==================== bcd_display_scheduler_flat
--- config.mk ---
export PLATFORM = sky130hd
export DESIGN_NAME = bcd_display_scheduler_flat
export DESIGN_NICKNAME = d
export VERILOG_FILES = /design/src/rtl/bcd_display_scheduler_pkg.sv /design/src/rtl/bcd_display_scheduler_if.sv /design/src/rtl/bcd_display_scheduler_rr_next_pick.sv /design/src/rtl/bcd_display_scheduler.sv /design/src/flat_wrapper.sv
export SDC_FILE = /design/constraint.sdc
export NUM_CORES = 1
export LEC_CHECK = 0
export CAP_MARGIN = 5
export CORE_MARGIN = 8
export CORE_UTILIZATION = 40
export CTS_CLUSTER_SIZE = 20
export DETAILED_ROUTE_END_ITERATION = 10
export PLACE_DENSITY = 0.6
export SKIP_LAST_GASP = 1
export SYNTH_ARGS = -nofsm -noshare
export SYNTH_HDL_FRONTEND = slang
export SYNTH_SLANG_ARGS = --single-unit
--- constraint.sdc ---
create_clock -name clk -period 2.7 [get_ports clk]
set_clock_uncertainty 0.15 [all_clocks]
set_input_delay 0.54 -clock clk [delete_from_list [all_inputs] [get_ports clk]]
set_output_delay 0.54 -clock clk [all_outputs]
set_load 0.05 [all_outputs]
--- src/rtl/bcd_display_scheduler_pkg.sv ---
// Shared types and helpers for the BCD display scheduler: FSM state encoding
// and the sign-magnitude value normalisation applied to CPU writes.
package bcd_disp_pkg;

    typedef enum logic [1:0] {
        IDLE    = 2'd0,
        ADVANCE = 2'd1,
        SHOW    = 2'd2
    } state_t;

    localparam logic [5:0] NEG_ZERO = 6'b100000;

    // Negative zero would light a lone minus sign; store it as plain zero instead.
    function automatic logic [5:0] normalize_bcd(input logic [5:0] value);
        return (value == NEG_ZERO) ? 6'b000000 : value;
    endfunction

endpackage

--- src/rtl/bcd_display_scheduler_if.sv ---
// CPU write port into the shadow slots: a plain valid/ready handshake carrying
// the target slot index and the 6-bit sign-magnitude value.
interface bcd_display_scheduler_if #(
    parameter int IDX_W = 2
);
    logic             wr_valid;
    logic [IDX_W-1:0] wr_idx;
    logic [5:0]       wr_data;
    logic             wr_ready;

    modport master (
        output wr_valid,
        output wr_idx,
        output wr_data,
        input  wr_ready
    );

    modport slave (
        input  wr_valid,
        input  wr_idx,
        input  wr_data,
        output wr_ready
    );
endinterface

--- src/rtl/bcd_display_scheduler_rr_next_pick.sv ---
// Combinational round-robin picker: finds the first enabled slot starting at
// base (inclusive) or just after base (exclusive), wrapping around.
module rr_next_pick #(
    parameter int NUM_SRC = 4,
    parameter int IDX_W   = 2
) (
    input  logic [NUM_SRC-1:0] src_en,
    input  logic [IDX_W-1:0]   base,
    input  logic               inclusive,
    output logic [IDX_W-1:0]   next_idx,
    output logic               found
);

    localparam logic [IDX_W:0] N_SLOTS = (IDX_W+1)'(NUM_SRC);

    logic [NUM_SRC-1:0][IDX_W-1:0] cand;
    logic [NUM_SRC-1:0]            hit;

    // Candidate gi is the slot gi steps away from the search start; in exclusive
    // mode the last candidate lands back on base, so a lone enabled slot is kept.
    generate
        for (genvar gi = 0; gi < NUM_SRC; gi++) begin : g_cand
            logic [IDX_W:0] sum;
            assign sum = {1'b0, base} + (IDX_W+1)'(gi) + {{IDX_W{1'b0}}, ~inclusive};
            assign cand[gi] = (sum >= N_SLOTS) ? IDX_W'(sum - N_SLOTS) : sum[IDX_W-1:0];
            assign hit[gi]  = src_en[cand[gi]];
        end
    endgenerate

    always_comb begin
        next_idx = '0;
        found    = 1'b0;
        for (int i = NUM_SRC - 1; i >= 0; i--) begin
            if (hit[i]) begin
                next_idx = cand[i];
                found    = 1'b1;
            end
        end
    end

endmodule

--- src/rtl/bcd_display_scheduler.sv ---
// Time-shares one sign-magnitude BCD/7-seg decoder among NUM_SRC CPU-written
// shadow slots, scanning the enabled slots round-robin for DWELL cycles each.
module bcd_display_scheduler
    import bcd_disp_pkg::*;
#(
    parameter int NUM_SRC = 4,
    parameter int IDX_W   = 2,
    parameter int DWELL_W = 16,
    parameter int DWELL   = 50000
) (
    input  logic                    clk,
    input  logic                    rst_n,
    bcd_display_scheduler_if.slave  wr,
    input  logic [NUM_SRC-1:0]      src_en,
    input  logic                    hold,
    output logic [5:0]              bcd_out,
    output logic [IDX_W-1:0]        src_sel,
    output logic                    sel_valid
);

    localparam logic [DWELL_W-1:0] CNT_LAST = DWELL_W'(DWELL - 1);

    state_t               state_reg, state_next;
    logic [IDX_W-1:0]     cur_reg, cur_next;
    logic [DWELL_W-1:0]   cnt_reg, cnt_next;
    logic                 first_reg, first_next;

    logic [5:0]           bcd_out_reg, bcd_out_next;
    logic [IDX_W-1:0]     src_sel_reg, src_sel_next;
    logic                 sel_valid_reg, sel_valid_next;
    logic                 wr_ready_reg, wr_ready_next;

    logic [NUM_SRC-1:0][5:0] shadow_w;
    logic                    accept;

    logic [IDX_W-1:0]     pick_base;
    logic [IDX_W-1:0]     pick_idx;
    logic                 pick_found;

    assign accept = wr.wr_valid & wr_ready_reg;

    // Shadow slots; indices beyond NUM_SRC match no slot, so such writes are
    // acknowledged and dropped.
    generate
        for (genvar gi = 0; gi < NUM_SRC; gi++) begin : g_slot
            logic [5:0] slot_reg;
            always_ff @(posedge clk or negedge rst_n) begin
                if (!rst_n) begin
                    slot_reg <= '0;
                end else if (accept && (wr.wr_idx == IDX_W'(gi))) begin
                    slot_reg <= normalize_bcd(wr.wr_data);
                end
            end
            assign shadow_w[gi] = slot_reg;
        end
    endgenerate

    // The first pick after IDLE searches inclusively from slot 0; later picks
    // search exclusively after the slot just shown.
    assign pick_base = first_reg ? '0 : cur_reg;

    rr_next_pick #(
        .NUM_SRC (NUM_SRC),
        .IDX_W   (IDX_W)
    ) u_pick (
        .src_en    (src_en),
        .base      (pick_base),
        .inclusive (first_reg),
        .next_idx  (pick_idx),
        .found     (pick_found)
    );

    always_comb begin
        state_next = state_reg;
        cur_next   = cur_reg;
        cnt_next   = cnt_reg;
        first_next = first_reg;
        case (state_reg)
            IDLE: begin
                if (|src_en) begin
                    state_next = ADVANCE;
                    first_next = 1'b1;
                end
            end
            ADVANCE: begin
                first_next = 1'b0;
                if (pick_found) begin
                    state_next = SHOW;
                    cur_next   = pick_idx;
                    cnt_next   = '0;
                end else begin
                    state_next = IDLE;
                end
            end
            SHOW: begin
                // Losing the enable beats both hold and the dwell count.
                if (!src_en[cur_reg]) begin
                    state_next = ADVANCE;
                end else if (!hold) begin
                    if (cnt_reg == CNT_LAST) begin
                        state_next = ADVANCE;
                    end else begin
                        cnt_next = cnt_reg + 1'b1;
                    end
                end
            end
            default: begin
                state_next = IDLE;
            end
        endcase
    end

    // Outputs are registered from the next state so they line up with it;
    // during ADVANCE the previous slot stays on the display.
    always_comb begin
        bcd_out_next   = bcd_out_reg;
        src_sel_next   = src_sel_reg;
        sel_valid_next = sel_valid_reg;
        wr_ready_next  = (state_next != ADVANCE);
        case (state_next)
            IDLE: begin
                bcd_out_next   = '0;
                sel_valid_next = 1'b0;
            end
            SHOW: begin
                bcd_out_next   = shadow_w[cur_next];
                src_sel_next   = cur_next;
                sel_valid_next = 1'b1;
            end
            default: begin
            end
        endcase
    end

    always_ff @(posedge clk or negedge rst_n) begin
        if (!rst_n) begin
            state_reg     <= IDLE;
            cur_reg       <= '0;
            cnt_reg       <= '0;
            first_reg     <= 1'b0;
            bcd_out_reg   <= '0;
            src_sel_reg   <= '0;
            sel_valid_reg <= 1'b0;
            wr_ready_reg  <= 1'b1;
        end else begin
            state_reg     <= state_next;
            cur_reg       <= cur_next;
            cnt_reg       <= cnt_next;
            first_reg     <= first_next;
            bcd_out_reg   <= bcd_out_next;
            src_sel_reg   <= src_sel_next;
            sel_valid_reg <= sel_valid_next;
            wr_ready_reg  <= wr_ready_next;
        end
    end

    assign bcd_out     = bcd_out_reg;
    assign src_sel     = src_sel_reg;
    assign sel_valid   = sel_valid_reg;
    assign wr.wr_ready = wr_ready_reg;

endmodule

--- src/flat_wrapper.sv ---
// flat-port wrapper written by rule: the top's interface ports become plain ports
module bcd_display_scheduler_flat import bcd_disp_pkg::*;
#(
    parameter int NUM_SRC = 4,
    parameter int IDX_W   = 2,
    parameter int DWELL_W = 16,
    parameter int DWELL   = 50000
)
  (clk, rst_n, src_en, hold, bcd_out, src_sel, sel_valid, wr_wr_valid, wr_wr_idx, wr_wr_data, wr_wr_ready);
  bcd_display_scheduler_if #(.IDX_W(IDX_W)) wr_i ();
  input  logic clk;
  input  logic rst_n;
  input  logic [NUM_SRC-1:0] src_en;
  input  logic hold;
  output logic [5:0] bcd_out;
  output logic [IDX_W-1:0] src_sel;
  output logic sel_valid;
  input wire logic [$bits(wr_i.wr_valid)-1:0] wr_wr_valid;
  input wire logic [$bits(wr_i.wr_idx)-1:0] wr_wr_idx;
  input wire logic [$bits(wr_i.wr_data)-1:0] wr_wr_data;
  output wire logic [$bits(wr_i.wr_ready)-1:0] wr_wr_ready;
  assign wr_i.wr_valid = wr_wr_valid;
  assign wr_i.wr_idx = wr_wr_idx;
  assign wr_i.wr_data = wr_wr_data;
  assign wr_wr_ready = wr_i.wr_ready;
  bcd_display_scheduler #(.NUM_SRC(NUM_SRC), .IDX_W(IDX_W), .DWELL_W(DWELL_W), .DWELL(DWELL)) u_core (.clk(clk), .rst_n(rst_n), .wr(wr_i), .src_en(src_en), .hold(hold), .bcd_out(bcd_out), .src_sel(src_sel), .sel_valid(sel_valid));
endmodule
==> PnR_summary.wiki <==
== Metrics ==
{| class="wikitable"
! Metric !! Value
|-
| Run status || completed
|-
| Highest routed metal layer || met4
|-
| Number of OpenROAD warnings || 26
|-
| Power of the clock network || 462 uW
|-
| Max reg flops || 24
|-
| Net count after synthesis || 263
|-
| Crit path setup slack, layout || 0.1662 ns
|-
| Post-synthesis cell count || 246
|-
| Critical Path Source || src_en[3]
|-
| Slew of the pin with the lowest slew margin || 0.6055 ns
|-
| Average detailed-routed wire length per instance || 15.76 um
|-
| Number of register bits inferred by synthesis || 55
|-
| Vias in the first global route || 1996
|-
| Met1 WL || 2792 um
|-
| Drt via density || 5.347
|-
| Category of the most critical setup path || in -> reg
|-
| Library cell with the highest instance count after synthesis || dfrtp_1
|-
| Data arrival time of the worst path || 2.60 ns
|-
| Total area of sequential cells || 0.001378 mm^2
|-
| Worst hold-check slack || 0.08761 ns
|-
| Comb pwr share || 0.480
|-
| Clk ins delay skew pair || 0.30 ns
|-
| Largest net degree at the start of global routing || 32
|-
| Max-capacitance violation count || 0
|-
| Category of the worst setup path capture point || flop
|-
| Top-level I/O count || 26
|-
| Synthesized cell area || 0.002763 mm^2
|}
## final cells by class
class                           count  area share
Sequential cell                    55      0.4147
Multi-Input combinational cell    178      0.3917
Timing Repair Buffer               44      0.1318
Tap cell                           80     0.03013
Clock buffer                        6     0.02185
Clock inverter                      2    0.005273
Inverter                            4    0.004520
## worst max-delay path: cells and delay by family
| family | cells | cell delay (ns) |
|---|---|---|
| simple gates | 3 | 1.10 |
| buf+inv | 2 | 0.62 |
| compound gates | 2 | 0.35 |
## timing repair
action / 4_1_cts / 5_1_grt
endpoints found under the setup margin: 0 / 1
endpoints found under the hold margin: 0 / 0
gates resized: 0 / 1
==> bcd_display_scheduler_flat/m1.png <==
Bar = 20 um.
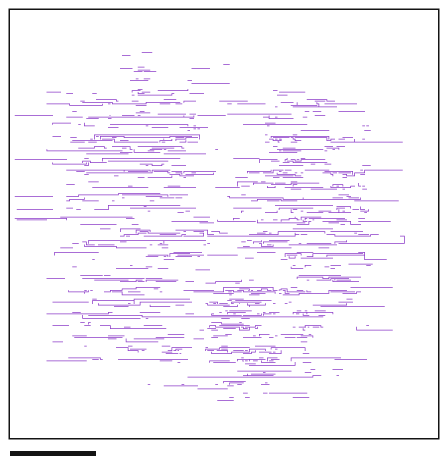
- longest straight run: 41.9 um
- main direction: horizontal

==> bcd_display_scheduler_flat/m2.png <==
Bar = 20 um.
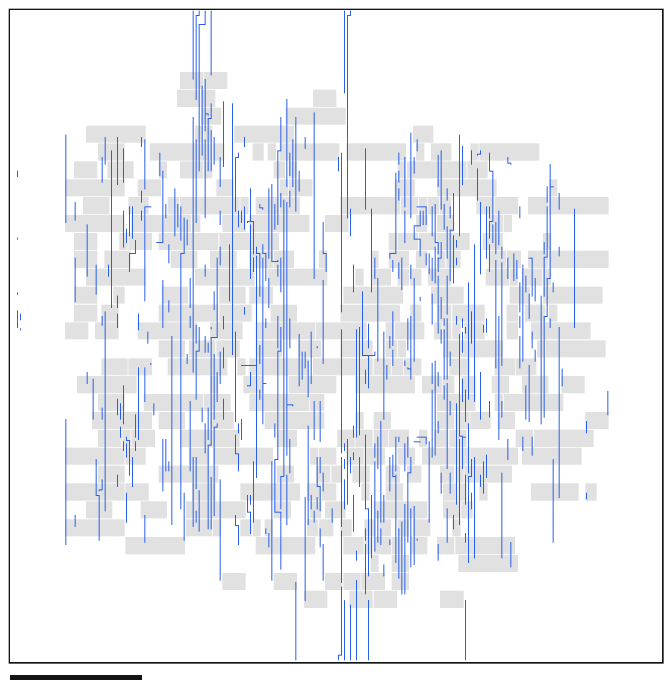
- main direction: vertical
- nets with wire on the layer: 262
- share of all routed wire: 48%
- wire length on this layer: 2810 um
- longest straight run: 42.0 um
met2 demand-to-capacity share in global routing: 0.2074
wire length reported by the detailed router: 5817 um


==================== mips_hazard_scoreboard_flat
==> mips_hazard_scoreboard_flat/m1.png <==
Bar = 20 um.
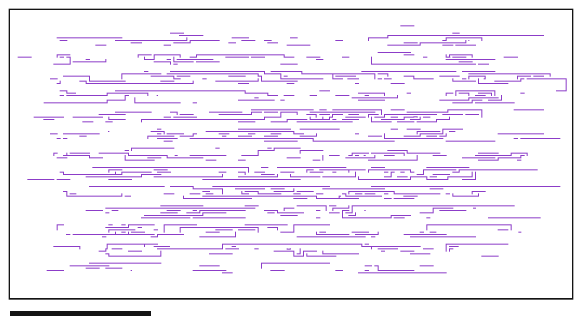
==> mips_hazard_scoreboard_flat/m2.png <==
Bar = 20 um.
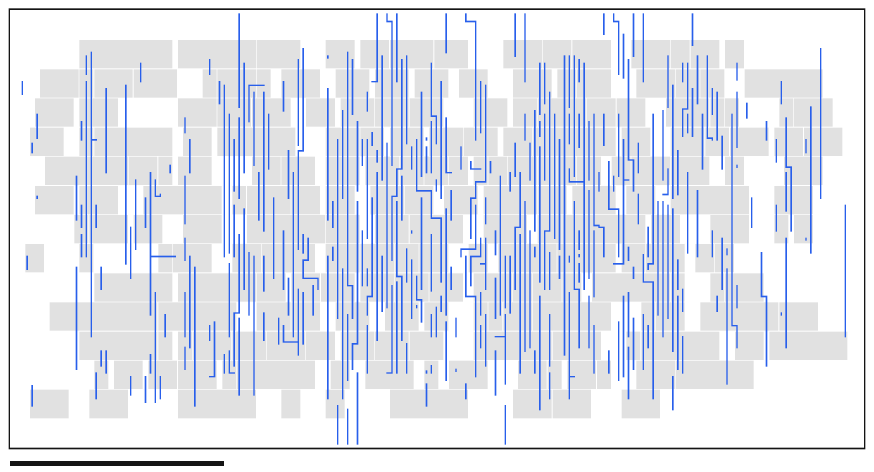
==> mips_hazard_scoreboard_flat/m3.png <==
Bar = 20 um.
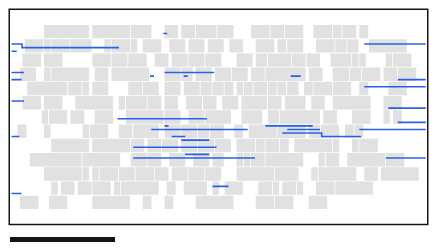
[src/rtl/mips_hazard_scoreboard_pkg.sv]
// Shared pipeline definitions for the MIPS hazard scoreboard: register address
// width, forward select encoding and the scoreboard entry layout.
package mips_pipe_pkg;

  localparam int REG_ADDR_W     = 5;
  localparam int FWD_RF         = 0;
  localparam int FWD_ENTRY_BASE = 1;

  typedef logic [REG_ADDR_W-1:0] reg_addr_t;

  typedef struct packed {
    logic      valid;
    logic      regwrite;
    logic      isload;
    reg_addr_t dest;
  } sb_entry_t;

  localparam int SB_ENTRY_W = $bits(sb_entry_t);

endpackage

[src/rtl/mips_hazard_scoreboard_if.sv]
// Decode-stage interface of the hazard scoreboard: D instruction info in,
// stall/bubble/forward controls out. StallCount exists only with MIPS_HAZARD_STALL_COUNT_EN.
interface mips_hazard_scoreboard_if
  import mips_pipe_pkg::*;
#(
  parameter int NUM_STAGES = 3,
  parameter int FWD_W      = $clog2(NUM_STAGES + 1)
);

  logic             ValidD;
  reg_addr_t        RsD;
  reg_addr_t        RtD;
  logic             UseRsD;
  logic             UseRtD;
  logic             RegWriteD;
  logic             MemReadD;
  reg_addr_t        WriteRegD;
  logic             FlushD;
  logic             HoldIn;
  logic             StallF;
  logic             StallD;
  logic             BubbleE;
  logic [FWD_W-1:0] ForwardAD;
  logic [FWD_W-1:0] ForwardBD;
`ifdef MIPS_HAZARD_STALL_COUNT_EN
  logic [31:0]      StallCount;
`endif

  modport master (
    output ValidD, RsD, RtD, UseRsD, UseRtD, RegWriteD, MemReadD, WriteRegD,
           FlushD, HoldIn,
    input  StallF, StallD, BubbleE, ForwardAD, ForwardBD
`ifdef MIPS_HAZARD_STALL_COUNT_EN
    , input StallCount
`endif
  );

  modport slave (
    input  ValidD, RsD, RtD, UseRsD, UseRtD, RegWriteD, MemReadD, WriteRegD,
           FlushD, HoldIn,
    output StallF, StallD, BubbleE, ForwardAD, ForwardBD
`ifdef MIPS_HAZARD_STALL_COUNT_EN
    , output StallCount
`endif
  );

endinterface

[src/rtl/mips_hazard_scoreboard_fwd_select.sv]
// Priority search over the scoreboard for one source operand: youngest matching
// entry wins; a load match that is not yet forwardable raises a hazard instead.
module mips_fwd_select
  import mips_pipe_pkg::*;
#(
  parameter int NUM_STAGES = 3,
  parameter int LOAD_LAT   = 2,
  parameter int FWD_W      = $clog2(NUM_STAGES + 1)
) (
  input  sb_entry_t [NUM_STAGES-1:0] sb,
  input  reg_addr_t                  src,
  input  logic                       use_src,
  output logic [FWD_W-1:0]           fwd,
  output logic                       hazard
);

  // Walk oldest to youngest so the lowest matching index overrides the rest.
  always_comb begin
    fwd    = FWD_W'(FWD_RF);
    hazard = 1'b0;
    for (int i = NUM_STAGES - 1; i >= 0; i--) begin
      if (use_src && sb[i].valid && sb[i].regwrite &&
          (sb[i].dest == src) && (sb[i].dest != '0)) begin
        if (!sb[i].isload || (i >= LOAD_LAT)) begin
          fwd    = FWD_W'(i + FWD_ENTRY_BASE);
          hazard = 1'b0;
        end else begin
          fwd    = FWD_W'(FWD_RF);
          hazard = 1'b1;
        end
      end
    end
  end

endmodule

[src/rtl/mips_hazard_scoreboard.sv]
// Hazard/forwarding unit: shifts D-stage destinations through a NUM_STAGES-deep
// scoreboard and drives forwarding selects, stalls and E bubbles. Optional
// stall counter enabled by MIPS_HAZARD_STALL_COUNT_EN.
module mips_hazard_scoreboard
  import mips_pipe_pkg::*;
#(
  parameter int NUM_STAGES = 3,
  parameter int LOAD_LAT   = 2,
  parameter int FWD_W      = $clog2(NUM_STAGES + 1)
) (
  input logic                     Clk,
  input logic                     Reset,
  mips_hazard_scoreboard_if.slave bus
);

  sb_entry_t [NUM_STAGES-1:0] sb;
  sb_entry_t                  entry_new;
  logic                       haz_a;
  logic                       haz_b;
  logic                       hazard;

  mips_fwd_select #(
    .NUM_STAGES (NUM_STAGES),
    .LOAD_LAT   (LOAD_LAT),
    .FWD_W      (FWD_W)
  ) u_fwd_a (
    .sb      (sb),
    .src     (bus.RsD),
    .use_src (bus.UseRsD),
    .fwd     (bus.ForwardAD),
    .hazard  (haz_a)
  );

  mips_fwd_select #(
    .NUM_STAGES (NUM_STAGES),
    .LOAD_LAT   (LOAD_LAT),
    .FWD_W      (FWD_W)
  ) u_fwd_b (
    .sb      (sb),
    .src     (bus.RtD),
    .use_src (bus.UseRtD),
    .fwd     (bus.ForwardBD),
    .hazard  (haz_b)
  );

  // A flushed or empty D slot can never stall the front end.
  assign hazard      = (haz_a || haz_b) && bus.ValidD && !bus.FlushD;
  assign bus.StallF  = hazard || bus.HoldIn;
  assign bus.StallD  = hazard || bus.HoldIn;
  assign bus.BubbleE = hazard && !bus.HoldIn;

  always_comb begin
    entry_new.valid    = bus.ValidD && !hazard && !bus.FlushD;
    entry_new.regwrite = bus.RegWriteD;
    entry_new.isload   = bus.MemReadD;
    entry_new.dest     = bus.WriteRegD;
  end

  always_ff @(posedge Clk) begin
    if (Reset) begin
      sb <= '0;
    end else if (!bus.HoldIn) begin
      for (int i = NUM_STAGES - 1; i > 0; i--) begin
        sb[i] <= sb[i-1];
      end
      sb[0] <= entry_new;
    end
  end

`ifdef MIPS_HAZARD_STALL_COUNT_EN
  logic [31:0] stall_count;

  always_ff @(posedge Clk) begin
    if (Reset) begin
      stall_count <= '0;
    end else if (hazard && !bus.HoldIn && (stall_count != 32'hFFFF_FFFF)) begin
      stall_count <= stall_count + 32'd1;
    end
  end

  assign bus.StallCount = stall_count;
`endif

endmodule

[src/flat_wrapper.sv]
// flat-port wrapper written by rule: the top's interface ports become plain ports
module mips_hazard_scoreboard_flat import mips_pipe_pkg::*;
#(
  parameter int NUM_STAGES = 3,
  parameter int LOAD_LAT   = 2,
  parameter int FWD_W      = $clog2(NUM_STAGES + 1)
)
  (Clk, Reset, bus_ValidD, bus_RsD, bus_RtD, bus_UseRsD, bus_UseRtD, bus_RegWriteD, bus_MemReadD, bus_WriteRegD, bus_FlushD, bus_HoldIn, bus_StallF, bus_StallD, bus_BubbleE, bus_ForwardAD, bus_ForwardBD);
  mips_hazard_scoreboard_if #(.NUM_STAGES(NUM_STAGES), .FWD_W(FWD_W)) bus_i ();
  input logic Clk;
  input logic Reset;
  input wire logic [$bits(bus_i.ValidD)-1:0] bus_ValidD;
  input wire logic [$bits(bus_i.RsD)-1:0] bus_RsD;
  input wire logic [$bits(bus_i.RtD)-1:0] bus_RtD;
  input wire logic [$bits(bus_i.UseRsD)-1:0] bus_UseRsD;
  input wire logic [$bits(bus_i.UseRtD)-1:0] bus_UseRtD;
  input wire logic [$bits(bus_i.RegWriteD)-1:0] bus_RegWriteD;
  input wire logic [$bits(bus_i.MemReadD)-1:0] bus_MemReadD;
  input wire logic [$bits(bus_i.WriteRegD)-1:0] bus_WriteRegD;
  input wire logic [$bits(bus_i.FlushD)-1:0] bus_FlushD;
  input wire logic [$bits(bus_i.HoldIn)-1:0] bus_HoldIn;
  output wire logic [$bits(bus_i.StallF)-1:0] bus_StallF;
  output wire logic [$bits(bus_i.StallD)-1:0] bus_StallD;
  output wire logic [$bits(bus_i.BubbleE)-1:0] bus_BubbleE;
  output wire logic [$bits(bus_i.ForwardAD)-1:0] bus_ForwardAD;
  output wire logic [$bits(bus_i.ForwardBD)-1:0] bus_ForwardBD;
  assign bus_i.ValidD = bus_ValidD;
  assign bus_i.RsD = bus_RsD;
  assign bus_i.RtD = bus_RtD;
  assign bus_i.UseRsD = bus_UseRsD;
  assign bus_i.UseRtD = bus_UseRtD;
  assign bus_i.RegWriteD = bus_RegWriteD;
  assign bus_i.MemReadD = bus_MemReadD;
  assign bus_i.WriteRegD = bus_WriteRegD;
  assign bus_i.FlushD = bus_FlushD;
  assign bus_i.HoldIn = bus_HoldIn;
  assign bus_StallF = bus_i.StallF;
  assign bus_StallD = bus_i.StallD;
  assign bus_BubbleE = bus_i.BubbleE;
  assign bus_ForwardAD = bus_i.ForwardAD;
  assign bus_ForwardBD = bus_i.ForwardBD;
  mips_hazard_scoreboard #(.NUM_STAGES(NUM_STAGES), .LOAD_LAT(LOAD_LAT), .FWD_W(FWD_W)) u_core (.Clk(Clk), .Reset(Reset), .bus(bus_i));
endmodule
[config.mk]
export PLATFORM = sky130hd
export DESIGN_NAME = mips_hazard_scoreboard_flat
export DESIGN_NICKNAME = d
export VERILOG_FILES = /design/src/rtl/mips_hazard_scoreboard_pkg.sv /design/src/rtl/mips_hazard_scoreboard_if.sv /design/src/rtl/mips_hazard_scoreboard_fwd_select.sv /design/src/rtl/mips_hazard_scoreboard.sv /design/src/flat_wrapper.sv
export SDC_FILE = /design/constraint.sdc
export NUM_CORES = 1
export LEC_CHECK = 0
export CAP_MARGIN = 10
export CORE_ASPECT_RATIO = 0.5
export CORE_UTILIZATION = 45
export DETAILED_ROUTE_END_ITERATION = 7
export HOLD_SLACK_MARGIN = 0.06
export PLACE_DENSITY_LB_ADDON = 0.15
export SYNTH_ARGS = -nofsm -noshare
export SYNTH_HDL_FRONTEND = slang
export SYNTH_SLANG_ARGS = --single-unit
export TNS_END_PERCENT = 50
[constraint.sdc]
create_clock -name Clk -period 2.75 [get_ports Clk]
set_input_delay 0.55 -clock Clk [delete_from_list [all_inputs] [get_ports Clk]]
set_output_delay 0.55 -clock Clk [all_outputs]
set_load 0.01 [all_outputs]
==> PnR_summary.wiki <==
== Metrics ==
{| class="wikitable"
! Metric !! Value
|-
| Run status || finished, violations left
|-
| Violated checks || negative setup slack
|-
| Power of the clock network || 213 uW
|-
| Post-detailed-placement cell area || 0.001907 mm^2
|-
| Met2 demand-to-capacity share in global routing || 0.4573
|-
| Final-stage net count || 237
|-
| Filler Cell Count || 202
|-
| Maximum VDD drop || 0.0002614 V
|-
| Setup violations, final || 1
|-
| Yosys top cell by area || dfxtp_1
|-
| Clock power share || 0.281
|-
| Minimum clock period after layout || 2.751 ns
|-
| Parity-gate share of the synthesized area counting xor and xnor cells || 0.1934
|-
| Library cell with the highest instance count after synthesis || mux2i_1
|-
| Category of the most critical setup path || reg -> out
|-
| Number of distinct standard cells referenced by the synthesized netlist || 28
|-
| Power of the sequential group || 359 uW
|-
| Synth Area per Inst || 8.999 um^2
|-
| Crit path setup slack, layout || -0.001409 ns
|-
| Net count after synthesis || 175
|-
| Power Combinational || 186 uW
|-
| Clock buffer count || 3
|}
## Picture notes: mips_hazard_scoreboard_flat/m1.png
- wire length on this layer: 1790 um
- longest straight run: 26.7 um
- main direction: horizontal

## Picture notes: mips_hazard_scoreboard_flat/m2.png
- nets with wire on the layer: 199
- wire length on this layer: 1780 um
- longest straight run: 27.9 um
- main direction: vertical
- share of all routed wire: 46%

## Picture notes: mips_hazard_scoreboard_flat/m3.png
- share of all routed wire: 5.7%
- longest straight run: 23.0 um
- main direction: horizontal
- nets with wire on the layer: 26
DR vias: 1342
wire length reported by the detailed router: 3865 um
met3 GRT Util: 0.07556

critical path, stage by stage (launching register included):
cell	delay (ns)
dfxtp_4	0.35
or4_4	0.56
nor2_4	0.22
nor4_2	0.08
o21a_1	0.23
o311a_1	0.35
buf_2	0.15
per-stage QoR:
step,cells,TNS [ns],setup WS [ns],power [mW]
final,249,-0.001409,-0.001409,0.7581
after global routing,249,-0.2690,-0.06849,0.7961
after CTS,250,-0.02006,-0.01181,0.7518
after detailed placement,242,-4.162,-0.7220,0.5372
after global placement,242,-3.926,-0.6766,0.5316
after floorplan,151,0,0.2153,0.4434

==================== fmc_master
==> fmc_master/m1.png <==
Bar = 20 um.
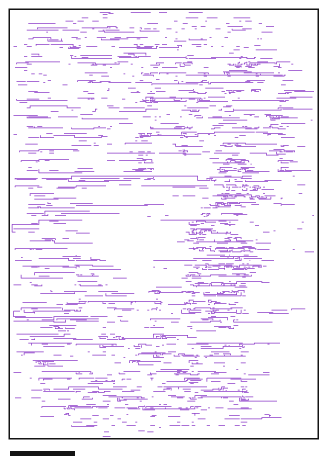
==> fmc_master/m2.png <==
Bar = 20 um.
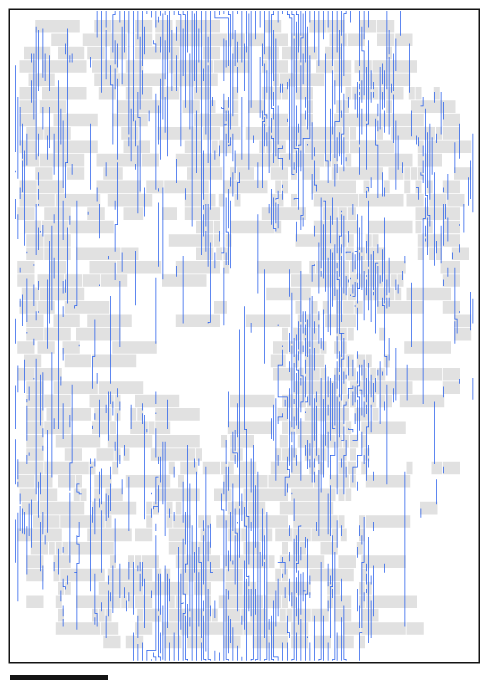
===== src/rtl/fmc_pkg.sv =====
// Shared definitions for the FMC initiator.
// Holds the FSM state encoding, the bus widths, the idle level of the
// strobes, the legal ranges of the timing parameters and a helper that turns
// a phase length into the phase-counter load value.
package fmc_pkg;

    localparam int FMC_ADDR_W  = 26;
    localparam int FMC_DATA_W  = 32;
    localparam int PHASE_CNT_W = 8;

    // {NE, NOE, NWE} when no bus cycle is in progress
    localparam logic [2:0] STROBE_IDLE = 3'b111;

    localparam int ADDSET_MIN  = 1;
    localparam int ADDSET_MAX  = 15;
    localparam int DATAST_MIN  = 1;
    localparam int DATAST_MAX  = 255;
    localparam int BUSTURN_MIN = 0;
    localparam int BUSTURN_MAX = 15;

    typedef enum logic [2:0] {
        ST_IDLE  = 3'd0,
        ST_SETUP = 3'd1,
        ST_DATA  = 3'd2,
        ST_HOLD  = 3'd3,
        ST_TURN  = 3'd4
    } fmc_state_e;

    // A phase of N cycles loads N-1 so that it ends when the counter reads 0
    function automatic logic [PHASE_CNT_W-1:0] phase_load(input int len);
        phase_load = PHASE_CNT_W'(len - 1);
    endfunction

endpackage


===== src/rtl/fmc_phase_counter.sv =====
// Loadable down-counter that times the FMC bus phases.
// Ports:
//   clk, reset  - clock, asynchronous active-high reset
//   load        - load load_val (has priority over en)
//   en          - decrement by one, saturating at zero
//   load_val    - value to load
//   zero        - counter currently reads zero
module fmc_phase_counter
    import fmc_pkg::*;
(
    input  logic                   clk,
    input  logic                   reset,
    input  logic                   load,
    input  logic                   en,
    input  logic [PHASE_CNT_W-1:0] load_val,
    output logic                   zero
);

    logic [PHASE_CNT_W-1:0] cnt_r;

    // Counter register: load, or count down while enabled
    always_ff @(posedge clk or posedge reset) begin
        if (reset) begin
            cnt_r <= '0;
        end else if (load) begin
            cnt_r <= load_val;
        end else if (en && (cnt_r != '0)) begin
            cnt_r <= cnt_r - PHASE_CNT_W'(1);
        end
    end

    assign zero = (cnt_r == '0);

endmodule


===== src/rtl/fmc_master.sv =====
// FMC initiator issuing asynchronous SRAM/NOR mode-1 read and write cycles
// from a command/response interface.
// Ports:
//   clk, reset            - clock, asynchronous active-high reset
//   io_cmd_*              - command: valid/ready handshake, write flag,
//                           address, write data
//   io_rsp_valid/rdata    - one-cycle pulse per completed read, read data
//                           (held until the next read completes)
//   io_fmc_master_A       - FMC address
//   io_fmc_master_D_*     - FMC data split into driven value, output enable
//                           and sampled value (joined into an inout at chip top)
//   io_fmc_master_NE/NOE/NWE - active-low strobes
// All FMC outputs are registered: each register is loaded with the value
// belonging to the state being entered, so outputs change on the same edge
// as the state.
module fmc_master
    import fmc_pkg::*;
#(
    parameter int ADDR_W  = FMC_ADDR_W,
    parameter int DATA_W  = FMC_DATA_W,
    parameter int ADDSET  = 2,
    parameter int DATAST  = 4,
    parameter int BUSTURN = 1
) (
    input  logic              clk,
    input  logic              reset,
    input  logic              io_cmd_valid,
    output logic              io_cmd_ready,
    input  logic              io_cmd_write,
    input  logic [ADDR_W-1:0] io_cmd_addr,
    input  logic [DATA_W-1:0] io_cmd_wdata,
    output logic              io_rsp_valid,
    output logic [DATA_W-1:0] io_rsp_rdata,
    output logic [ADDR_W-1:0] io_fmc_master_A,
    output logic [DATA_W-1:0] io_fmc_master_D_out,
    output logic              io_fmc_master_D_oe,
    input  logic [DATA_W-1:0] io_fmc_master_D_in,
    output logic              io_fmc_master_NE,
    output logic              io_fmc_master_NOE,
    output logic              io_fmc_master_NWE
);

    localparam logic TURN_EN = (BUSTURN != 0);

    fmc_state_e             state_r;
    fmc_state_e             state_next_s;
    logic                   ready_r;
    logic                   wr_r;
    logic                   accept_s;
    logic                   wr_eff_s;
    logic                   rd_done_s;
    logic                   in_txn_s;
    logic                   cnt_load_s;
    logic                   cnt_en_s;
    logic [PHASE_CNT_W-1:0] cnt_load_val_s;
    logic                   cnt_zero_s;
    logic [2:0]             strobe_next_s;
    logic [2:0]             strobe_r;
    logic [ADDR_W-1:0]      addr_r;
    logic [DATA_W-1:0]      dout_r;
    logic                   doe_r;
    logic                   rsp_valid_r;
    logic [DATA_W-1:0]      rdata_r;

    // ready_r is only ever 1 while in IDLE, so it alone qualifies the handshake
    assign accept_s = io_cmd_valid && ready_r;
    // direction of the transaction being entered or in progress
    assign wr_eff_s = accept_s ? io_cmd_write : wr_r;

    fmc_phase_counter u_phase_counter (
        .clk      (clk),
        .reset    (reset),
        .load     (cnt_load_s),
        .en       (cnt_en_s),
        .load_val (cnt_load_val_s),
        .zero     (cnt_zero_s)
    );

    // Next-state logic and phase-counter control
    always_comb begin
        state_next_s   = state_r;
        cnt_load_s     = 1'b0;
        cnt_en_s       = 1'b0;
        cnt_load_val_s = '0;
        rd_done_s      = 1'b0;
        case (state_r)
            ST_IDLE: begin
                if (accept_s) begin
                    state_next_s   = ST_SETUP;
                    cnt_load_s     = 1'b1;
                    cnt_load_val_s = phase_load(ADDSET);
                end else begin
                    state_next_s = ST_IDLE;
                end
            end
            ST_SETUP: begin
                if (cnt_zero_s) begin
                    state_next_s   = ST_DATA;
                    cnt_load_s     = 1'b1;
                    cnt_load_val_s = phase_load(DATAST);
                end else begin
                    cnt_en_s = 1'b1;
                end
            end
            ST_DATA: begin
                if (cnt_zero_s && wr_r) begin
                    state_next_s = ST_HOLD;
                end else if (cnt_zero_s) begin
                    rd_done_s = 1'b1;
                    if (TURN_EN) begin
                        state_next_s   = ST_TURN;
                        cnt_load_s     = 1'b1;
                        cnt_load_val_s = phase_load(BUSTURN);
                    end else begin
                        state_next_s = ST_IDLE;
                    end
                end else begin
                    cnt_en_s = 1'b1;
                end
            end
            ST_HOLD: begin
                if (TURN_EN) begin
                    state_next_s   = ST_TURN;
                    cnt_load_s     = 1'b1;
                    cnt_load_val_s = phase_load(BUSTURN);
                end else begin
                    state_next_s = ST_IDLE;
                end
            end
            ST_TURN: begin
                if (cnt_zero_s) begin
                    state_next_s = ST_IDLE;
                end else begin
                    cnt_en_s = 1'b1;
                end
            end
            default: begin
                state_next_s = ST_IDLE;
            end
        endcase
    end

    // Strobe levels for the state being entered; NOE and NWE are qualified by
    // opposite directions so they can never be low together
    always_comb begin
        in_txn_s = (state_next_s == ST_SETUP) || (state_next_s == ST_DATA) ||
                   (state_next_s == ST_HOLD);
        strobe_next_s[2] = !in_txn_s;
        strobe_next_s[1] = !(!wr_eff_s && ((state_next_s == ST_SETUP) ||
                                           (state_next_s == ST_DATA)));
        strobe_next_s[0] = !(wr_eff_s && (state_next_s == ST_DATA));
    end

    // State register and command ready
    always_ff @(posedge clk or posedge reset) begin
        if (reset) begin
            state_r <= ST_IDLE;
            ready_r <= 1'b0;
        end else begin
            state_r <= state_next_s;
            ready_r <= (state_next_s == ST_IDLE);
        end
    end

    // Command capture: direction, address and (for writes) data
    always_ff @(posedge clk or posedge reset) begin
        if (reset) begin
            wr_r   <= 1'b0;
            addr_r <= '0;
            dout_r <= '0;
        end else if (accept_s) begin
            wr_r   <= io_cmd_write;
            addr_r <= io_cmd_addr;
            if (io_cmd_write) begin
                dout_r <= io_cmd_wdata;
            end
        end
    end

    // FMC strobes and data output enable
    always_ff @(posedge clk or posedge reset) begin
        if (reset) begin
            strobe_r <= STROBE_IDLE;
            doe_r    <= 1'b0;
        end else begin
            strobe_r <= strobe_next_s;
            doe_r    <= wr_eff_s && in_txn_s;
        end
    end

    // Read response: sample D_in on the edge that ends the last DATA cycle
    always_ff @(posedge clk or posedge reset) begin
        if (reset) begin
            rsp_valid_r <= 1'b0;
            rdata_r     <= '0;
        end else begin
            rsp_valid_r <= rd_done_s;
            if (rd_done_s) begin
                rdata_r <= io_fmc_master_D_in;
            end
        end
    end

    assign io_cmd_ready        = ready_r;
    assign io_rsp_valid        = rsp_valid_r;
    assign io_rsp_rdata        = rdata_r;
    assign io_fmc_master_A     = addr_r;
    assign io_fmc_master_D_out = dout_r;
    assign io_fmc_master_D_oe  = doe_r;
    assign io_fmc_master_NE    = strobe_r[2];
    assign io_fmc_master_NOE   = strobe_r[1];
    assign io_fmc_master_NWE   = strobe_r[0];

endmodule


===== config.mk =====
export PLATFORM = sky130hd
export DESIGN_NAME = fmc_master
export DESIGN_NICKNAME = d
export VERILOG_FILES = /design/src/rtl/fmc_pkg.sv /design/src/rtl/fmc_phase_counter.sv /design/src/rtl/fmc_master.sv
export SDC_FILE = /design/constraint.sdc
export NUM_CORES = 1
export LEC_CHECK = 0
export ABC_AREA = 1
export CAP_MARGIN = 20
export CORE_ASPECT_RATIO = 1.4
export CORE_UTILIZATION = 38
export DETAILED_ROUTE_END_ITERATION = 7
export PLACE_DENSITY = 0.69
export SLEW_MARGIN = 20
export SYNTH_ARGS = -nofsm -noshare
export SYNTH_HDL_FRONTEND = slang
export SYNTH_HIERARCHICAL = 1
export SYNTH_SLANG_ARGS = --single-unit

===== constraint.sdc =====
create_clock -name clk -period 4.9 [get_ports clk]
set_input_delay 0.98 -clock clk [delete_from_list [all_inputs] [get_ports clk]]
set_output_delay 0.98 -clock clk [all_outputs]
set_load 0.01 [all_outputs]

==> PnR_summary.wiki <==
== Metrics ==
{| class="wikitable"
! Metric !! Value
|-
| Run status || completed
|-
| Highest routed metal layer || met4
|-
| Count of nets left with antenna violations after detail routing || 0
|-
| Clk ins delay skew pair || 0.34 ns
|-
| First-pass DRT Iterations || 5
|-
| Sequential Power Share || 0.368
|-
| TritonCTS clock tree || yes
|-
| Top cells by area || dfrtp_1 (57%), nand2_1 (17%), mux2_4 (9.4%)
|-
| Internal || 2.593 mW
|-
| Share of final layout cell area taken by non-clock buffers || 0.2745
|-
| Minimum clock period after layout || 3.163 ns
|-
| Synthesized cell area || 0.004623 mm^2
|-
| Complex Gates by Area || 0.01813
|-
| Number of OpenROAD warnings || 27
|-
| Clock distribution area overhead in the final layout || 0.04647
|-
| Share of the yosys chip area belonging to registers || 0.5854
|-
| Violation count after the first detailed-route iteration || 183
|-
| Yosys top cell by area || dfrtp_1
|-
| Inverters || 23
|-
| Multi-input logic cell count || 316
|-
| DPL Wire Length || 8623 um
|-
| Flop share of the area || 0.3896
|-
| Count of endpoints failing hold in the final timing report || 0
|-
| Share of synthesized registers carrying an async set or reset || 1.000
|-
| TritonCTS buffer count || 9
|-
| Met1 WL || 4377 um
|-
| Post-Route Setup TNS || 0 ns
|-
| Most numerous cell on the critical path || inv_1
|}
About fmc_master/m1.png:
- share of all routed wire: 37%
- main direction: horizontal
- nets with wire on the layer: 652
- wire length on this layer: 4380 um

About fmc_master/m2.png:
- wire length on this layer: 6500 um
- share of all routed wire: 55%
DR vias: 3726
wire length reported by the detailed router: 11870 um
met2 demand-to-capacity share in global routing: 0.3631

per-stage QoR:
stage	total power, mW	hold slack [ns]	cells	setup WS (ns)	instance area [um^2]
after floorplan	2.322	0.5137	462	1.306	4642
after global placement	3.085	0.4614	785	1.546	6624
after detailed placement	3.145	0.4642	785	1.486	6624
after CTS	3.956	0.4830	800	1.728	6947
after global routing	4.166	0.5045	800	1.491	6947
final	3.921	0.4790	800	1.737	6947
metal layers:
metal,vias to the layer above,GRT usage
met3,28,0.04310
met5,-,0
met2,139,0.3631
met4,0,0.08502
li1,1801,-
met1,1758,0.2164

==================== width_adapter_32_to_64
## config.mk

```make
export PLATFORM = sky130hd
export DESIGN_NAME = width_adapter_32_to_64
export DESIGN_NICKNAME = d
export VERILOG_FILES = /design/src/rtl/width_adapter_32_to_64.sv
export SDC_FILE = /design/constraint.sdc
export NUM_CORES = 1
export LEC_CHECK = 0
export ABC_CLOCK_PERIOD_IN_PS = 4300
export CAP_MARGIN = 20
export CELL_PAD_IN_SITES_DETAIL_PLACEMENT = 1
export CELL_PAD_IN_SITES_GLOBAL_PLACEMENT = 2
export CORE_ASPECT_RATIO = 0.75
export CORE_UTILIZATION = 34
export DETAILED_ROUTE_END_ITERATION = 6
export PLACE_DENSITY_LB_ADDON = 0.1
export SLEW_MARGIN = 20
export SYNTH_ARGS = -nofsm -noshare
export SYNTH_HDL_FRONTEND = slang
export SYNTH_SLANG_ARGS = --single-unit
```

## constraint.sdc

```tcl
create_clock -name clk -period 4.3 [get_ports clk]
set_input_delay 1.075 -clock clk [delete_from_list [all_inputs] [get_ports clk]]
set_output_delay 1.075 -clock clk [all_outputs]
set_load 0.05 [all_outputs]
```

## src/rtl/width_adapter_32_to_64.sv

```systemverilog
// width_adapter_32_to_64: packs pairs of 32-bit network-order beats into 64-bit words.
// Optional end-of-packet support under macro WIDTH_ADAPTER_32_TO_64_EOP_EN.
module width_adapter_32_to_64 (
  input  logic        clk,
  input  logic        rst,
  input  logic        sop,
  input  logic        input_valid,
  input  logic [31:0] input_data,
  output logic        input_ready,
  output logic        output_valid,
  output logic [63:0] output_data,
`ifdef WIDTH_ADAPTER_32_TO_64_EOP_EN
  input  logic        eop,
  output logic        output_last,
  output logic [1:0]  output_keep,
`endif
  input  logic        output_ready
);

  localparam logic [0:0] LOW  = 1'b0;
  localparam logic [0:0] HIGH = 1'b1;

  logic [0:0]  state_q, state_d;
  logic [31:0] lo_q, lo_d;
  logic [63:0] out_q, out_d;
  logic        out_valid_q, out_valid_d;
`ifdef WIDTH_ADAPTER_32_TO_64_EOP_EN
  logic        last_q, last_d;
  logic [1:0]  keep_q, keep_d;
`endif

  logic        in_fire;
  logic        out_fire;
  logic [31:0] rev;

  // Handshakes and byte reversal of the incoming beat
  always_comb begin
    input_ready = !out_valid_q | output_ready;
    in_fire     = input_valid & input_ready;
    out_fire    = out_valid_q & output_ready;
    rev = {input_data[7:0], input_data[15:8],
           input_data[23:16], input_data[31:24]};
  end

  // Next-state: lower half capture, word assembly, output drain
  always_comb begin
    state_d     = state_q;
    lo_d        = lo_q;
    out_d       = out_q;
    out_valid_d = out_valid_q;
`ifdef WIDTH_ADAPTER_32_TO_64_EOP_EN
    last_d      = last_q;
    keep_d      = keep_q;
`endif
    if (out_fire) begin
      out_valid_d = 1'b0;
    end
    if (in_fire) begin
`ifdef WIDTH_ADAPTER_32_TO_64_EOP_EN
      if (eop && (sop || state_q == LOW)) begin
        // Single-beat tail: emit a half word
        out_d       = {32'h0, rev};
        keep_d      = 2'b01;
        last_d      = 1'b1;
        out_valid_d = 1'b1;
        state_d     = LOW;
      end else if (sop || state_q == LOW) begin
        lo_d    = rev;
        state_d = HIGH;
      end else begin
        out_d       = {rev, lo_q};
        keep_d      = 2'b11;
        last_d      = eop;
        out_valid_d = 1'b1;
        state_d     = LOW;
      end
`else
      if (sop || state_q == LOW) begin
        // sop restarts pairing; any held lower half is dropped
        lo_d    = rev;
        state_d = HIGH;
      end else begin
        out_d       = {rev, lo_q};
        out_valid_d = 1'b1;
        state_d     = LOW;
      end
`endif
    end
  end

  // State registers with asynchronous reset
  always_ff @(posedge clk or posedge rst) begin
    if (rst) begin
      state_q     <= LOW;
      lo_q        <= 32'h0;
      out_q       <= 64'h0;
      out_valid_q <= 1'b0;
`ifdef WIDTH_ADAPTER_32_TO_64_EOP_EN
      last_q      <= 1'b0;
      keep_q      <= 2'b00;
`endif
    end else begin
      state_q     <= state_d;
      lo_q        <= lo_d;
      out_q       <= out_d;
      out_valid_q <= out_valid_d;
`ifdef WIDTH_ADAPTER_32_TO_64_EOP_EN
      last_q      <= last_d;
      keep_q      <= keep_d;
`endif
    end
  end

  // Registered outputs
  always_comb begin
    output_valid = out_valid_q;
    output_data  = out_q;
`ifdef WIDTH_ADAPTER_32_TO_64_EOP_EN
    output_last  = last_q;
    output_keep  = keep_q;
`endif
  end

endmodule

```

==> width_adapter_32_to_64/m1.png <==
Bar = 20 um.
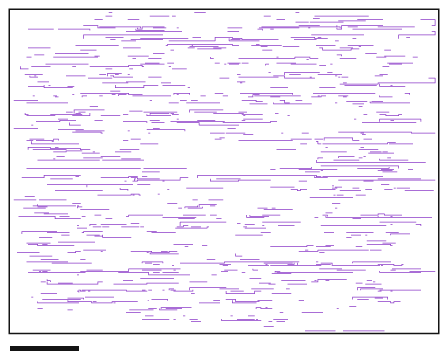
- wire length on this layer: 3610 um
- share of all routed wire: 47%
wire length reported by the detailed router: 7618 um
DR vias: 2106
GR Layer Usage met1: 0.1917

==> PnR_summary.wiki <==
== Metrics ==
{| class="wikitable"
! Metric !! Value
|-
| Run status || completed
|-
| First-pass GRT wire length || 12520 um
|-
| Post-cts sizing count || 0
|-
| Core Box Area || 0.01094 mm^2
|-
| Final core area utilization || 0.4853
|-
| Clock distribution area overhead in the final layout || 0.05749
|-
| Critical Path Source || output_ready
|-
| Post-route standard cell area excluding fillers || 0.005310 mm^2
|-
| Yosys top cell by area || dfrtp_1
|-
| TritonCTS buffer count || 9
|-
| Slew of the pin with the lowest slew margin || 0.7502 ns
|-
| Critical path depth || 3
|-
| Flop share of the area || 0.4618
|-
| Clk ins delay skew pair || 0.33 ns
|-
| Comb pwr share || 0.458
|-
| Internal || 2.436 mW
|-
| Category of the worst setup path capture point || output port
|}
==> width_adapter_32_to_64/m2.png <==
Bar = 20 um.
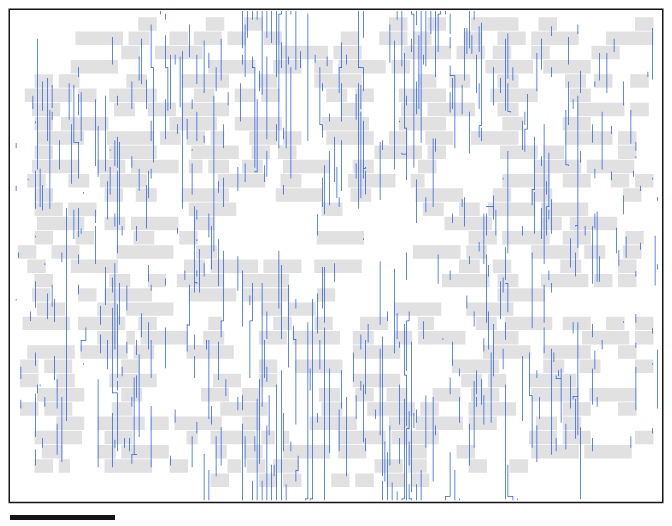
- nets with wire on the layer: 339
- main direction: vertical
met2 demand-to-capacity share in global routing: 0.2026

[power by group through the flow]
stage               logic [mW]  clock network (mW)  registers [mW]
detailed placement        1.87                   0            1.41
finish                    1.85               0.806            1.39
global placement          1.86                   0            1.39
floorplan                0.419                   0            2.23
CTS                       1.88               0.842            1.40
global route              1.93               0.875            1.44
[registers in the layout, summed over array words and instances (netlist names)]
name          flops
output_valid      1
state_q           1
lo_q             32
output_data      64
[worst register-to-register path: cells and delay by family (launching register included)]
family	cells	cell delay [ns]
buf+inv	1	0.48
mux	1	0.34
flops	1	0.41
simple gates	2	0.61

==================== mux_3to1_flat
==> config.mk <==
export PLATFORM = sky130hd
export DESIGN_NAME = mux_3to1_flat
export DESIGN_NICKNAME = d
export VERILOG_FILES = /design/src/rtl/mux_3to1_if.sv /design/src/rtl/mux_3to1.sv /design/src/flat_wrapper.sv
export SDC_FILE = /design/constraint.sdc
export NUM_CORES = 1
export LEC_CHECK = 0
export ABC_AREA = 1
export CORE_MARGIN = 2
export CORE_UTILIZATION = 37
export DETAILED_ROUTE_END_ITERATION = 16
export GPL_ROUTABILITY_DRIVEN = 0
export PLACE_DENSITY = 0.87
export SYNTH_ARGS = -nofsm -noshare
export SYNTH_HDL_FRONTEND = slang
export SYNTH_SLANG_ARGS = --single-unit
==> constraint.sdc <==
create_clock -name clk -period 2.4 [get_ports clk]
set_input_delay 0.48 -clock clk [delete_from_list [all_inputs] [get_ports clk]]
set_output_delay 0.48 -clock clk [all_outputs]
set_load 0.005 [all_outputs]
==> src/rtl/mux_3to1_if.sv <==
// Bus interface for the 3-to-1 word multiplexer: data inputs, select code,
// combinational and registered selected word.
interface mux_3to1_if #(
   parameter int WIDTH = 32
);

   logic [WIDTH-1:0] d0;
   logic [WIDTH-1:0] d1;
   logic [WIDTH-1:0] d2;
   logic [1:0]       s;
   logic [WIDTH-1:0] y;
   logic [WIDTH-1:0] y_q;

   // The datapath side that supplies operands and consumes the selection
   modport master (
      output d0,
      output d1,
      output d2,
      output s,
      input  y,
      input  y_q
   );

   // The multiplexer itself
   modport slave (
      input  d0,
      input  d1,
      input  d2,
      input  s,
      output y,
      output y_q
   );

endinterface

==> src/rtl/mux_3to1.sv <==
// Three-input WIDTH-bit word multiplexer for operand forwarding and
// writeback selection. y is purely combinational; y_q is the same word
// registered one clock later. Select code 2'b11 aliases to d2, so s[1]
// alone decides between d2 and the lower pair.
module mux_3to1 #(
   parameter int WIDTH = 32
) (
   input logic        clk,
   input logic        reset,
   mux_3to1_if.slave  bus
);

   logic [WIDTH-1:0] ySel;

   // Select the word: s[1] wins over s[0], so both 2'b10 and 2'b11 pick d2
   always_comb begin
      ySel = bus.d0;
      if (bus.s[1]) begin
         ySel = bus.d2;
      end else if (bus.s[0]) begin
         ySel = bus.d1;
      end
   end

   assign bus.y = ySel;

   // Register the selected word for the next pipeline stage; reset clears it
   always_ff @(posedge clk) begin
      if (reset) begin
         bus.y_q <= '0;
      end else begin
         bus.y_q <= ySel;
      end
   end

endmodule

==> src/flat_wrapper.sv <==
// flat-port wrapper written by rule: the top's interface ports become plain ports
module mux_3to1_flat 
#(
   parameter int WIDTH = 32
)
  (clk, reset, bus_d0, bus_d1, bus_d2, bus_s, bus_y, bus_y_q);
  mux_3to1_if #(.WIDTH(WIDTH)) bus_i ();
  input logic clk;
  input logic reset;
  input wire logic [$bits(bus_i.d0)-1:0] bus_d0;
  input wire logic [$bits(bus_i.d1)-1:0] bus_d1;
  input wire logic [$bits(bus_i.d2)-1:0] bus_d2;
  input wire logic [$bits(bus_i.s)-1:0] bus_s;
  output wire logic [$bits(bus_i.y)-1:0] bus_y;
  output wire logic [$bits(bus_i.y_q)-1:0] bus_y_q;
  assign bus_i.d0 = bus_d0;
  assign bus_i.d1 = bus_d1;
  assign bus_i.d2 = bus_d2;
  assign bus_i.s = bus_s;
  assign bus_y = bus_i.y;
  assign bus_y_q = bus_i.y_q;
  mux_3to1 #(.WIDTH(WIDTH)) u_core (.clk(clk), .reset(reset), .bus(bus_i));
endmodule
==> PnR_summary.wiki <==
== Metrics ==
{| class="wikitable"
! Metric !! Value
|-
| Vert. Die Dim || 80.55 um
|-
| Complex Gates by Area || 0
|-
| Unrepaired setup endpoints after global routing || false
|-
| Post-cts sizing count || 7
|-
| Max-capacitance violation count || 0
|-
| Clock Pin Slew Worst Setup and Hold Paths || 0.06 ns
|-
| Layout buffer count excluding clock buffers || 204
|-
| Power of the sequential group || 581 uW
|-
| Cts-stage hold buffer count || 0
|-
| Vias in the first global route || 2259
|-
| Adder-cell share of the synthesized area || 0
|-
| Flop share of the area || 0.1526
|-
| Largest Register || u_core.bus.y_q
|-
| Number of OpenROAD warnings || 26
|-
| Run status || completed
|-
| Post-Route Setup TNS || 0 ns
|-
| Worst setup slack before clock tree synthesis || -0.1809 ns
|-
| Flip-flops || 32
|-
| Met2 wire len || 3619 um
|-
| Share of final layout cell area taken by non-clock buffers || 0.4799
|-
| TritonCTS buffer count || 5
|}
synthesized netlist by cell type:
cell	number	area (um^2)
buf_6	7	78.83
or2_2	4	25.02
inv_2	1	3.750
nor2_2	30	187.7
nand3_2	30	300.3
inv_1	32	120.1
nor2_1	2	7.510
buf_12	3	60.06
nand3_1	2	10.01
dfxtp_1	32	640.6
inv_8	1	11.26
buf_2	3	15.01
nand2_2	60	375.4
or2_1	21	131.4
or2_0	7	43.79
buf_4	3	22.52
nand2_1	36	135.1
==> mux_3to1_flat/m1.png <==
Bar = 20 um.
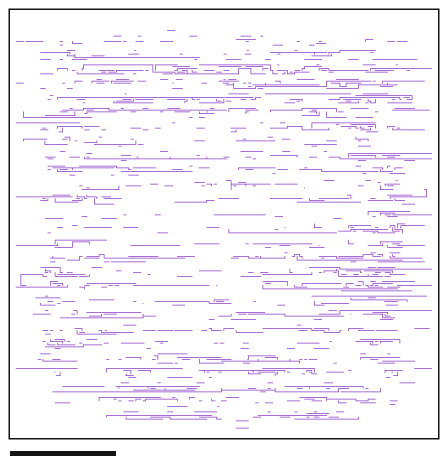
- main direction: horizontal
- wire length on this layer: 2530 um
DR vias: 2382
wire length reported by the detailed router: 6870 um
GR Layer Usage met1: 0.2044

==> mux_3to1_flat/m2.png <==
Bar = 20 um.
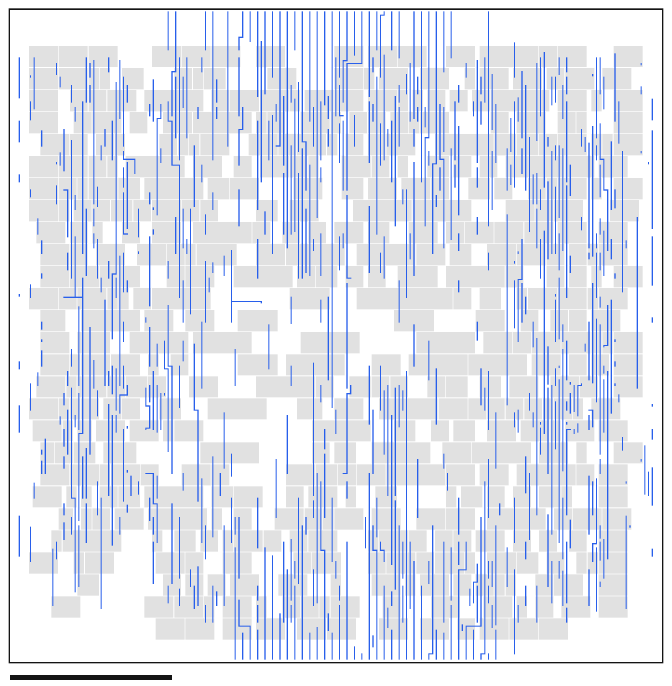
- nets with wire on the layer: 476
- longest straight run: 48.9 um
- share of all routed wire: 53%
- wire length on this layer: 3620 um


==================== iqueue_dispatcher
<file path="src/rtl/iqueue_dispatcher.sv">
// iqueue_dispatcher
//   Instruction-queue side of the EU dispatch interface. Decoded entries are
//   buffered in a FIFO and up to NUM_PARALLEL_INSTR_DISPATCHES of them are
//   handed each cycle to the execution units that report ready. EUs are
//   scanned round-robin from rr_ptr.
// Ports
//   clk, reset_n                    clock, async active-low reset
//   enq_valid_i/enq_entry_i         producer offer
//   enq_ready_o                     FIFO has room (registered state only)
//   flush_i                         discard everything queued, this cycle
//   eu_ready_i                      per-EU ready_for_next_instrs_o
//   dispatched_instr_o              per-slot entry (0 when slot invalid)
//   dispatched_instr_valid_o        per-slot valid, contiguous from slot 0
//   dispatched_instr_alloc_euidx_o  per-slot target EU (0 when slot invalid)
//   occupancy_o                     entries currently held
module iqueue_dispatcher #(
  parameter int ENTRY_W                       = 32,
  parameter int DEPTH                         = 8,
  parameter int NUM_PARALLEL_INSTR_DISPATCHES = 2,
  parameter int LOG2_NUM_EXEC_UNITS           = 2
) (
  input  logic                           clk,
  input  logic                           reset_n,
  input  logic                           enq_valid_i,
  input  logic [ENTRY_W-1:0]             enq_entry_i,
  output logic                           enq_ready_o,
  input  logic                           flush_i,
  input  logic [(1<<LOG2_NUM_EXEC_UNITS)-1:0] eu_ready_i,
  output logic [ENTRY_W-1:0]             dispatched_instr_o             [NUM_PARALLEL_INSTR_DISPATCHES],
  output logic                           dispatched_instr_valid_o       [NUM_PARALLEL_INSTR_DISPATCHES],
  output logic [LOG2_NUM_EXEC_UNITS-1:0] dispatched_instr_alloc_euidx_o [NUM_PARALLEL_INSTR_DISPATCHES],
  output logic [$clog2(DEPTH):0]         occupancy_o
);

  localparam int NUM_EU = 1 << LOG2_NUM_EXEC_UNITS;
  localparam int NP     = NUM_PARALLEL_INSTR_DISPATCHES;
  localparam int PTR_W  = $clog2(DEPTH);
  localparam int CNT_W  = PTR_W + 1;

  logic [ENTRY_W-1:0]             mem [DEPTH];
  logic [PTR_W-1:0]               head;
  logic [PTR_W-1:0]               tail;
  logic [CNT_W-1:0]               occ;
  logic [LOG2_NUM_EXEC_UNITS-1:0] rr_ptr;

  logic                           enq_accept;
  logic [CNT_W-1:0]               n_disp;
  logic [LOG2_NUM_EXEC_UNITS-1:0] eu_idx;
  logic [LOG2_NUM_EXEC_UNITS-1:0] last_eu;

  assign enq_ready_o = (occ < CNT_W'(DEPTH));
  assign enq_accept  = enq_valid_i & enq_ready_o & ~flush_i;
  assign occupancy_o = occ;

  // Round-robin scan: walk EUs from rr_ptr, give the k-th ready one to slot k.
  // n_disp doubles as the index of the next free slot, so valid slots are
  // contiguous and each EU is visited (hence allocated) at most once.
  always_comb begin
    n_disp  = '0;
    eu_idx  = '0;
    last_eu = rr_ptr;
    for (int k = 0; k < NP; k++) begin
      dispatched_instr_o[k]             = '0;
      dispatched_instr_valid_o[k]       = 1'b0;
      dispatched_instr_alloc_euidx_o[k] = '0;
    end
    for (int i = 0; i < NUM_EU; i++) begin
      eu_idx = rr_ptr + LOG2_NUM_EXEC_UNITS'(i);
      if (!flush_i && eu_ready_i[eu_idx] && (n_disp < occ) &&
          (int'(n_disp) < NP)) begin
        for (int k = 0; k < NP; k++) begin
          if (CNT_W'(k) == n_disp) begin
            dispatched_instr_valid_o[k]       = 1'b1;
            dispatched_instr_alloc_euidx_o[k] = eu_idx;
            dispatched_instr_o[k]             = mem[head + PTR_W'(k)];
          end
        end
        last_eu = eu_idx;
        n_disp  = n_disp + 1'b1;
      end
    end
  end

  // Storage carries no reset: invalid slots are forced to zero above, so
  // stale contents are never visible.
  always_ff @(posedge clk) begin
    if (enq_accept) mem[tail] <= enq_entry_i;
  end

  always_ff @(posedge clk or negedge reset_n) begin
    if (!reset_n) begin
      head   <= '0;
      tail   <= '0;
      occ    <= '0;
      rr_ptr <= '0;
    end else if (flush_i) begin
      head <= '0;
      tail <= '0;
      occ  <= '0;
    end else begin
      head <= head + PTR_W'(n_disp);
      if (enq_accept) tail <= tail + 1'b1;
      occ <= occ + CNT_W'(enq_accept) - n_disp;
      if (n_disp != '0) rr_ptr <= last_eu + 1'b1;
    end
  end

endmodule

</file>
<file path="config.mk">
export PLATFORM = sky130hd
export DESIGN_NAME = iqueue_dispatcher
export DESIGN_NICKNAME = d
export VERILOG_FILES = /design/src/rtl/iqueue_dispatcher.sv
export SDC_FILE = /design/constraint.sdc
export NUM_CORES = 1
export LEC_CHECK = 0
export CAP_MARGIN = 0
export CELL_PAD_IN_SITES_DETAIL_PLACEMENT = 1
export CELL_PAD_IN_SITES_GLOBAL_PLACEMENT = 1
export CORE_ASPECT_RATIO = 0.9
export CORE_MARGIN = 2
export CORE_UTILIZATION = 38
export DETAILED_ROUTE_END_ITERATION = 8
export PLACE_DENSITY_LB_ADDON = 0.1
export SYNTH_ARGS = -nofsm -noshare
export SYNTH_HDL_FRONTEND = slang
export SYNTH_SLANG_ARGS = --single-unit
</file>
<file path="constraint.sdc">
create_clock -name clk -period 15.35 [get_ports clk]
set_input_delay 2.3025 -clock clk [delete_from_list [all_inputs] [get_ports clk]]
set_output_delay 2.3025 -clock clk [all_outputs]
set_load 0.01 [all_outputs]
</file>
==> iqueue_dispatcher/m1.png <==
Bar = 50 um.
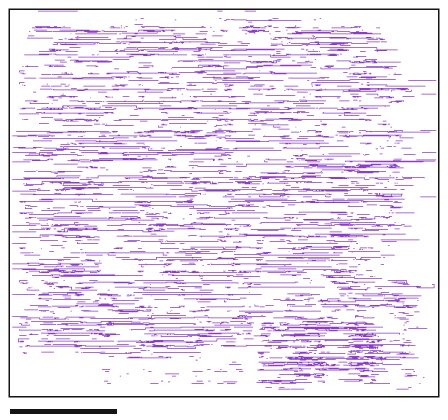
- nets with wire on the layer: 881
- share of all routed wire: 45%

==> iqueue_dispatcher/m2.png <==
Bar = 50 um.
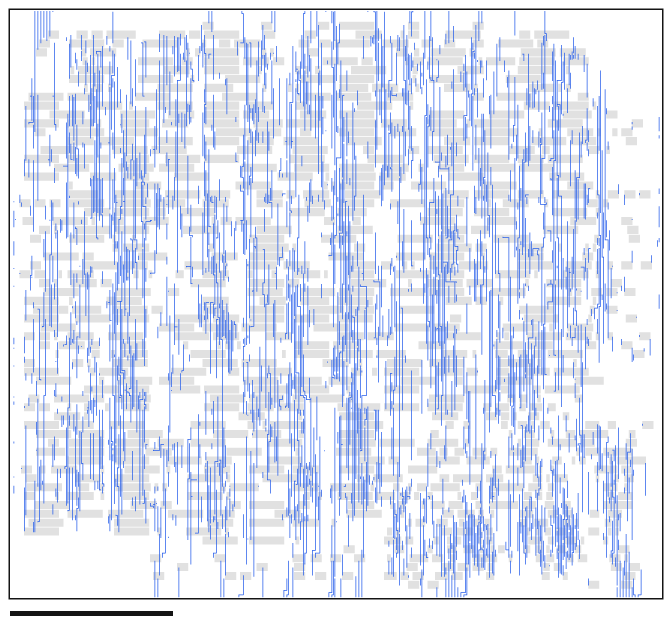
- nets with wire on the layer: 865
- share of all routed wire: 49%
- main direction: vertical

==> iqueue_dispatcher/m3.png <==
Bar = 50 um.
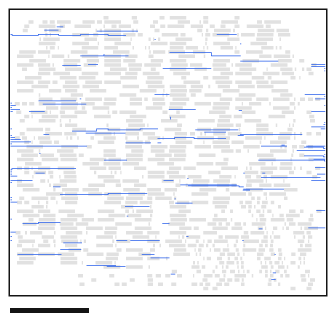
- wire length on this layer: 1390 um
- main direction: horizontal
DR vias: 7563
met3 GRT Util: 0.02920
wire length reported by the detailed router: 34180 um

==> PnR_summary.wiki <==
== Metrics ==
{| class="wikitable"
! Metric !! Value
|-
| Clock Pin Slew Worst Setup and Hold Paths || 0.06 ns
|-
| Port bufs || 114
|-
| Gpl congestion || 0.7621
|-
| DPL Wire Length || 20280 um
|-
| Non-filler instance count after layout || 1366
|-
| Unrepaired setup endpoints after global routing || false
|-
| Crit path setup slack, layout || 4.437 ns
|-
| Adder-cell share of the synthesized area || 0.02022
|-
| Met2 wire len || 16900 um
|-
| Most frequent cells in the layout || edfxtp_1 (256), mux4_2 (128), clkdlybuf4s50_1 (114), nand2_1 (77), nor2_1 (45)
|-
| Count of nets left with antenna violations after detail routing || 0
|-
| Vert. Die Dim || 180.3 um
|-
| Post-Route Setup TNS || 0 ns
|-
| Critical register-to-register path endpoint || occupancy_o[2]
|-
| Post-synthesis cell count || 768
|-
| Origin of the critical flop-to-flop path || rr_ptr[0]
|-
| Static Leakage || 5.066 nW
|-
| Wire length on met3 || 1387 um
|-
| Run status || completed
|-
| Post-route DRC violation count || 0
|-
| TritonCTS Sinks || 268
|-
| Setup violations, final || 0
|}
[final cells by class]
| cell class | instances | area, um^2 |
|---|---|---|
| multi-input combinational | 436 | 4947 |
| clock buffer | 33 | 762.0 |
| clock inverter | 23 | 286.5 |
| tap | 462 | 578.1 |
| sequential | 268 | 7996 |
| fill | 3233 | 18140 |
| timing repair buffer | 131 | 1269 |
| inverter | 13 | 48.80 |
[critical path, delay by kind of cell]
kind            cells  cell delay (ns)
compound gates      5             1.03
fa+ha+maj           2             0.55
buf+inv             4             1.79
mux                 1             0.22
simple gates        8             2.65

==================== sid_reg_if_flat
==> sid_reg_if_flat/m1.png <==
Bar = 50 um.
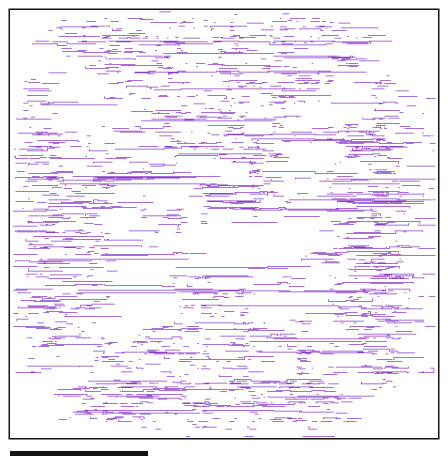
==> sid_reg_if_flat/m2.png <==
Bar = 50 um.
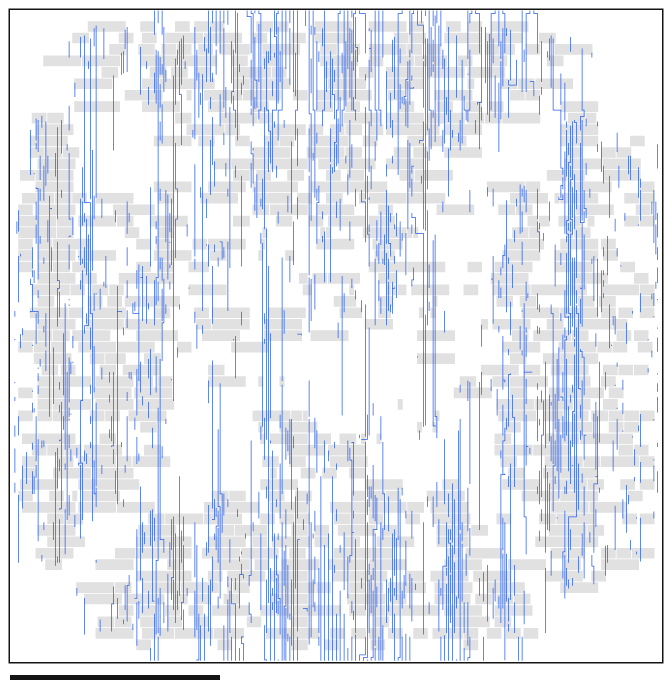
### src/rtl/sid_reg_if_if.sv
// Host bus of the tt_um_sid register port: strobe/voice/address byte plus data byte.
interface sid_reg_if_if;
  logic [7:0] ui_in;
  logic [7:0] uio_in;

  modport master (output ui_in, output uio_in);
  modport slave  (input ui_in, input uio_in);
endinterface

### src/rtl/sid_reg_if.sv
// Register-write responder for the tt_um_sid host bus: synchronises the strobe, commits
// one byte per strobe rising edge into voice or filter registers, emits gate-edge events.
module sid_reg_if #(
  parameter int unsigned SYNC_STAGES = 2,
  parameter int unsigned NUM_VOICES  = 3
) (
  input  logic                       clk,
  input  logic                       rst_n,
  sid_reg_if_if.slave                bus,
  output logic [16*NUM_VOICES-1:0]   freq_o,
  output logic [12*NUM_VOICES-1:0]   pw_o,
  output logic [8*NUM_VOICES-1:0]    ad_o,
  output logic [8*NUM_VOICES-1:0]    sr_o,
  output logic [8*NUM_VOICES-1:0]    ctrl_o,
  output logic [10:0]                fc_o,
  output logic [7:0]                 res_filt_o,
  output logic [7:0]                 mode_vol_o,
  output logic [NUM_VOICES-1:0]      gate_rise_o,
  output logic [NUM_VOICES-1:0]      gate_fall_o,
  output logic                       wr_pulse_o,
  output logic                       bad_addr_o
);

  localparam int unsigned SyncW = 14;

  logic [SYNC_STAGES-1:0][SyncW-1:0] sync_q;
  logic [SYNC_STAGES-1:0]            fill_q;
  logic                              s_prev_q;
  logic                              armed_q;

  logic       s_stb;
  logic [7:0] s_data;
  logic [1:0] s_voice;
  logic [2:0] s_addr;
  logic       commit;

  logic [NUM_VOICES-1:0][15:0] freq_q, freq_d;
  logic [NUM_VOICES-1:0][11:0] pw_q, pw_d;
  logic [NUM_VOICES-1:0][7:0]  ad_q, ad_d;
  logic [NUM_VOICES-1:0][7:0]  sr_q, sr_d;
  logic [NUM_VOICES-1:0][7:0]  ctrl_q, ctrl_d;
  logic [2:0]                  fc_lo_q, fc_lo_d;
  logic [7:0]                  fc_hi_q, fc_hi_d;
  logic [7:0]                  res_filt_q, res_filt_d;
  logic [7:0]                  mode_vol_q, mode_vol_d;
  logic [NUM_VOICES-1:0]       rise_q, rise_d;
  logic [NUM_VOICES-1:0]       fall_q, fall_d;
  logic                        wr_q, wr_d;
  logic                        bad_q, bad_d;

  assign {s_stb, s_data, s_voice, s_addr} = sync_q[SYNC_STAGES-1];

  // fill_q marks stages holding genuinely sampled bus values; the strobe must be seen low in a
  // genuine sample before a rise can commit, so a strobe held across reset release is ignored.
  assign commit = s_stb & ~s_prev_q & armed_q;

  always_ff @(posedge clk or negedge rst_n) begin
    if (!rst_n) begin
      sync_q   <= '0;
      fill_q   <= '0;
      s_prev_q <= 1'b0;
      armed_q  <= 1'b0;
    end else begin
      sync_q   <= {sync_q[SYNC_STAGES-2:0], {bus.ui_in[7], bus.uio_in, bus.ui_in[4:0]}};
      fill_q   <= {fill_q[SYNC_STAGES-2:0], 1'b1};
      s_prev_q <= s_stb;
      if (fill_q[SYNC_STAGES-1] && !s_stb) begin
        armed_q <= 1'b1;
      end
    end
  end

  always_comb begin
    freq_d     = freq_q;
    pw_d       = pw_q;
    ad_d       = ad_q;
    sr_d       = sr_q;
    ctrl_d     = ctrl_q;
    fc_lo_d    = fc_lo_q;
    fc_hi_d    = fc_hi_q;
    res_filt_d = res_filt_q;
    mode_vol_d = mode_vol_q;
    rise_d     = '0;
    fall_d     = '0;
    wr_d       = commit;
    bad_d      = 1'b0;
    if (commit) begin
      if (s_voice == 2'd3) begin
        case (s_addr)
          3'd0:    fc_lo_d    = s_data[2:0];
          3'd1:    fc_hi_d    = s_data;
          3'd2:    res_filt_d = s_data;
          3'd3:    mode_vol_d = s_data;
          default: bad_d      = 1'b1;
        endcase
      end else if ({30'd0, s_voice} < NUM_VOICES) begin
        case (s_addr)
          3'd0: freq_d[s_voice][7:0]  = s_data;
          3'd1: freq_d[s_voice][15:8] = s_data;
          3'd2: pw_d[s_voice][7:0]    = s_data;
          3'd3: pw_d[s_voice][11:8]   = s_data[3:0];
          3'd4: ad_d[s_voice]         = s_data;
          3'd5: sr_d[s_voice]         = s_data;
          3'd6: begin
            ctrl_d[s_voice] = s_data;
            rise_d[s_voice] = s_data[0] & ~ctrl_q[s_voice][0];
            fall_d[s_voice] = ~s_data[0] & ctrl_q[s_voice][0];
          end
          default: bad_d = 1'b1;
        endcase
      end else begin
        bad_d = 1'b1;
      end
    end
  end

  always_ff @(posedge clk or negedge rst_n) begin
    if (!rst_n) begin
      freq_q     <= '0;
      pw_q       <= '0;
      ad_q       <= '0;
      sr_q       <= '0;
      ctrl_q     <= '0;
      fc_lo_q    <= '0;
      fc_hi_q    <= '0;
      res_filt_q <= '0;
      mode_vol_q <= '0;
      rise_q     <= '0;
      fall_q     <= '0;
      wr_q       <= 1'b0;
      bad_q      <= 1'b0;
    end else begin
      freq_q     <= freq_d;
      pw_q       <= pw_d;
      ad_q       <= ad_d;
      sr_q       <= sr_d;
      ctrl_q     <= ctrl_d;
      fc_lo_q    <= fc_lo_d;
      fc_hi_q    <= fc_hi_d;
      res_filt_q <= res_filt_d;
      mode_vol_q <= mode_vol_d;
      rise_q     <= rise_d;
      fall_q     <= fall_d;
      wr_q       <= wr_d;
      bad_q      <= bad_d;
    end
  end

  assign freq_o      = freq_q;
  assign pw_o        = pw_q;
  assign ad_o        = ad_q;
  assign sr_o        = sr_q;
  assign ctrl_o      = ctrl_q;
  assign fc_o        = {fc_hi_q, fc_lo_q};
  assign res_filt_o  = res_filt_q;
  assign mode_vol_o  = mode_vol_q;
  assign gate_rise_o = rise_q;
  assign gate_fall_o = fall_q;
  assign wr_pulse_o  = wr_q;
  assign bad_addr_o  = bad_q;

endmodule

### src/flat_wrapper.sv
// flat-port wrapper written by rule: the top's interface ports become plain ports
module sid_reg_if_flat 
#(
  parameter int unsigned SYNC_STAGES = 2,
  parameter int unsigned NUM_VOICES  = 3
)
  (clk, rst_n, freq_o, pw_o, ad_o, sr_o, ctrl_o, fc_o, res_filt_o, mode_vol_o, gate_rise_o, gate_fall_o, wr_pulse_o, bad_addr_o, bus_ui_in, bus_uio_in);
  sid_reg_if_if bus_i ();
  input  logic clk;
  input  logic rst_n;
  output logic [16*NUM_VOICES-1:0] freq_o;
  output logic [12*NUM_VOICES-1:0] pw_o;
  output logic [8*NUM_VOICES-1:0] ad_o;
  output logic [8*NUM_VOICES-1:0] sr_o;
  output logic [8*NUM_VOICES-1:0] ctrl_o;
  output logic [10:0] fc_o;
  output logic [7:0] res_filt_o;
  output logic [7:0] mode_vol_o;
  output logic [NUM_VOICES-1:0] gate_rise_o;
  output logic [NUM_VOICES-1:0] gate_fall_o;
  output logic wr_pulse_o;
  output logic bad_addr_o;
  input wire logic [$bits(bus_i.ui_in)-1:0] bus_ui_in;
  input wire logic [$bits(bus_i.uio_in)-1:0] bus_uio_in;
  assign bus_i.ui_in = bus_ui_in;
  assign bus_i.uio_in = bus_uio_in;
  sid_reg_if #(.SYNC_STAGES(SYNC_STAGES), .NUM_VOICES(NUM_VOICES)) u_core (.clk(clk), .rst_n(rst_n), .bus(bus_i), .freq_o(freq_o), .pw_o(pw_o), .ad_o(ad_o), .sr_o(sr_o), .ctrl_o(ctrl_o), .fc_o(fc_o), .res_filt_o(res_filt_o), .mode_vol_o(mode_vol_o), .gate_rise_o(gate_rise_o), .gate_fall_o(gate_fall_o), .wr_pulse_o(wr_pulse_o), .bad_addr_o(bad_addr_o));
endmodule
### config.mk
export PLATFORM = sky130hd
export DESIGN_NAME = sid_reg_if_flat
export DESIGN_NICKNAME = d
export VERILOG_FILES = /design/src/rtl/sid_reg_if_if.sv /design/src/rtl/sid_reg_if.sv /design/src/flat_wrapper.sv
export SDC_FILE = /design/constraint.sdc
export NUM_CORES = 1
export LEC_CHECK = 0
export CAP_MARGIN = 25
export CORE_MARGIN = 1.5
export CORE_UTILIZATION = 35
export DETAILED_ROUTE_END_ITERATION = 10
export PLACE_DENSITY = 0.64
export SYNTH_ARGS = -nofsm -noshare
export SYNTH_HDL_FRONTEND = slang
export SYNTH_SLANG_ARGS = --single-unit
### constraint.sdc
create_clock -name clk -period 5.7 [get_ports clk]
set_input_delay 1.14 -clock clk [delete_from_list [all_inputs] [get_ports clk]]
set_output_delay 1.14 -clock clk [all_outputs]
set_load 0.01 [all_outputs]
==> PnR_summary.wiki <==
== Metrics ==
{| class="wikitable"
! Metric !! Value
|-
| Run status || completed
|-
| Maximum VDD drop || 0.0002129 V
|-
| Category of the worst setup path capture point || output port
|-
| Post-route standard cell area excluding fillers || 0.01135 mm^2
|-
| First-pass GRT wire length || 31520 um
|-
| Critical-path top delay cell || clkdlybuf4s50_1
|-
| Post-cts sizing count || 0
|-
| Gate family responsible for the most delay along the worst path || buffers and inverters
|-
| Setup violations, final || 0
|-
| Growth of design area from synthesis to finish || 40.63%
|-
| Count of nets left with antenna violations after detail routing || 0
|-
| Post-synth area from yosys stat || 0.008074 mm^2
|-
| Critical Path, Cell by Cell || clkdlybuf4s50_1
|-
| Global route overflow || 0
|-
| Final core area utilization || 0.5015
|-
| Library cell with the highest instance count after synthesis || dfrtp_1
|-
| Worst Hold Path EP || u_core.s_voice[0]
|-
| Parity-gate share of the synthesized area counting xor and xnor cells || 0
|-
| Share of the yosys chip area belonging to registers || 0.6912
|-
| Kind of path behind the tightest hold check || reg -> reg
|-
| Top-area cell type share of the netlist area || 0.6912
|-
| FF-to-FF setup slack || 3.31 ns
|-
| Violation count after the first detailed-route iteration || 127
|}
Notes on sid_reg_if_flat/m1.png above:
- longest straight run: 53.4 um
- nets with wire on the layer: 617
- main direction: horizontal
wire length reported by the detailed router: 20220 um
GR Layer Usage met1: 0.2113
DR vias: 4740

Notes on sid_reg_if_flat/m2.png above:
- main direction: vertical
- share of all routed wire: 50%
- longest straight run: 79.9 um
met2 demand-to-capacity share in global routing: 0.2990

[where the power goes]
part,switching (mW),total (mW),internal (mW)
combinational,0.241,0.633,0.392
sequential,0.114,1.87,1.75
clock,0.612,1.64,1.03
[per-layer routing]
metal,part of all wire,vias up,GRT usage
met5,0,-,0
met4,0.019,0,0.04121
met3,0.058,30,0.04513
met2,0.50,136,0.2990
met1,0.42,2450,0.2113
li1,-,2124,-
[cell families (layout without fill, tap and decap cells)]
family / count (synthesis) / after routing
AOI/OAI and AO/OA: 3 / 3
buffers and inverters: 24 / 255
DFF: 223 / 223
muxes: 184 / 184
other: 1 / 1
and+or+nand+nor: 49 / 49

==================== uart_tx_param_flat
==> uart_tx_param_flat/m1.png <==
Bar = 20 um.
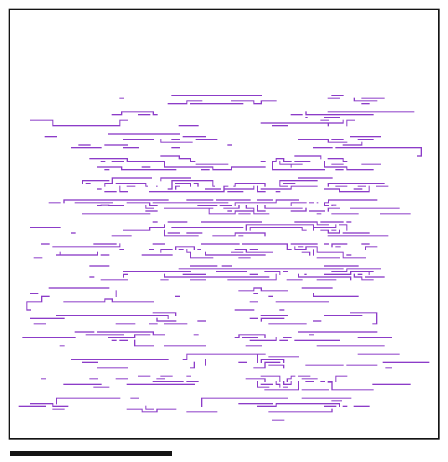
==> uart_tx_param_flat/m2.png <==
Bar = 20 um.
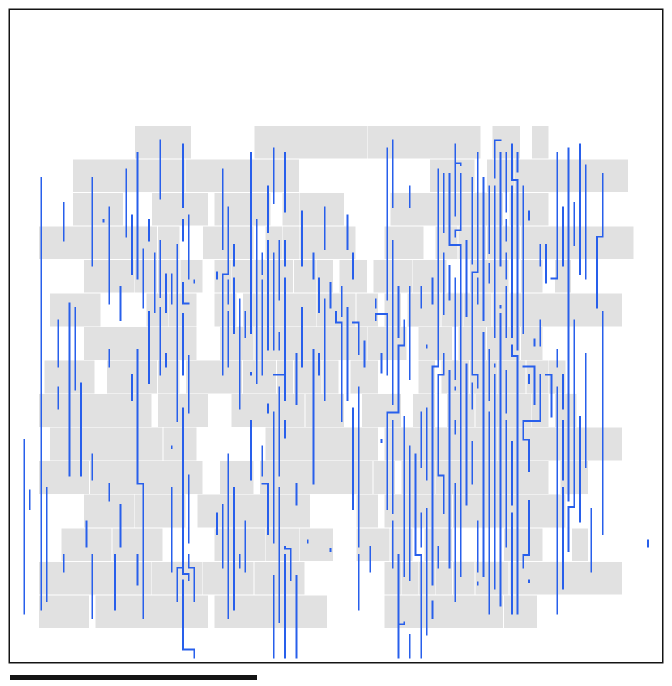
==> uart_tx_param_flat/m3.png <==
Bar = 20 um.
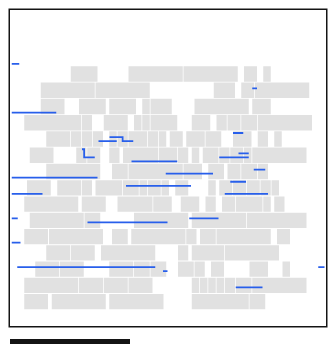
### config.mk
export PLATFORM = sky130hd
export DESIGN_NAME = uart_tx_param_flat
export DESIGN_NICKNAME = d
export VERILOG_FILES = /design/src/rtl/uart_tx_param_if.sv /design/src/rtl/uart_tx_param.sv /design/src/flat_wrapper.sv
export SDC_FILE = /design/constraint.sdc
export NUM_CORES = 1
export LEC_CHECK = 0
export ABC_CLOCK_PERIOD_IN_PS = 3170
export CAP_MARGIN = 20
export CORE_MARGIN = 2
export CORE_UTILIZATION = 60
export DETAILED_ROUTE_END_ITERATION = 10
export DONT_BUFFER_PORTS = 1
export MAX_ROUTING_LAYER = met4
export PLACE_DENSITY = 0.87
export SLEW_MARGIN = 5
export SYNTH_ARGS = -nofsm -noshare
export SYNTH_HDL_FRONTEND = slang
export SYNTH_SLANG_ARGS = --single-unit
### constraint.sdc
create_clock -name clk -period 3.17 [get_ports clk]
set_input_delay 0.634 -clock clk [delete_from_list [all_inputs] [get_ports clk]]
set_output_delay 0.634 -clock clk [all_outputs]
set_load 0.01 [all_outputs]
### src/rtl/uart_tx_param_if.sv
// uart_tx_param_if: byte handshake between a producer and the UART transmitter.
// The master drives tx_data/tx_valid. The slave (transmitter) drives tx_ready.
interface uart_tx_param_if;
    logic [7:0] tx_data;
    logic       tx_valid;
    logic       tx_ready;

    modport master (
        output tx_data,
        output tx_valid,
        input  tx_ready
    );

    modport slave (
        input  tx_data,
        input  tx_valid,
        output tx_ready
    );
endinterface

### src/rtl/uart_tx_param.sv
// uart_tx_param: parametrised UART transmitter.
// Frame format: start bit, DATA_BITS data bits LSB first, optional parity bit,
// then STOP_BITS stop bits. Each bit lasts CLKS_PER_BIT clocks.
// Define UART_TX_PARITY_EN to insert the parity bit. PARITY_ODD then selects
// odd parity (1) or even parity (0).
// All outputs are registered. Reset is asynchronous and active-high.
module uart_tx_param #(
    parameter int CLKS_PER_BIT = 256,
    parameter int DATA_BITS    = 8,
    parameter int STOP_BITS    = 1,
    parameter int PARITY_ODD   = 0
) (
    input  logic                  clk,
    input  logic                  rst,
    uart_tx_param_if.slave        bus,
    output logic                  tx_busy,
    output logic                  txd
);

    localparam int CW = $clog2(CLKS_PER_BIT);

    localparam logic [CW-1:0] CNT_MAX   = CW'(CLKS_PER_BIT - 1);
    localparam logic [2:0]    LAST_DATA = 3'(DATA_BITS - 1);
    localparam logic [2:0]    LAST_STOP = 3'(STOP_BITS - 1);

    localparam logic [2:0] S_IDLE   = 3'd0;
    localparam logic [2:0] S_START  = 3'd1;
    localparam logic [2:0] S_DATA   = 3'd2;
    localparam logic [2:0] S_PARITY = 3'd3;
    localparam logic [2:0] S_STOP   = 3'd4;

    if (CLKS_PER_BIT < 2 || CLKS_PER_BIT > 65535 ||
        DATA_BITS < 5 || DATA_BITS > 8 ||
        (STOP_BITS != 1 && STOP_BITS != 2) ||
        (PARITY_ODD != 0 && PARITY_ODD != 1)) begin : g_param_check
        $error("uart_tx_param: illegal parameter value");
    end

    logic [2:0]           state;
    logic [CW-1:0]        cnt;
    logic [2:0]           bit_idx;
    logic [DATA_BITS-1:0] shreg;
    logic                 ready_q;
    logic                 bit_end;

    assign bit_end      = (cnt == CNT_MAX);
    assign bus.tx_ready = ready_q;

`ifdef UART_TX_PARITY_EN
    logic par_q;

    // The parity of the accepted byte is captured when the byte is latched.
    // The shift register no longer holds the whole byte by the time the parity bit is sent.
    always_ff @(posedge clk or posedge rst) begin
        if (rst) begin
            par_q <= 1'b0;
        end else if (state == S_IDLE && bus.tx_valid && ready_q) begin
            par_q <= (^bus.tx_data[DATA_BITS-1:0]) ^ (PARITY_ODD != 0);
        end
    end
`endif

    // Frame sequencer. Each branch loads txd with the level of the state it enters.
    // This keeps txd registered and aligned with the state change.
    always_ff @(posedge clk or posedge rst) begin
        if (rst) begin
            state   <= S_IDLE;
            cnt     <= '0;
            bit_idx <= '0;
            shreg   <= '0;
            txd     <= 1'b1;
            ready_q <= 1'b1;
            tx_busy <= 1'b0;
        end else begin
            case (state)
                S_IDLE: begin
                    if (bus.tx_valid && ready_q) begin
                        state   <= S_START;
                        shreg   <= bus.tx_data[DATA_BITS-1:0];
                        cnt     <= '0;
                        bit_idx <= '0;
                        txd     <= 1'b0;
                        ready_q <= 1'b0;
                        tx_busy <= 1'b1;
                    end
                end

                S_START: begin
                    if (bit_end) begin
                        state   <= S_DATA;
                        cnt     <= '0;
                        bit_idx <= '0;
                        txd     <= shreg[0];
                    end else begin
                        cnt <= cnt + CW'(1);
                    end
                end

                S_DATA: begin
                    if (bit_end) begin
                        cnt   <= '0;
                        shreg <= shreg >> 1;
                        if (bit_idx == LAST_DATA) begin
                            bit_idx <= '0;
`ifdef UART_TX_PARITY_EN
                            state   <= S_PARITY;
                            txd     <= par_q;
`else
                            state   <= S_STOP;
                            txd     <= 1'b1;
`endif
                        end else begin
                            bit_idx <= bit_idx + 3'd1;
                            txd     <= shreg[1];
                        end
                    end else begin
                        cnt <= cnt + CW'(1);
                    end
                end

`ifdef UART_TX_PARITY_EN
                S_PARITY: begin
                    if (bit_end) begin
                        state   <= S_STOP;
                        cnt     <= '0;
                        bit_idx <= '0;
                        txd     <= 1'b1;
                    end else begin
                        cnt <= cnt + CW'(1);
                    end
                end
`endif

                S_STOP: begin
                    if (bit_end) begin
                        cnt <= '0;
                        if (bit_idx == LAST_STOP) begin
                            state   <= S_IDLE;
                            bit_idx <= '0;
                            ready_q <= 1'b1;
                            tx_busy <= 1'b0;
                        end else begin
                            bit_idx <= bit_idx + 3'd1;
                        end
                        txd <= 1'b1;
                    end else begin
                        cnt <= cnt + CW'(1);
                    end
                end

                default: begin
                    state   <= S_IDLE;
                    cnt     <= '0;
                    bit_idx <= '0;
                    txd     <= 1'b1;
                    ready_q <= 1'b1;
                    tx_busy <= 1'b0;
                end
            endcase
        end
    end

endmodule

### src/flat_wrapper.sv
// flat-port wrapper written by rule: the top's interface ports become plain ports
module uart_tx_param_flat 
#(
    parameter int CLKS_PER_BIT = 256,
    parameter int DATA_BITS    = 8,
    parameter int STOP_BITS    = 1,
    parameter int PARITY_ODD   = 0
)
  (clk, rst, tx_busy, txd, bus_tx_data, bus_tx_valid, bus_tx_ready);
  uart_tx_param_if bus_i ();
  input  logic clk;
  input  logic rst;
  output logic tx_busy;
  output logic txd;
  input wire logic [$bits(bus_i.tx_data)-1:0] bus_tx_data;
  input wire logic [$bits(bus_i.tx_valid)-1:0] bus_tx_valid;
  output wire logic [$bits(bus_i.tx_ready)-1:0] bus_tx_ready;
  assign bus_i.tx_data = bus_tx_data;
  assign bus_i.tx_valid = bus_tx_valid;
  assign bus_tx_ready = bus_i.tx_ready;
  uart_tx_param #(.CLKS_PER_BIT(CLKS_PER_BIT), .DATA_BITS(DATA_BITS), .STOP_BITS(STOP_BITS), .PARITY_ODD(PARITY_ODD)) u_core (.clk(clk), .rst(rst), .bus(bus_i), .tx_busy(tx_busy), .txd(txd));
endmodule
==> PnR_summary.wiki <==
== Metrics ==
{| class="wikitable"
! Metric !! Value
|-
| Run status || completed
|-
| Total area of sequential cells || 628.1 um^2
|-
| Post-detailed-placement cell area || 0.001441 mm^2
|-
| Critical Path Source || u_core.cnt[0]
|-
| Critical Path, Cell by Cell || ha_1, and3_1, and2_1, a21oi_4, mux2_1
|-
| Sw Pwr || 99.97 uW
|-
| Global route overflow || 0
|-
| Filler Cell Count || 147
|-
| Internal || 374.9 uW
|-
| Complex Gates by Area || 0.1553
|-
| Well Taps || 28
|-
| Post-synth area from yosys stat || 0.001434 mm^2
|-
| Parity-gate share of the synthesized area counting xor and xnor cells || 0.01222
|-
| Worst hold-check slack || 0.07735 ns
|-
| Leading cell category by total area || multi-input combinational cells
|-
| Clock buffer count || 4
|-
| Post-synthesis cell count || 134
|-
| Clock Pin Slew Worst Setup and Hold Paths || 0.13 ns
|-
| Cells on worst reg2reg path || 5
|-
| DPL Wire Length || 1972 um
|-
| Library cell with the highest instance count after synthesis || dfrtp_1
|}
About uart_tx_param_flat/m1.png:
- longest straight run: 20.2 um
- nets with wire on the layer: 134
- wire length on this layer: 1150 um
DR vias: 1043
wire length reported by the detailed router: 2770 um

About uart_tx_param_flat/m2.png:
- wire length on this layer: 1430 um
- nets with wire on the layer: 138
- main direction: vertical
- share of all routed wire: 52%
- longest straight run: 35.0 um

About uart_tx_param_flat/m3.png:
- share of all routed wire: 4.6%
- longest straight run: 22.8 um
- wire length on this layer: 129 um
- nets with wire on the layer: 20

## layout by cell type (no fill, tap or decap), drive strengths merged
cell	instances
dfstp	2
dfrtp	23
and3	3
a21oi	6
o41ai	1
a22o	1
a32o	1
nand3	8
and4	1
o31ai	1
o211ai	1
nor3	4
buf	1
inv	6
o2111ai	2
nor3b	3
a311oi	1
nor2b	3
nand4	1
nand2b	2
ha	6
a31oi	3
nand2	9
o21a	1
xor2	2
a211oi	1
nor2	3
or4	1
mux2i	1
clkbuf	4
a21o	4
a2111oi	1
mux2	17
and2	1
o21ai	6
nand4b	1
or3	2

==================== hazard_ctrl
==> hazard_ctrl/m1.png <==
Bar = 10 um.
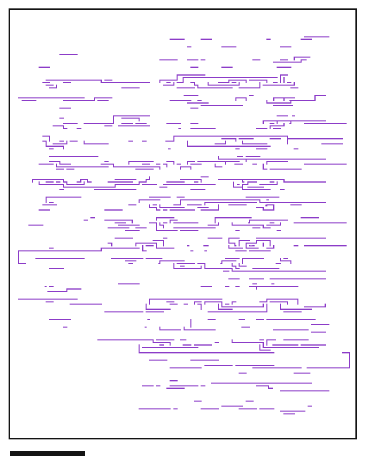
`config.mk`:
```
export PLATFORM = sky130hd
export DESIGN_NAME = hazard_ctrl
export DESIGN_NICKNAME = d
export VERILOG_FILES = /design/src/rtl/hazard_ctrl.sv
export SDC_FILE = /design/constraint.sdc
export NUM_CORES = 1
export LEC_CHECK = 0
export ABC_AREA = 1
export CORE_ASPECT_RATIO = 1.25
export CORE_UTILIZATION = 35
export CTS_CLUSTER_SIZE = 24
export DETAILED_ROUTE_END_ITERATION = 6
export MAX_ROUTING_LAYER = met4
export PLACE_DENSITY_LB_ADDON = 0.3
export SYNTH_ARGS = -nofsm -noshare
export SYNTH_HDL_FRONTEND = slang
export SYNTH_SLANG_ARGS = --single-unit
```
`constraint.sdc`:
```
create_clock -name clk -period 1.6 [get_ports clk]
set_input_delay 0.24 -clock clk [delete_from_list [all_inputs] [get_ports clk]]
set_output_delay 0.24 -clock clk [all_outputs]
set_load 0.005 [all_outputs]
```
`src/rtl/hazard_ctrl.sv`:
```
// rtl/hazard_ctrl.sv - Tuse/Tnew stall and bubble control plus XALU busy counter; HAZARD_PERF_EN adds stall counters
module hazard_ctrl #(
  parameter int MULT_LAT = 5,
  parameter int DIV_LAT  = 10,
  parameter int CNT_W    = 4
) (
  input  logic       clk,
  input  logic       reset,
  input  logic [4:0] A1_D,
  input  logic [4:0] A2_D,
  input  logic [1:0] Tuse_rs_D,
  input  logic [1:0] Tuse_rt_D,
  input  logic       use_rs_D,
  input  logic       use_rt_D,
  input  logic [4:0] A3_E,
  input  logic [1:0] Tnew_E,
  input  logic [4:0] A3_M,
  input  logic [1:0] Tnew_M,
  input  logic       md_use_D,
  input  logic       md_start_E,
  input  logic       md_div_E,
  output logic       stall,
  output logic       clr,
  output logic       md_busy
`ifdef HAZARD_PERF_EN
  ,
  output logic [31:0] stall_cycles,
  output logic [31:0] md_stall_cycles
`endif
);

  logic             rs_hazard;
  logic             rt_hazard;
  logic             md_hazard;
  logic [CNT_W-1:0] md_cnt_q;
  logic [CNT_W-1:0] md_cnt_d;

  // A producer blocks a reader only if its value is ready later than the reader needs it;
  // $0 is hardwired and Tnew == 0 values are forwarded, so neither ever stalls.
  always_comb begin
    rs_hazard = 1'b0;
    rt_hazard = 1'b0;
    if (use_rs_D && (A1_D != 5'd0)) begin
      rs_hazard = ((A3_E == A1_D) && (Tnew_E > Tuse_rs_D)) ||
                  ((A3_M == A1_D) && (Tnew_M > Tuse_rs_D));
    end
    if (use_rt_D && (A2_D != 5'd0)) begin
      rt_hazard = ((A3_E == A2_D) && (Tnew_E > Tuse_rt_D)) ||
                  ((A3_M == A2_D) && (Tnew_M > Tuse_rt_D));
    end
    // A starting mult/div in E counts as busy already, so the D consumer waits with it.
    md_hazard = md_use_D && (md_busy || md_start_E);
  end

  assign stall   = rs_hazard || rt_hazard || md_hazard;
  assign clr     = stall;
  assign md_busy = (md_cnt_q != '0);

  // XALU countdown: a start is only accepted when idle; otherwise keep counting down.
  always_comb begin
    md_cnt_d = md_cnt_q;
    if (md_cnt_q != '0) begin
      md_cnt_d = md_cnt_q - CNT_W'(1);
    end else if (md_start_E) begin
      md_cnt_d = md_div_E ? CNT_W'(DIV_LAT) : CNT_W'(MULT_LAT);
    end
  end

  // XALU busy counter register; reset drops md_busy without waiting for a clock.
  always_ff @(posedge clk or posedge reset) begin
    if (reset) begin
      md_cnt_q <= '0;
    end else begin
      md_cnt_q <= md_cnt_d;
    end
  end

`ifdef HAZARD_PERF_EN
  logic [31:0] stall_cycles_q;
  logic [31:0] stall_cycles_d;
  logic [31:0] md_stall_cycles_q;
  logic [31:0] md_stall_cycles_d;

  // Saturating event counters for total stalls and the XALU-caused subset.
  always_comb begin
    stall_cycles_d    = stall_cycles_q;
    md_stall_cycles_d = md_stall_cycles_q;
    if (stall && (stall_cycles_q != 32'hFFFF_FFFF)) begin
      stall_cycles_d = stall_cycles_q + 32'd1;
    end
    if (md_hazard && (md_stall_cycles_q != 32'hFFFF_FFFF)) begin
      md_stall_cycles_d = md_stall_cycles_q + 32'd1;
    end
  end

  // Performance counter registers.
  always_ff @(posedge clk or posedge reset) begin
    if (reset) begin
      stall_cycles_q    <= 32'd0;
      md_stall_cycles_q <= 32'd0;
    end else begin
      stall_cycles_q    <= stall_cycles_d;
      md_stall_cycles_q <= md_stall_cycles_d;
    end
  end

  assign stall_cycles    = stall_cycles_q;
  assign md_stall_cycles = md_stall_cycles_q;
`endif

endmodule
```
==> PnR_summary.wiki <==
== Metrics ==
{| class="wikitable"
! Metric !! Value
|-
| Run status || completed
|-
| Met1 WL || 1035 um
|-
| Total area of sequential cells || 100.1 um^2
|-
| Category of the most critical setup path || reg -> out
|-
| Number of distinct standard cells referenced by the synthesized netlist || 20
|-
| Critical Path, Cell by Cell || inv_2, ha_4, nand3_4, o21ai_2, nand3_2, buf_2
|-
| Parity-gate share of the synthesized area counting xor and xnor cells || 0.06176
|-
| Highest routed metal layer || met4
|-
| Grt peak-use layer || met2
|-
| Number of OpenROAD warnings || 27
|-
| Leading cell category by total area || multi-input combinational cells
|-
| Post-synthesis cell count || 153
|-
| Count of nets left with antenna violations after detail routing || 0
|-
| Clock buffer count || 3
|-
| Port bufs || 37
|-
| Most frequent cells in the layout || nand2_1 (47), inv_1 (24), dlygate4sd2_1 (20), nor2_1 (11), inv_2 (10)
|-
| Final core area utilization || 0.6438
|-
| Area occupied by multi-input gates || 763.2 um^2
|-
| Top cells by count || nand2_1 (52), inv_1 (34), nor2_1 (14), nand3_1 (11), ha_1 (10)
|-
| Clock Pin Slew Worst Setup and Hold Paths || 0.04 ns
|}
Notes on hazard_ctrl/m1.png above:
- share of all routed wire: 39%
- longest straight run: 17.9 um

[worst register-to-register path: stages (launching register included)]
cell and delay, ns:
dfrtp_1 0.35, inv_2 0.06, buf_4 0.13, buf_4 0.13
ha_1 0.19, xor2_1 0.15, o21ai_0 0.15, nor2_1 0.06
[power by group]
group          switching [mW]  internal, mW  leakage [nW]  total [mW]
Combinational           0.380         0.352         0.722       0.733
Sequential             0.0340         0.159        0.0469       0.193
Clock                  0.0490        0.0844        0.0138       0.133
Total                   0.463         0.596         0.783        1.06

==================== brightness_ramp
--- src/rtl/brightness_ramp.sv ---
// ============================================================================
// brightness_ramp : frame-aligned fade of the applied brightness level
// Optional feature macro: BRIGHTNESS_RAMP_EN (defined = stepped ramp,
// undefined = jump to target on the next frame tick).
// Revision: 1.0
// ============================================================================
`default_nettype none

module brightness_ramp #(
  parameter int                          BRIGHTNESS_WIDTH = 8,
  parameter int                          STEP_DIV         = 4,
  parameter logic [BRIGHTNESS_WIDTH-1:0] RESET_LEVEL      = '1
) (
  input  logic                        clk,
  input  logic                        reset,
  input  logic [BRIGHTNESS_WIDTH-1:0] brightness_in,
  input  logic                        brightness_change_en,
  input  logic                        frame_tick,
  output logic [BRIGHTNESS_WIDTH-1:0] target_level,
  output logic [BRIGHTNESS_WIDTH-1:0] current_level,
  output logic                        ramping,
  output logic                        settled
);

  typedef enum logic [0:0] {
    IDLE = 1'b0,
    RAMP = 1'b1
  } state_t;

  if (STEP_DIV < 1 || STEP_DIV > 255) begin : g_step_div_range_check
    $error("brightness_ramp: STEP_DIV must be in 1..255");
  end

  state_t                      state_q, state_d;
  logic [BRIGHTNESS_WIDTH-1:0] current_q, current_d;
  logic [BRIGHTNESS_WIDTH-1:0] target_q, target_d;
  logic                        ramping_q, ramping_d;
  logic                        settled_q, settled_d;

`ifdef BRIGHTNESS_RAMP_EN
  localparam logic [7:0] DIV_LAST = 8'(STEP_DIV - 1);

  logic [7:0]                  div_q, div_d;
  logic [BRIGHTNESS_WIDTH-1:0] step_level;

  // Direction always points at the target, so the step can never wrap.
  assign step_level = (current_q < target_q) ? current_q + 1'b1 : current_q - 1'b1;
`endif

  always_comb begin
    state_d   = state_q;
    current_d = current_q;
    target_d  = target_q;
    settled_d = 1'b0;
`ifdef BRIGHTNESS_RAMP_EN
    div_d     = div_q;
`endif

    unique case (state_q)
      IDLE: begin
        if (brightness_change_en) begin
          target_d = brightness_in;
          if (brightness_in != current_q) begin
            state_d = RAMP;
`ifdef BRIGHTNESS_RAMP_EN
            div_d   = 8'd0;
`endif
          end else begin
            settled_d = 1'b1;
          end
        end
      end

      RAMP: begin
        // A request in the same cycle as a tick swallows that tick.
        if (brightness_change_en) begin
          target_d = brightness_in;
          if (brightness_in == current_q) begin
            state_d   = IDLE;
            settled_d = 1'b1;
          end
        end else if (frame_tick) begin
`ifdef BRIGHTNESS_RAMP_EN
          if (div_q == DIV_LAST) begin
            div_d     = 8'd0;
            current_d = step_level;
            if (step_level == target_q) begin
              state_d   = IDLE;
              settled_d = 1'b1;
            end
          end else begin
            div_d = div_q + 8'd1;
          end
`else
          current_d = target_q;
          state_d   = IDLE;
          settled_d = 1'b1;
`endif
        end
      end

      default: state_d = IDLE;
    endcase

    ramping_d = (state_d == RAMP);
  end

  always_ff @(posedge clk) begin
    if (reset) begin
      state_q   <= IDLE;
      current_q <= RESET_LEVEL;
      target_q  <= RESET_LEVEL;
      ramping_q <= 1'b0;
      settled_q <= 1'b0;
`ifdef BRIGHTNESS_RAMP_EN
      div_q     <= 8'd0;
`endif
    end else begin
      state_q   <= state_d;
      current_q <= current_d;
      target_q  <= target_d;
      ramping_q <= ramping_d;
      settled_q <= settled_d;
`ifdef BRIGHTNESS_RAMP_EN
      div_q     <= div_d;
`endif
    end
  end

  assign target_level  = target_q;
  assign current_level = current_q;
  assign ramping       = ramping_q;
  assign settled       = settled_q;

endmodule

`default_nettype wire

--- config.mk ---
export PLATFORM = sky130hd
export DESIGN_NAME = brightness_ramp
export DESIGN_NICKNAME = d
export VERILOG_FILES = /design/src/rtl/brightness_ramp.sv
export SDC_FILE = /design/constraint.sdc
export NUM_CORES = 1
export LEC_CHECK = 0
export CAP_MARGIN = 20
export CORE_MARGIN = 8
export CORE_UTILIZATION = 40
export DETAILED_ROUTE_END_ITERATION = 10
export GPL_TIMING_DRIVEN = 1
export PLACE_DENSITY = 0.74
export SYNTH_ARGS = -nofsm -noshare
export SYNTH_HDL_FRONTEND = slang
export SYNTH_SLANG_ARGS = --single-unit
--- constraint.sdc ---
create_clock -name clk -period 2.53 [get_ports clk]
set_input_delay 0.506 -clock clk [delete_from_list [all_inputs] [get_ports clk]]
set_output_delay 0.506 -clock clk [all_outputs]
set_load 0.05 [all_outputs]
==> brightness_ramp/m1.png <==
Bar = 20 um.
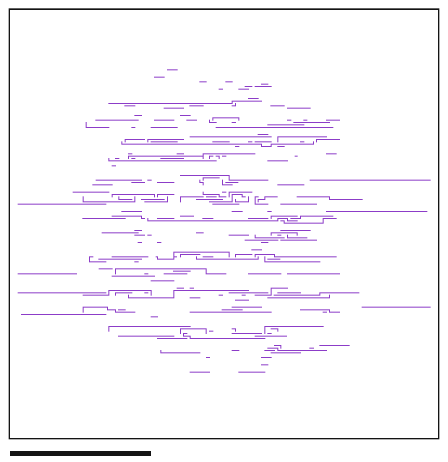
- nets with wire on the layer: 104
- wire length on this layer: 855 um
wire length reported by the detailed router: 1884 um
DR vias: 670
GR Layer Usage met1: 0.1144

==> brightness_ramp/m2.png <==
Bar = 20 um.
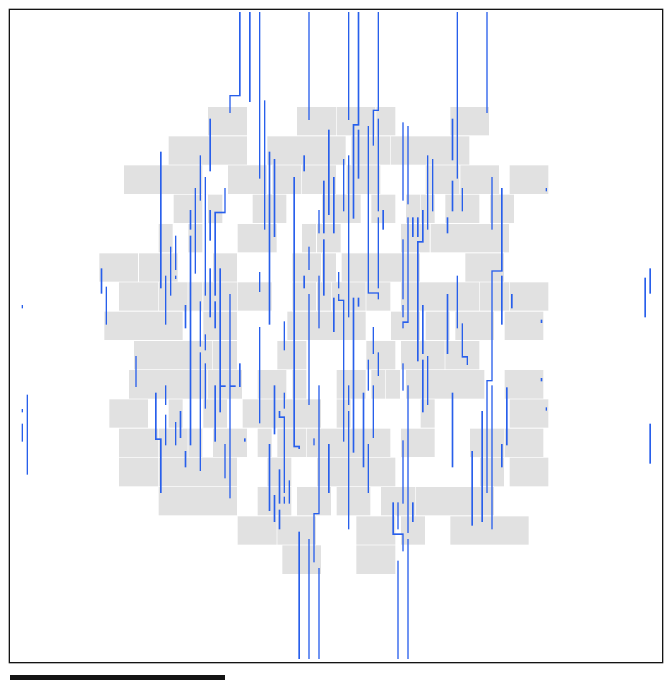
- main direction: vertical
- longest straight run: 25.0 um
- nets with wire on the layer: 106
met2 demand-to-capacity share in global routing: 0.1795

==> PnR_summary.wiki <==
== Metrics ==
{| class="wikitable"
! Metric !! Value
|-
| Run status || completed
|-
| Met2 wire len || 878 um
|-
| Count of endpoints failing hold in the final timing report || 0
|-
| Crit path to || ramping
|-
| Vert. Die Dim || 60.67 um
|-
| Share of synthesized registers carrying an async set or reset || 0
|-
| Power of the sequential group || 311 uW
|-
| Crit start category || flop
|-
| Critical-path top delay cell || clkdlybuf4s50_1
|-
| Chip width || 60.67 um
|-
| Global route overflow || 0
|-
| Diodes inserted || 0
|-
| Setup violations, final || 0
|-
| TritonCTS Sinks || 18
|-
| Max-Slew Margin vs Limit || 0.6091
|}
-- cell families after synthesis --
family	count (synthesis)	share of synthesized area
simple gates	40	0.2994
flops	18	0.4514
compound gates	11	0.1160
xor+xnor	8	0.08778
buf+inv	5	0.04544
-- layout make-up --
class                           count  area (um^2)  share of cell area
Sequential cell                    18        360.3              0.3229
Tap cell                           27        33.78             0.03027
Timing Repair Buffer               30        297.8              0.2668
Multi-Input combinational cell     59        401.6              0.3599
Clock buffer                        3        22.52             0.02018

==================== vga_pattern_gen
==> vga_pattern_gen/congestion_map.png <==
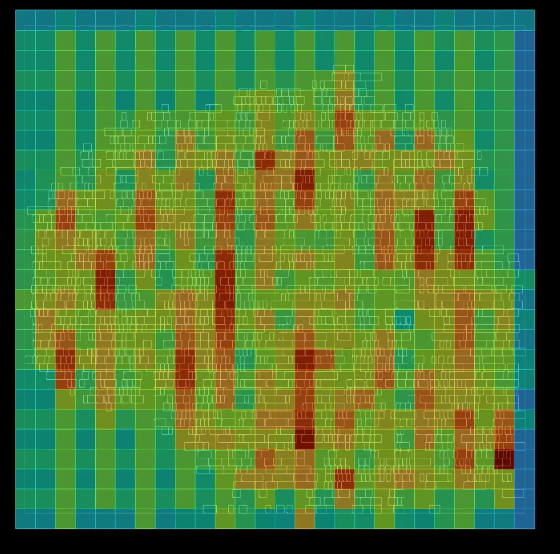
==> vga_pattern_gen/m1.png <==
Bar = 50 um.
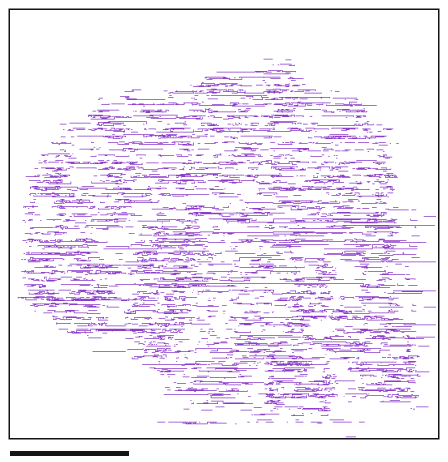
==> src/rtl/vga_pattern_gen.sv <==
// Test-pattern generator: H-bands, V-bars, checkerboard or grey ramp from raster coordinates.
// Latency 1 clk_25m (registered pixel); no backpressure, one pixel accepted every clock.
module vga_pattern_gen #(
    parameter int H_DISP      = 640,
    parameter int V_DISP      = 480,
    parameter int NUM_BARS    = 8,
    parameter int COLOR_W     = 8,
    parameter int AUTO_FRAMES = 60
) (
    input  logic                   clk_25m,
    input  logic                   rst_n,
    input  logic [10:0]            vga_xpos,
    input  logic [10:0]            vga_ypos,
    input  logic [1:0]             mode_sel,
    input  logic                   auto_en,
    output logic [3*COLOR_W-1:0]   vga_data,
    output logic [1:0]             cur_mode,
    output logic                   frame_tick
);

    localparam int BW    = H_DISP / NUM_BARS;
    localparam int BH    = V_DISP / NUM_BARS;
    localparam int CNT_W = 10;

    logic [CNT_W-1:0]       frame_cnt;
    logic                   origin_q;
    logic                   at_origin;
    logic                   boundary;
    logic [1:0]             mode_nxt;
    logic [CNT_W-1:0]       cnt_nxt;
    logic [10:0]            cx_raw;
    logic [10:0]            ry_raw;
    logic [2:0]             col_idx;
    logic [2:0]             row_idx;
    logic [21:0]            ramp_prod;
    logic [COLOR_W-1:0]     ramp_val;
    logic [3*COLOR_W-1:0]   pix_nxt;

    // Palette entry as {R,G,B} on/off flags.
    function automatic logic [2:0] pal(input logic [2:0] p);
        case (p)
            3'd0:    pal = 3'b100;
            3'd1:    pal = 3'b010;
            3'd2:    pal = 3'b001;
            3'd3:    pal = 3'b111;
            3'd4:    pal = 3'b000;
            3'd5:    pal = 3'b110;
            3'd6:    pal = 3'b101;
            default: pal = 3'b011;
        endcase
    endfunction

    function automatic logic [3*COLOR_W-1:0] expand(input logic [2:0] c);
        expand = {{COLOR_W{c[2]}}, {COLOR_W{c[1]}}, {COLOR_W{c[0]}}};
    endfunction

    // Mode/counter update; the counter idles at zero outside auto mode so cycling restarts cleanly.
    always_comb begin
        at_origin = (vga_xpos == 11'd0) && (vga_ypos == 11'd0);
        boundary  = at_origin && !origin_q;
        mode_nxt  = cur_mode;
        cnt_nxt   = frame_cnt;
        if (boundary) begin
            if (!auto_en) begin
                mode_nxt = mode_sel;
                cnt_nxt  = '0;
            end else if (frame_cnt == CNT_W'(AUTO_FRAMES - 1)) begin
                mode_nxt = cur_mode + 2'd1;
                cnt_nxt  = '0;
            end else begin
                cnt_nxt  = frame_cnt + 10'd1;
            end
        end else if (!auto_en) begin
            cnt_nxt = '0;
        end
    end

    always_comb begin
        cx_raw    = vga_xpos / 11'(BW);
        ry_raw    = vga_ypos / 11'(BH);
        col_idx   = (cx_raw > 11'(NUM_BARS - 1)) ? 3'(NUM_BARS - 1) : cx_raw[2:0];
        row_idx   = (ry_raw > 11'(NUM_BARS - 1)) ? 3'(NUM_BARS - 1) : ry_raw[2:0];
        ramp_prod = 22'(vga_xpos) * 22'((2 ** COLOR_W) - 1);
        ramp_val  = COLOR_W'(ramp_prod / 22'(H_DISP - 1));
        pix_nxt   = '0;
        case (mode_nxt)
            2'd0:    pix_nxt = expand(pal(row_idx));
            2'd1:    pix_nxt = expand(pal(col_idx));
            2'd2:    pix_nxt = (col_idx[0] ^ row_idx[0]) ? '0 : '1;
            default: pix_nxt = {3{ramp_val}};
        endcase
        if (vga_xpos >= 11'(H_DISP) || vga_ypos >= 11'(V_DISP))
            pix_nxt = '0;
    end

    always_ff @(posedge clk_25m) begin
        if (!rst_n) begin
            vga_data   <= '0;
            cur_mode   <= 2'd0;
            frame_tick <= 1'b0;
            frame_cnt  <= '0;
            origin_q   <= 1'b0;
        end else begin
            vga_data   <= pix_nxt;
            cur_mode   <= mode_nxt;
            frame_tick <= boundary;
            frame_cnt  <= cnt_nxt;
            origin_q   <= at_origin;
        end
    end

endmodule

==> config.mk <==
export PLATFORM = sky130hd
export DESIGN_NAME = vga_pattern_gen
export DESIGN_NICKNAME = d
export VERILOG_FILES = /design/src/rtl/vga_pattern_gen.sv
export SDC_FILE = /design/constraint.sdc
export NUM_CORES = 1
export LEC_CHECK = 0
export ABC_AREA = 1
export CAP_MARGIN = 20
export CORE_MARGIN = 3
export CORE_UTILIZATION = 30
export CTS_BUF_LIST = sky130_fd_sc_hd__clkbuf_16
export CTS_CLUSTER_DIAMETER = 50
export DETAILED_ROUTE_END_ITERATION = 8
export HOLD_SLACK_MARGIN = 0.05
export PLACE_DENSITY_LB_ADDON = 0.25
export SYNTH_ARGS = -nofsm -noshare
export SYNTH_HDL_FRONTEND = slang
export SYNTH_SLANG_ARGS = --single-unit
==> constraint.sdc <==
create_clock -name clk_25m -period 12.4 [get_ports clk_25m]
set_input_delay 2.48 -clock clk_25m [delete_from_list [all_inputs] [get_ports clk_25m]]
set_output_delay 2.48 -clock clk_25m [all_outputs]
set_load 0.01 [all_outputs]
==> PnR_summary.wiki <==
== Metrics ==
{| class="wikitable"
! Metric !! Value
|-
| Critical Path Source || vga_xpos[2]
|-
| Highest routed metal layer || met4
|-
| Port bufs || 53
|-
| Setup Skew || 0.004693 ns
|-
| Number of buffers added for setup after CTS || 2
|-
| Vias in the first global route || 8725
|-
| Number of register bits inferred by synthesis || 38
|-
| Library cell with the highest instance count after synthesis || nand2_1
|-
| Run status || completed
|-
| Critical-path top delay cell || fa_2
|-
| Gpl congestion || 0.8407
|-
| Share of synthesized registers carrying an async set or reset || 0
|-
| Most frequent cells in the layout || nand2_1 (312), buf_4 (246), inv_1 (228), nand3_1 (98), nand2_2 (98)
|-
| Share of the yosys chip area belonging to registers || 0.08415
|-
| Clock Pin Slew Worst Setup and Hold Paths || 0.06 ns
|-
| Top-level I/O count || 54
|-
| Critical register-to-register path endpoint || vga_data[21]
|-
| Origin of the critical flop-to-flop path || frame_cnt[0]
|-
| Drt via density || 4.451
|-
| Grt peak-use layer || met2
|-
| Largest Register || vga_data
|-
| DR vias || 9290
|}
## Picture notes: vga_pattern_gen/congestion_map.png
met3 GRT Util: 0.006063
Total GRT Usage: 0.1376
average detailed-routed wire length per instance: 11.41 um

## Picture notes: vga_pattern_gen/m1.png
- longest straight run: 73.1 um
- main direction: horizontal
- wire length on this layer: 11300 um
- share of all routed wire: 47%
- nets with wire on the layer: 1700

cells by family after synthesis:
| logic type | Yosys count | synth area share |
|---|---|---|
| AND-OR/OR-AND | 124 | 0.08402 |
| XOR/XNOR | 35 | 0.03474 |
| adder cells (fa/ha/maj) | 102 | 0.1785 |
| buffers and inverters | 269 | 0.1194 |
| flip-flops | 38 | 0.08415 |
| AND/OR/NAND/NOR | 822 | 0.4991 |

==================== flash_op_sequencer
===== src/rtl/flash_op_sequencer_pkg.sv =====
`default_nettype none
// ============================================================================
// Module      : flash_op_sequencer_pkg
// Description : Shared flash command input codes, sequencer states and the
//               op-class helper used by the command sequencer.
// Revision    : 1.0 - initial release
// ============================================================================
package flash_op_sequencer_pkg;

    typedef logic [4:0] cmd_t;

    localparam cmd_t c_CMD_READ   = 5'h00;
    localparam cmd_t c_CMD_FREAD  = 5'h01;
    localparam cmd_t c_CMD_PP     = 5'h02;
    localparam cmd_t c_CMD_SE     = 5'h03;
    localparam cmd_t c_CMD_BE     = 5'h04;
    localparam cmd_t c_CMD_BE_64K = 5'h05;
    localparam cmd_t c_CMD_CE     = 5'h06;
    localparam cmd_t c_CMD_WRSR   = 5'h07;
    localparam cmd_t c_CMD_QPP    = 5'h08;
    localparam cmd_t c_CMD_WRCR   = 5'h09;
    localparam cmd_t c_CMD_RDSR   = 5'h0A;
    localparam cmd_t c_CMD_WREN   = 5'h0B;
    localparam cmd_t c_CMD_RST_EN = 5'h0C;
    localparam cmd_t c_CMD_RST    = 5'h0D;
    localparam cmd_t c_CMD_JEDEC  = 5'h0E;
    localparam cmd_t c_CMD_RDCR   = 5'h0F;

    typedef logic [2:0] state_t;

    localparam logic [2:0] c_ST_IDLE  = 3'd0;
    localparam logic [2:0] c_ST_WREN  = 3'd1;
    localparam logic [2:0] c_ST_OP    = 3'd2;
    localparam logic [2:0] c_ST_POLL  = 3'd3;
    localparam logic [2:0] c_ST_RSTEN = 3'd4;
    localparam logic [2:0] c_ST_RST   = 3'd5;
    localparam logic [2:0] c_ST_FIN   = 3'd6;

    typedef enum logic [1:0] {
        OPC_SIMPLE = 2'd0,
        OPC_WRITE  = 2'd1,
        OPC_RESET  = 2'd2
    } op_class_t;

    function automatic op_class_t op_class(input cmd_t cmd);
        op_class_t cls;
        cls = OPC_SIMPLE;
        case (cmd)
            c_CMD_PP, c_CMD_SE, c_CMD_BE, c_CMD_BE_64K,
            c_CMD_CE, c_CMD_WRSR, c_CMD_QPP, c_CMD_WRCR: cls = OPC_WRITE;
            c_CMD_RST_EN, c_CMD_RST:                     cls = OPC_RESET;
            default:                                     cls = OPC_SIMPLE;
        endcase
        return cls;
    endfunction

endpackage
`default_nettype wire


===== src/rtl/flash_op_sequencer.sv =====
`default_nettype none
// ============================================================================
// Module      : flash_op_sequencer
// Description : Expands a host flash request into WREN / op / RDSR-poll or
//               RST_EN / RST transaction sequences towards the flash engine.
// Revision    : 1.0 - initial release
// ============================================================================
module flash_op_sequencer
    import flash_op_sequencer_pkg::*;
#(
    parameter logic [19:0] POLL_MAX = 20'd1000000,
    parameter int          WIP_BIT  = 0
) (
    input  logic       clk,
    input  logic       reset,
    input  logic       req_valid,
    input  logic [4:0] req_cmd,
    output logic       req_ready,
    output logic       op_done,
    output logic       op_error,
    output logic       xfer_valid,
    output logic [4:0] xfer_cmd,
    input  logic       xfer_ready,
    input  logic       xfer_done,
    input  logic [7:0] xfer_status
);

    localparam logic [2:0] c_WIP_IDX = WIP_BIT[2:0];

    logic [2:0]  r_state;
    logic [4:0]  r_cmd_q;
    logic        r_issued;
    logic [19:0] r_poll_cnt;
    logic        r_err;

    logic        w_issuing;
    logic        w_xfer_complete;
    logic        w_wip;
    logic [19:0] w_poll_next;

    assign w_issuing = (r_state == c_ST_WREN) || (r_state == c_ST_OP) ||
                       (r_state == c_ST_POLL) || (r_state == c_ST_RSTEN) ||
                       (r_state == c_ST_RST);

    // A done pulse only counts once the transaction has been handed over,
    // which includes the cycle in which it is being accepted.
    assign w_xfer_complete = w_issuing &&
                             (r_issued ? xfer_done : (xfer_ready && xfer_done));

    assign w_wip       = xfer_status[c_WIP_IDX];
    assign w_poll_next = r_poll_cnt + 20'd1;

    assign req_ready  = (r_state == c_ST_IDLE);
    assign op_done    = (r_state == c_ST_FIN);
    assign op_error   = (r_state == c_ST_FIN) && r_err;
    assign xfer_valid = w_issuing && !r_issued;

    always_comb begin
        xfer_cmd = 5'd0;
        case (r_state)
            c_ST_WREN:  xfer_cmd = c_CMD_WREN;
            c_ST_OP:    xfer_cmd = r_cmd_q;
            c_ST_POLL:  xfer_cmd = c_CMD_RDSR;
            c_ST_RSTEN: xfer_cmd = c_CMD_RST_EN;
            c_ST_RST:   xfer_cmd = c_CMD_RST;
            default:    xfer_cmd = 5'd0;
        endcase
    end

    always_ff @(posedge clk) begin
        if (reset) begin
            r_state    <= c_ST_IDLE;
            r_cmd_q    <= 5'd0;
            r_issued   <= 1'b0;
            r_poll_cnt <= 20'd0;
            r_err      <= 1'b0;
        end else begin
            case (r_state)
                c_ST_IDLE: begin
                    r_err    <= 1'b0;
                    r_issued <= 1'b0;
                    if (req_valid) begin
                        r_cmd_q <= req_cmd;
                        case (op_class(req_cmd))
                            OPC_WRITE: r_state <= c_ST_WREN;
                            OPC_RESET: r_state <= c_ST_RSTEN;
                            default:   r_state <= c_ST_OP;
                        endcase
                    end
                end
                c_ST_FIN: begin
                    r_state <= c_ST_IDLE;
                    r_err   <= 1'b0;
                end
                c_ST_WREN, c_ST_OP, c_ST_POLL, c_ST_RSTEN, c_ST_RST: begin
                    if (w_xfer_complete) begin
                        r_issued <= 1'b0;
                        case (r_state)
                            c_ST_WREN:  r_state <= c_ST_OP;
                            c_ST_OP: begin
                                if (op_class(r_cmd_q) == OPC_WRITE) begin
                                    r_state    <= c_ST_POLL;
                                    r_poll_cnt <= 20'd0;
                                end else begin
                                    r_state <= c_ST_FIN;
                                end
                            end
                            c_ST_POLL: begin
                                // Exit before the counter could ever wrap.
                                if (!w_wip) begin
                                    r_state <= c_ST_FIN;
                                end else if (w_poll_next >= POLL_MAX) begin
                                    r_state <= c_ST_FIN;
                                    r_err   <= 1'b1;
                                end else begin
                                    r_poll_cnt <= w_poll_next;
                                end
                            end
                            c_ST_RSTEN: r_state <= c_ST_RST;
                            default:    r_state <= c_ST_FIN;
                        endcase
                    end else if (!r_issued && xfer_ready) begin
                        r_issued <= 1'b1;
                    end
                end
                default: r_state <= c_ST_IDLE;
            endcase
        end
    end

endmodule
`default_nettype wire


===== config.mk =====
export PLATFORM = sky130hd
export DESIGN_NAME = flash_op_sequencer
export DESIGN_NICKNAME = d
export VERILOG_FILES = /design/src/rtl/flash_op_sequencer_pkg.sv /design/src/rtl/flash_op_sequencer.sv
export SDC_FILE = /design/constraint.sdc
export NUM_CORES = 1
export LEC_CHECK = 0
export CAP_MARGIN = 25
export CORE_AREA = 2 2 69 71
export CTS_BUF_LIST = sky130_fd_sc_hd__clkbuf_4
export DETAILED_ROUTE_END_ITERATION = 16
export DIE_AREA = 0 0 71 73
export PLACE_DENSITY = 0.7
export SLEW_MARGIN = 10
export SYNTH_ARGS = -nofsm -noshare
export SYNTH_HDL_FRONTEND = slang
export SYNTH_SLANG_ARGS = --single-unit

===== constraint.sdc =====
create_clock -name clk -period 2.8 [get_ports clk]
set_input_delay 0.84 -clock clk [delete_from_list [all_inputs] [get_ports clk]]
set_output_delay 0.84 -clock clk [all_outputs]
set_load 0.05 [all_outputs]

==> flash_op_sequencer/m1.png <==
Bar = 20 um.
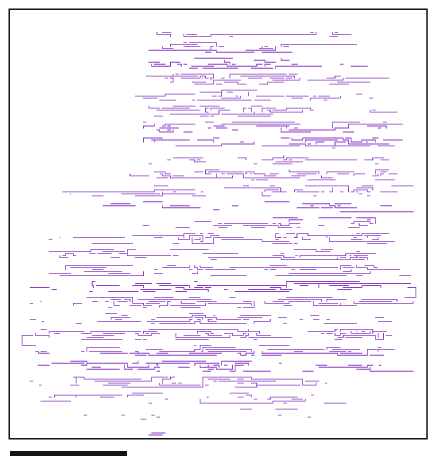
- longest straight run: 19.8 um
- share of all routed wire: 46%
- main direction: horizontal
DR vias: 1959
GR Layer Usage met1: 0.2581
wire length reported by the detailed router: 5057 um

==> flash_op_sequencer/m2.png <==
Bar = 20 um.
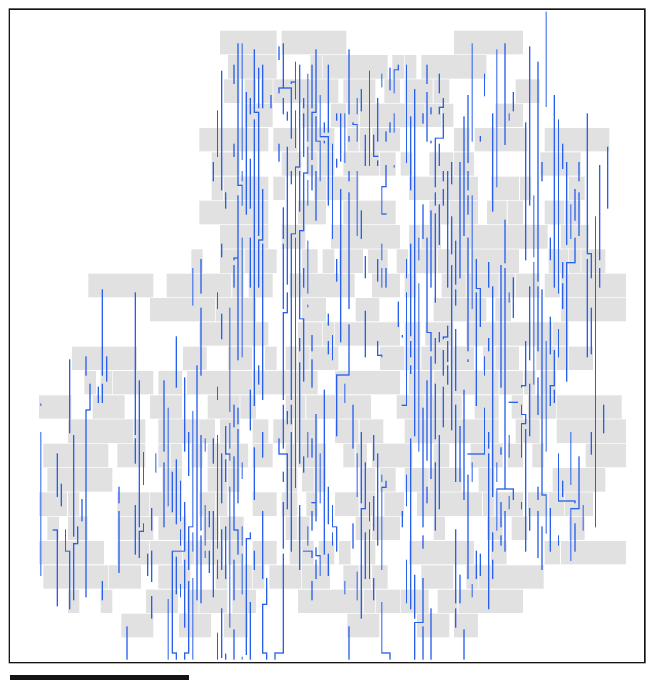
- main direction: vertical
- longest straight run: 38.8 um
- wire length on this layer: 2570 um
- nets with wire on the layer: 247
- share of all routed wire: 51%
met2 demand-to-capacity share in global routing: 0.3520

==> power by group <==
| part | switching (mW) | leakage (nW) | internal [mW] |
|---|---|---|---|
| Combinational | 0.453 | 0.669 | 0.238 |
| Clock | 0.166 | 0.0403 | 0.182 |
| Sequential | 0.0498 | 0.260 | 0.496 |
| Total | 0.668 | 0.969 | 0.917 |
==> metal layers <==
layer	GRT usage	wire [um]	vias up	part of all wire
met1	0.2581	2301	936	0.46
li1	-	-	989	-
met2	0.3520	2566	28	0.51
met3	0.03729	144	6	0.028
met4	0.05660	44	0	0.0087
met5	0	0	-	0
==> PnR_summary.wiki <==
== Metrics ==
{| class="wikitable"
! Metric !! Value
|-
| Final core area utilization || 0.5567
|-
| Number of register bits inferred by synthesis || 32
|-
| Vias in the first global route || 1773
|-
| Multiplexer share || 0.03871
|-
| Origin of the critical flop-to-flop path || r_poll_cnt[1]
|-
| Run status || completed
|-
| Power after layout || 1.585 mW
|-
| Die Area || 0.005183 mm^2
|-
| Post-Route Setup TNS || 0 ns
|-
| Maximum VDD drop || 0.0004275 V
|-
| Count of endpoints failing hold in the final timing report || 0
|-
| Inverters || 11
|-
| Initial cell density of the core || 0.4632
|-
| Number of antenna violations at the first check in global routing || 0
|-
| Post-layout period usage || 0.9592
|}


==> screenshots <==
M3 wires.
Bar = 20 um.
(a)
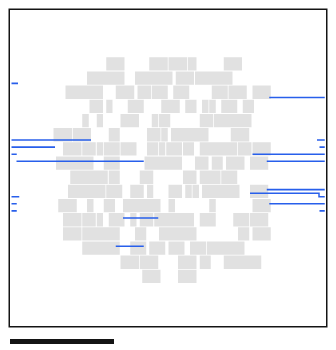
(b)
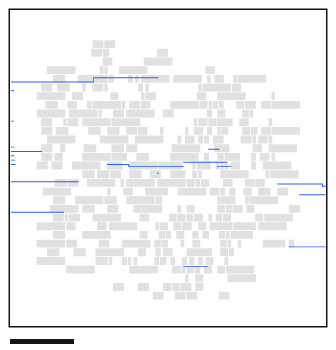
(c)
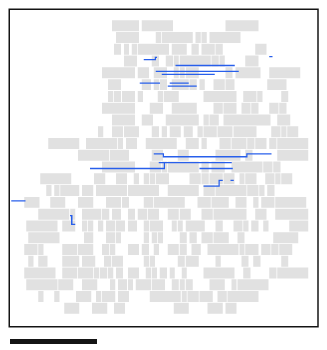
(d)
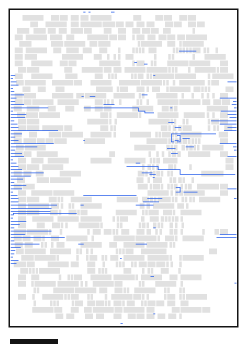
(e)
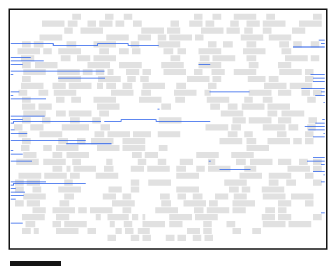
(f)
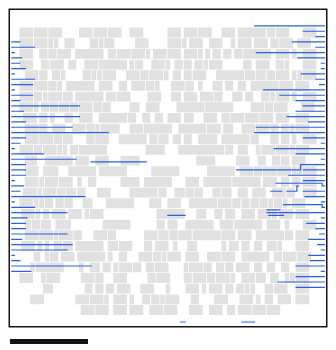
brightness_ramp -> (a)
mux_3to1_flat -> (f)
fmc_master -> (d)
flash_op_sequencer -> (c)
bcd_display_scheduler_flat -> (b)
width_adapter_32_to_64 -> (e)
- smallest die: (a)


==> layout pictures side by side <==
Routing congestion.
image #1
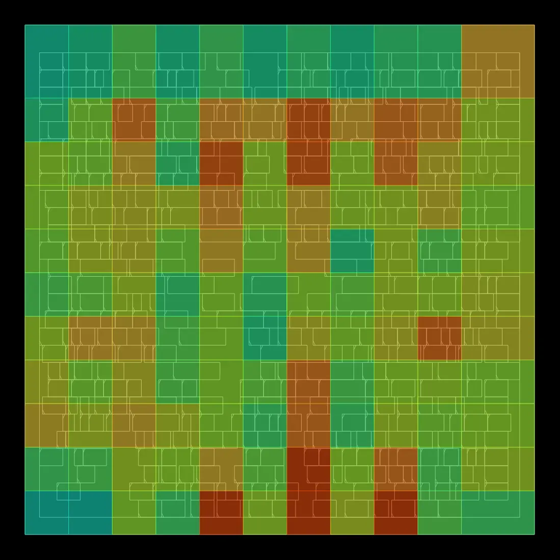
image #2
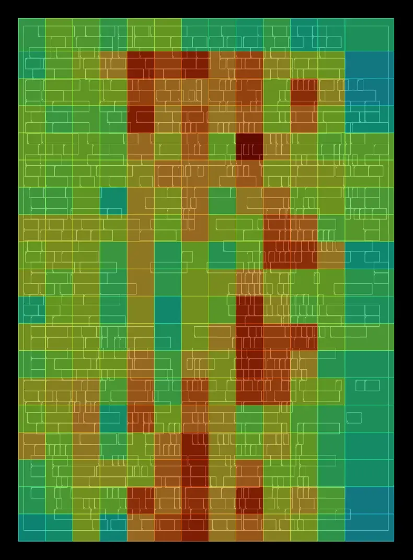
image #3
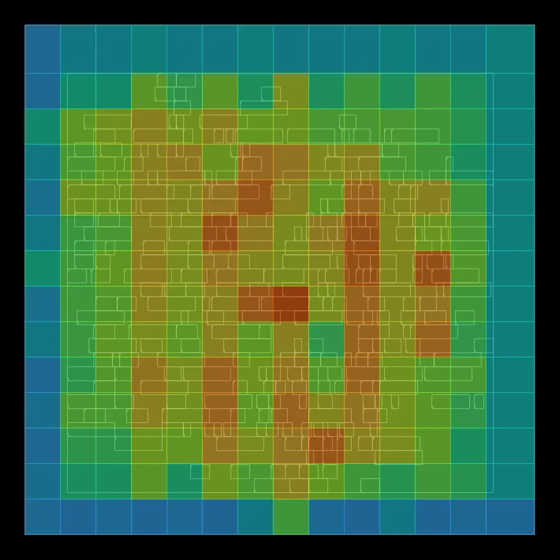
image #4
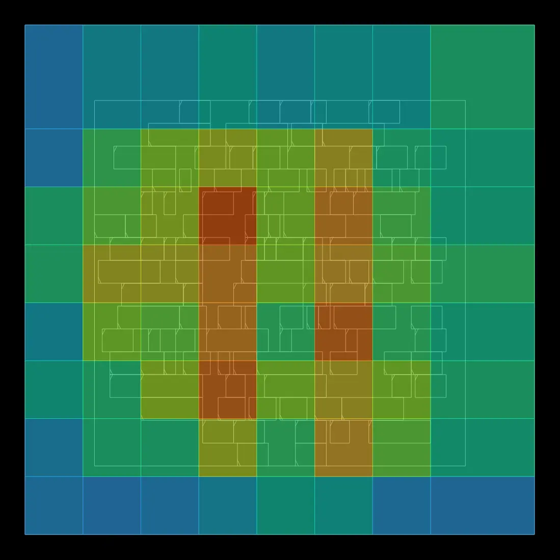
image #5
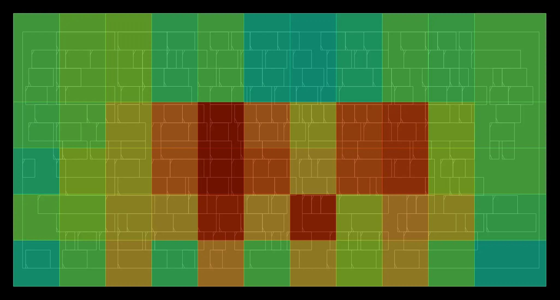
image #6
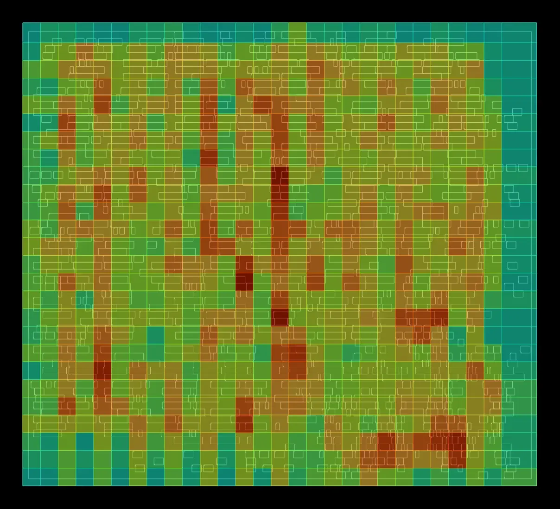
For bcd_display_scheduler_flat, see image #3.
For fmc_master, see image #2.
For mips_hazard_scoreboard_flat, see image #5.
For mux_3to1_flat, see image #1.
For brightness_ramp, see image #4.
For iqueue_dispatcher, see image #6.
- lowest track usage: image #4

No activity file was given, so power comes from the tool's default toggle rates.
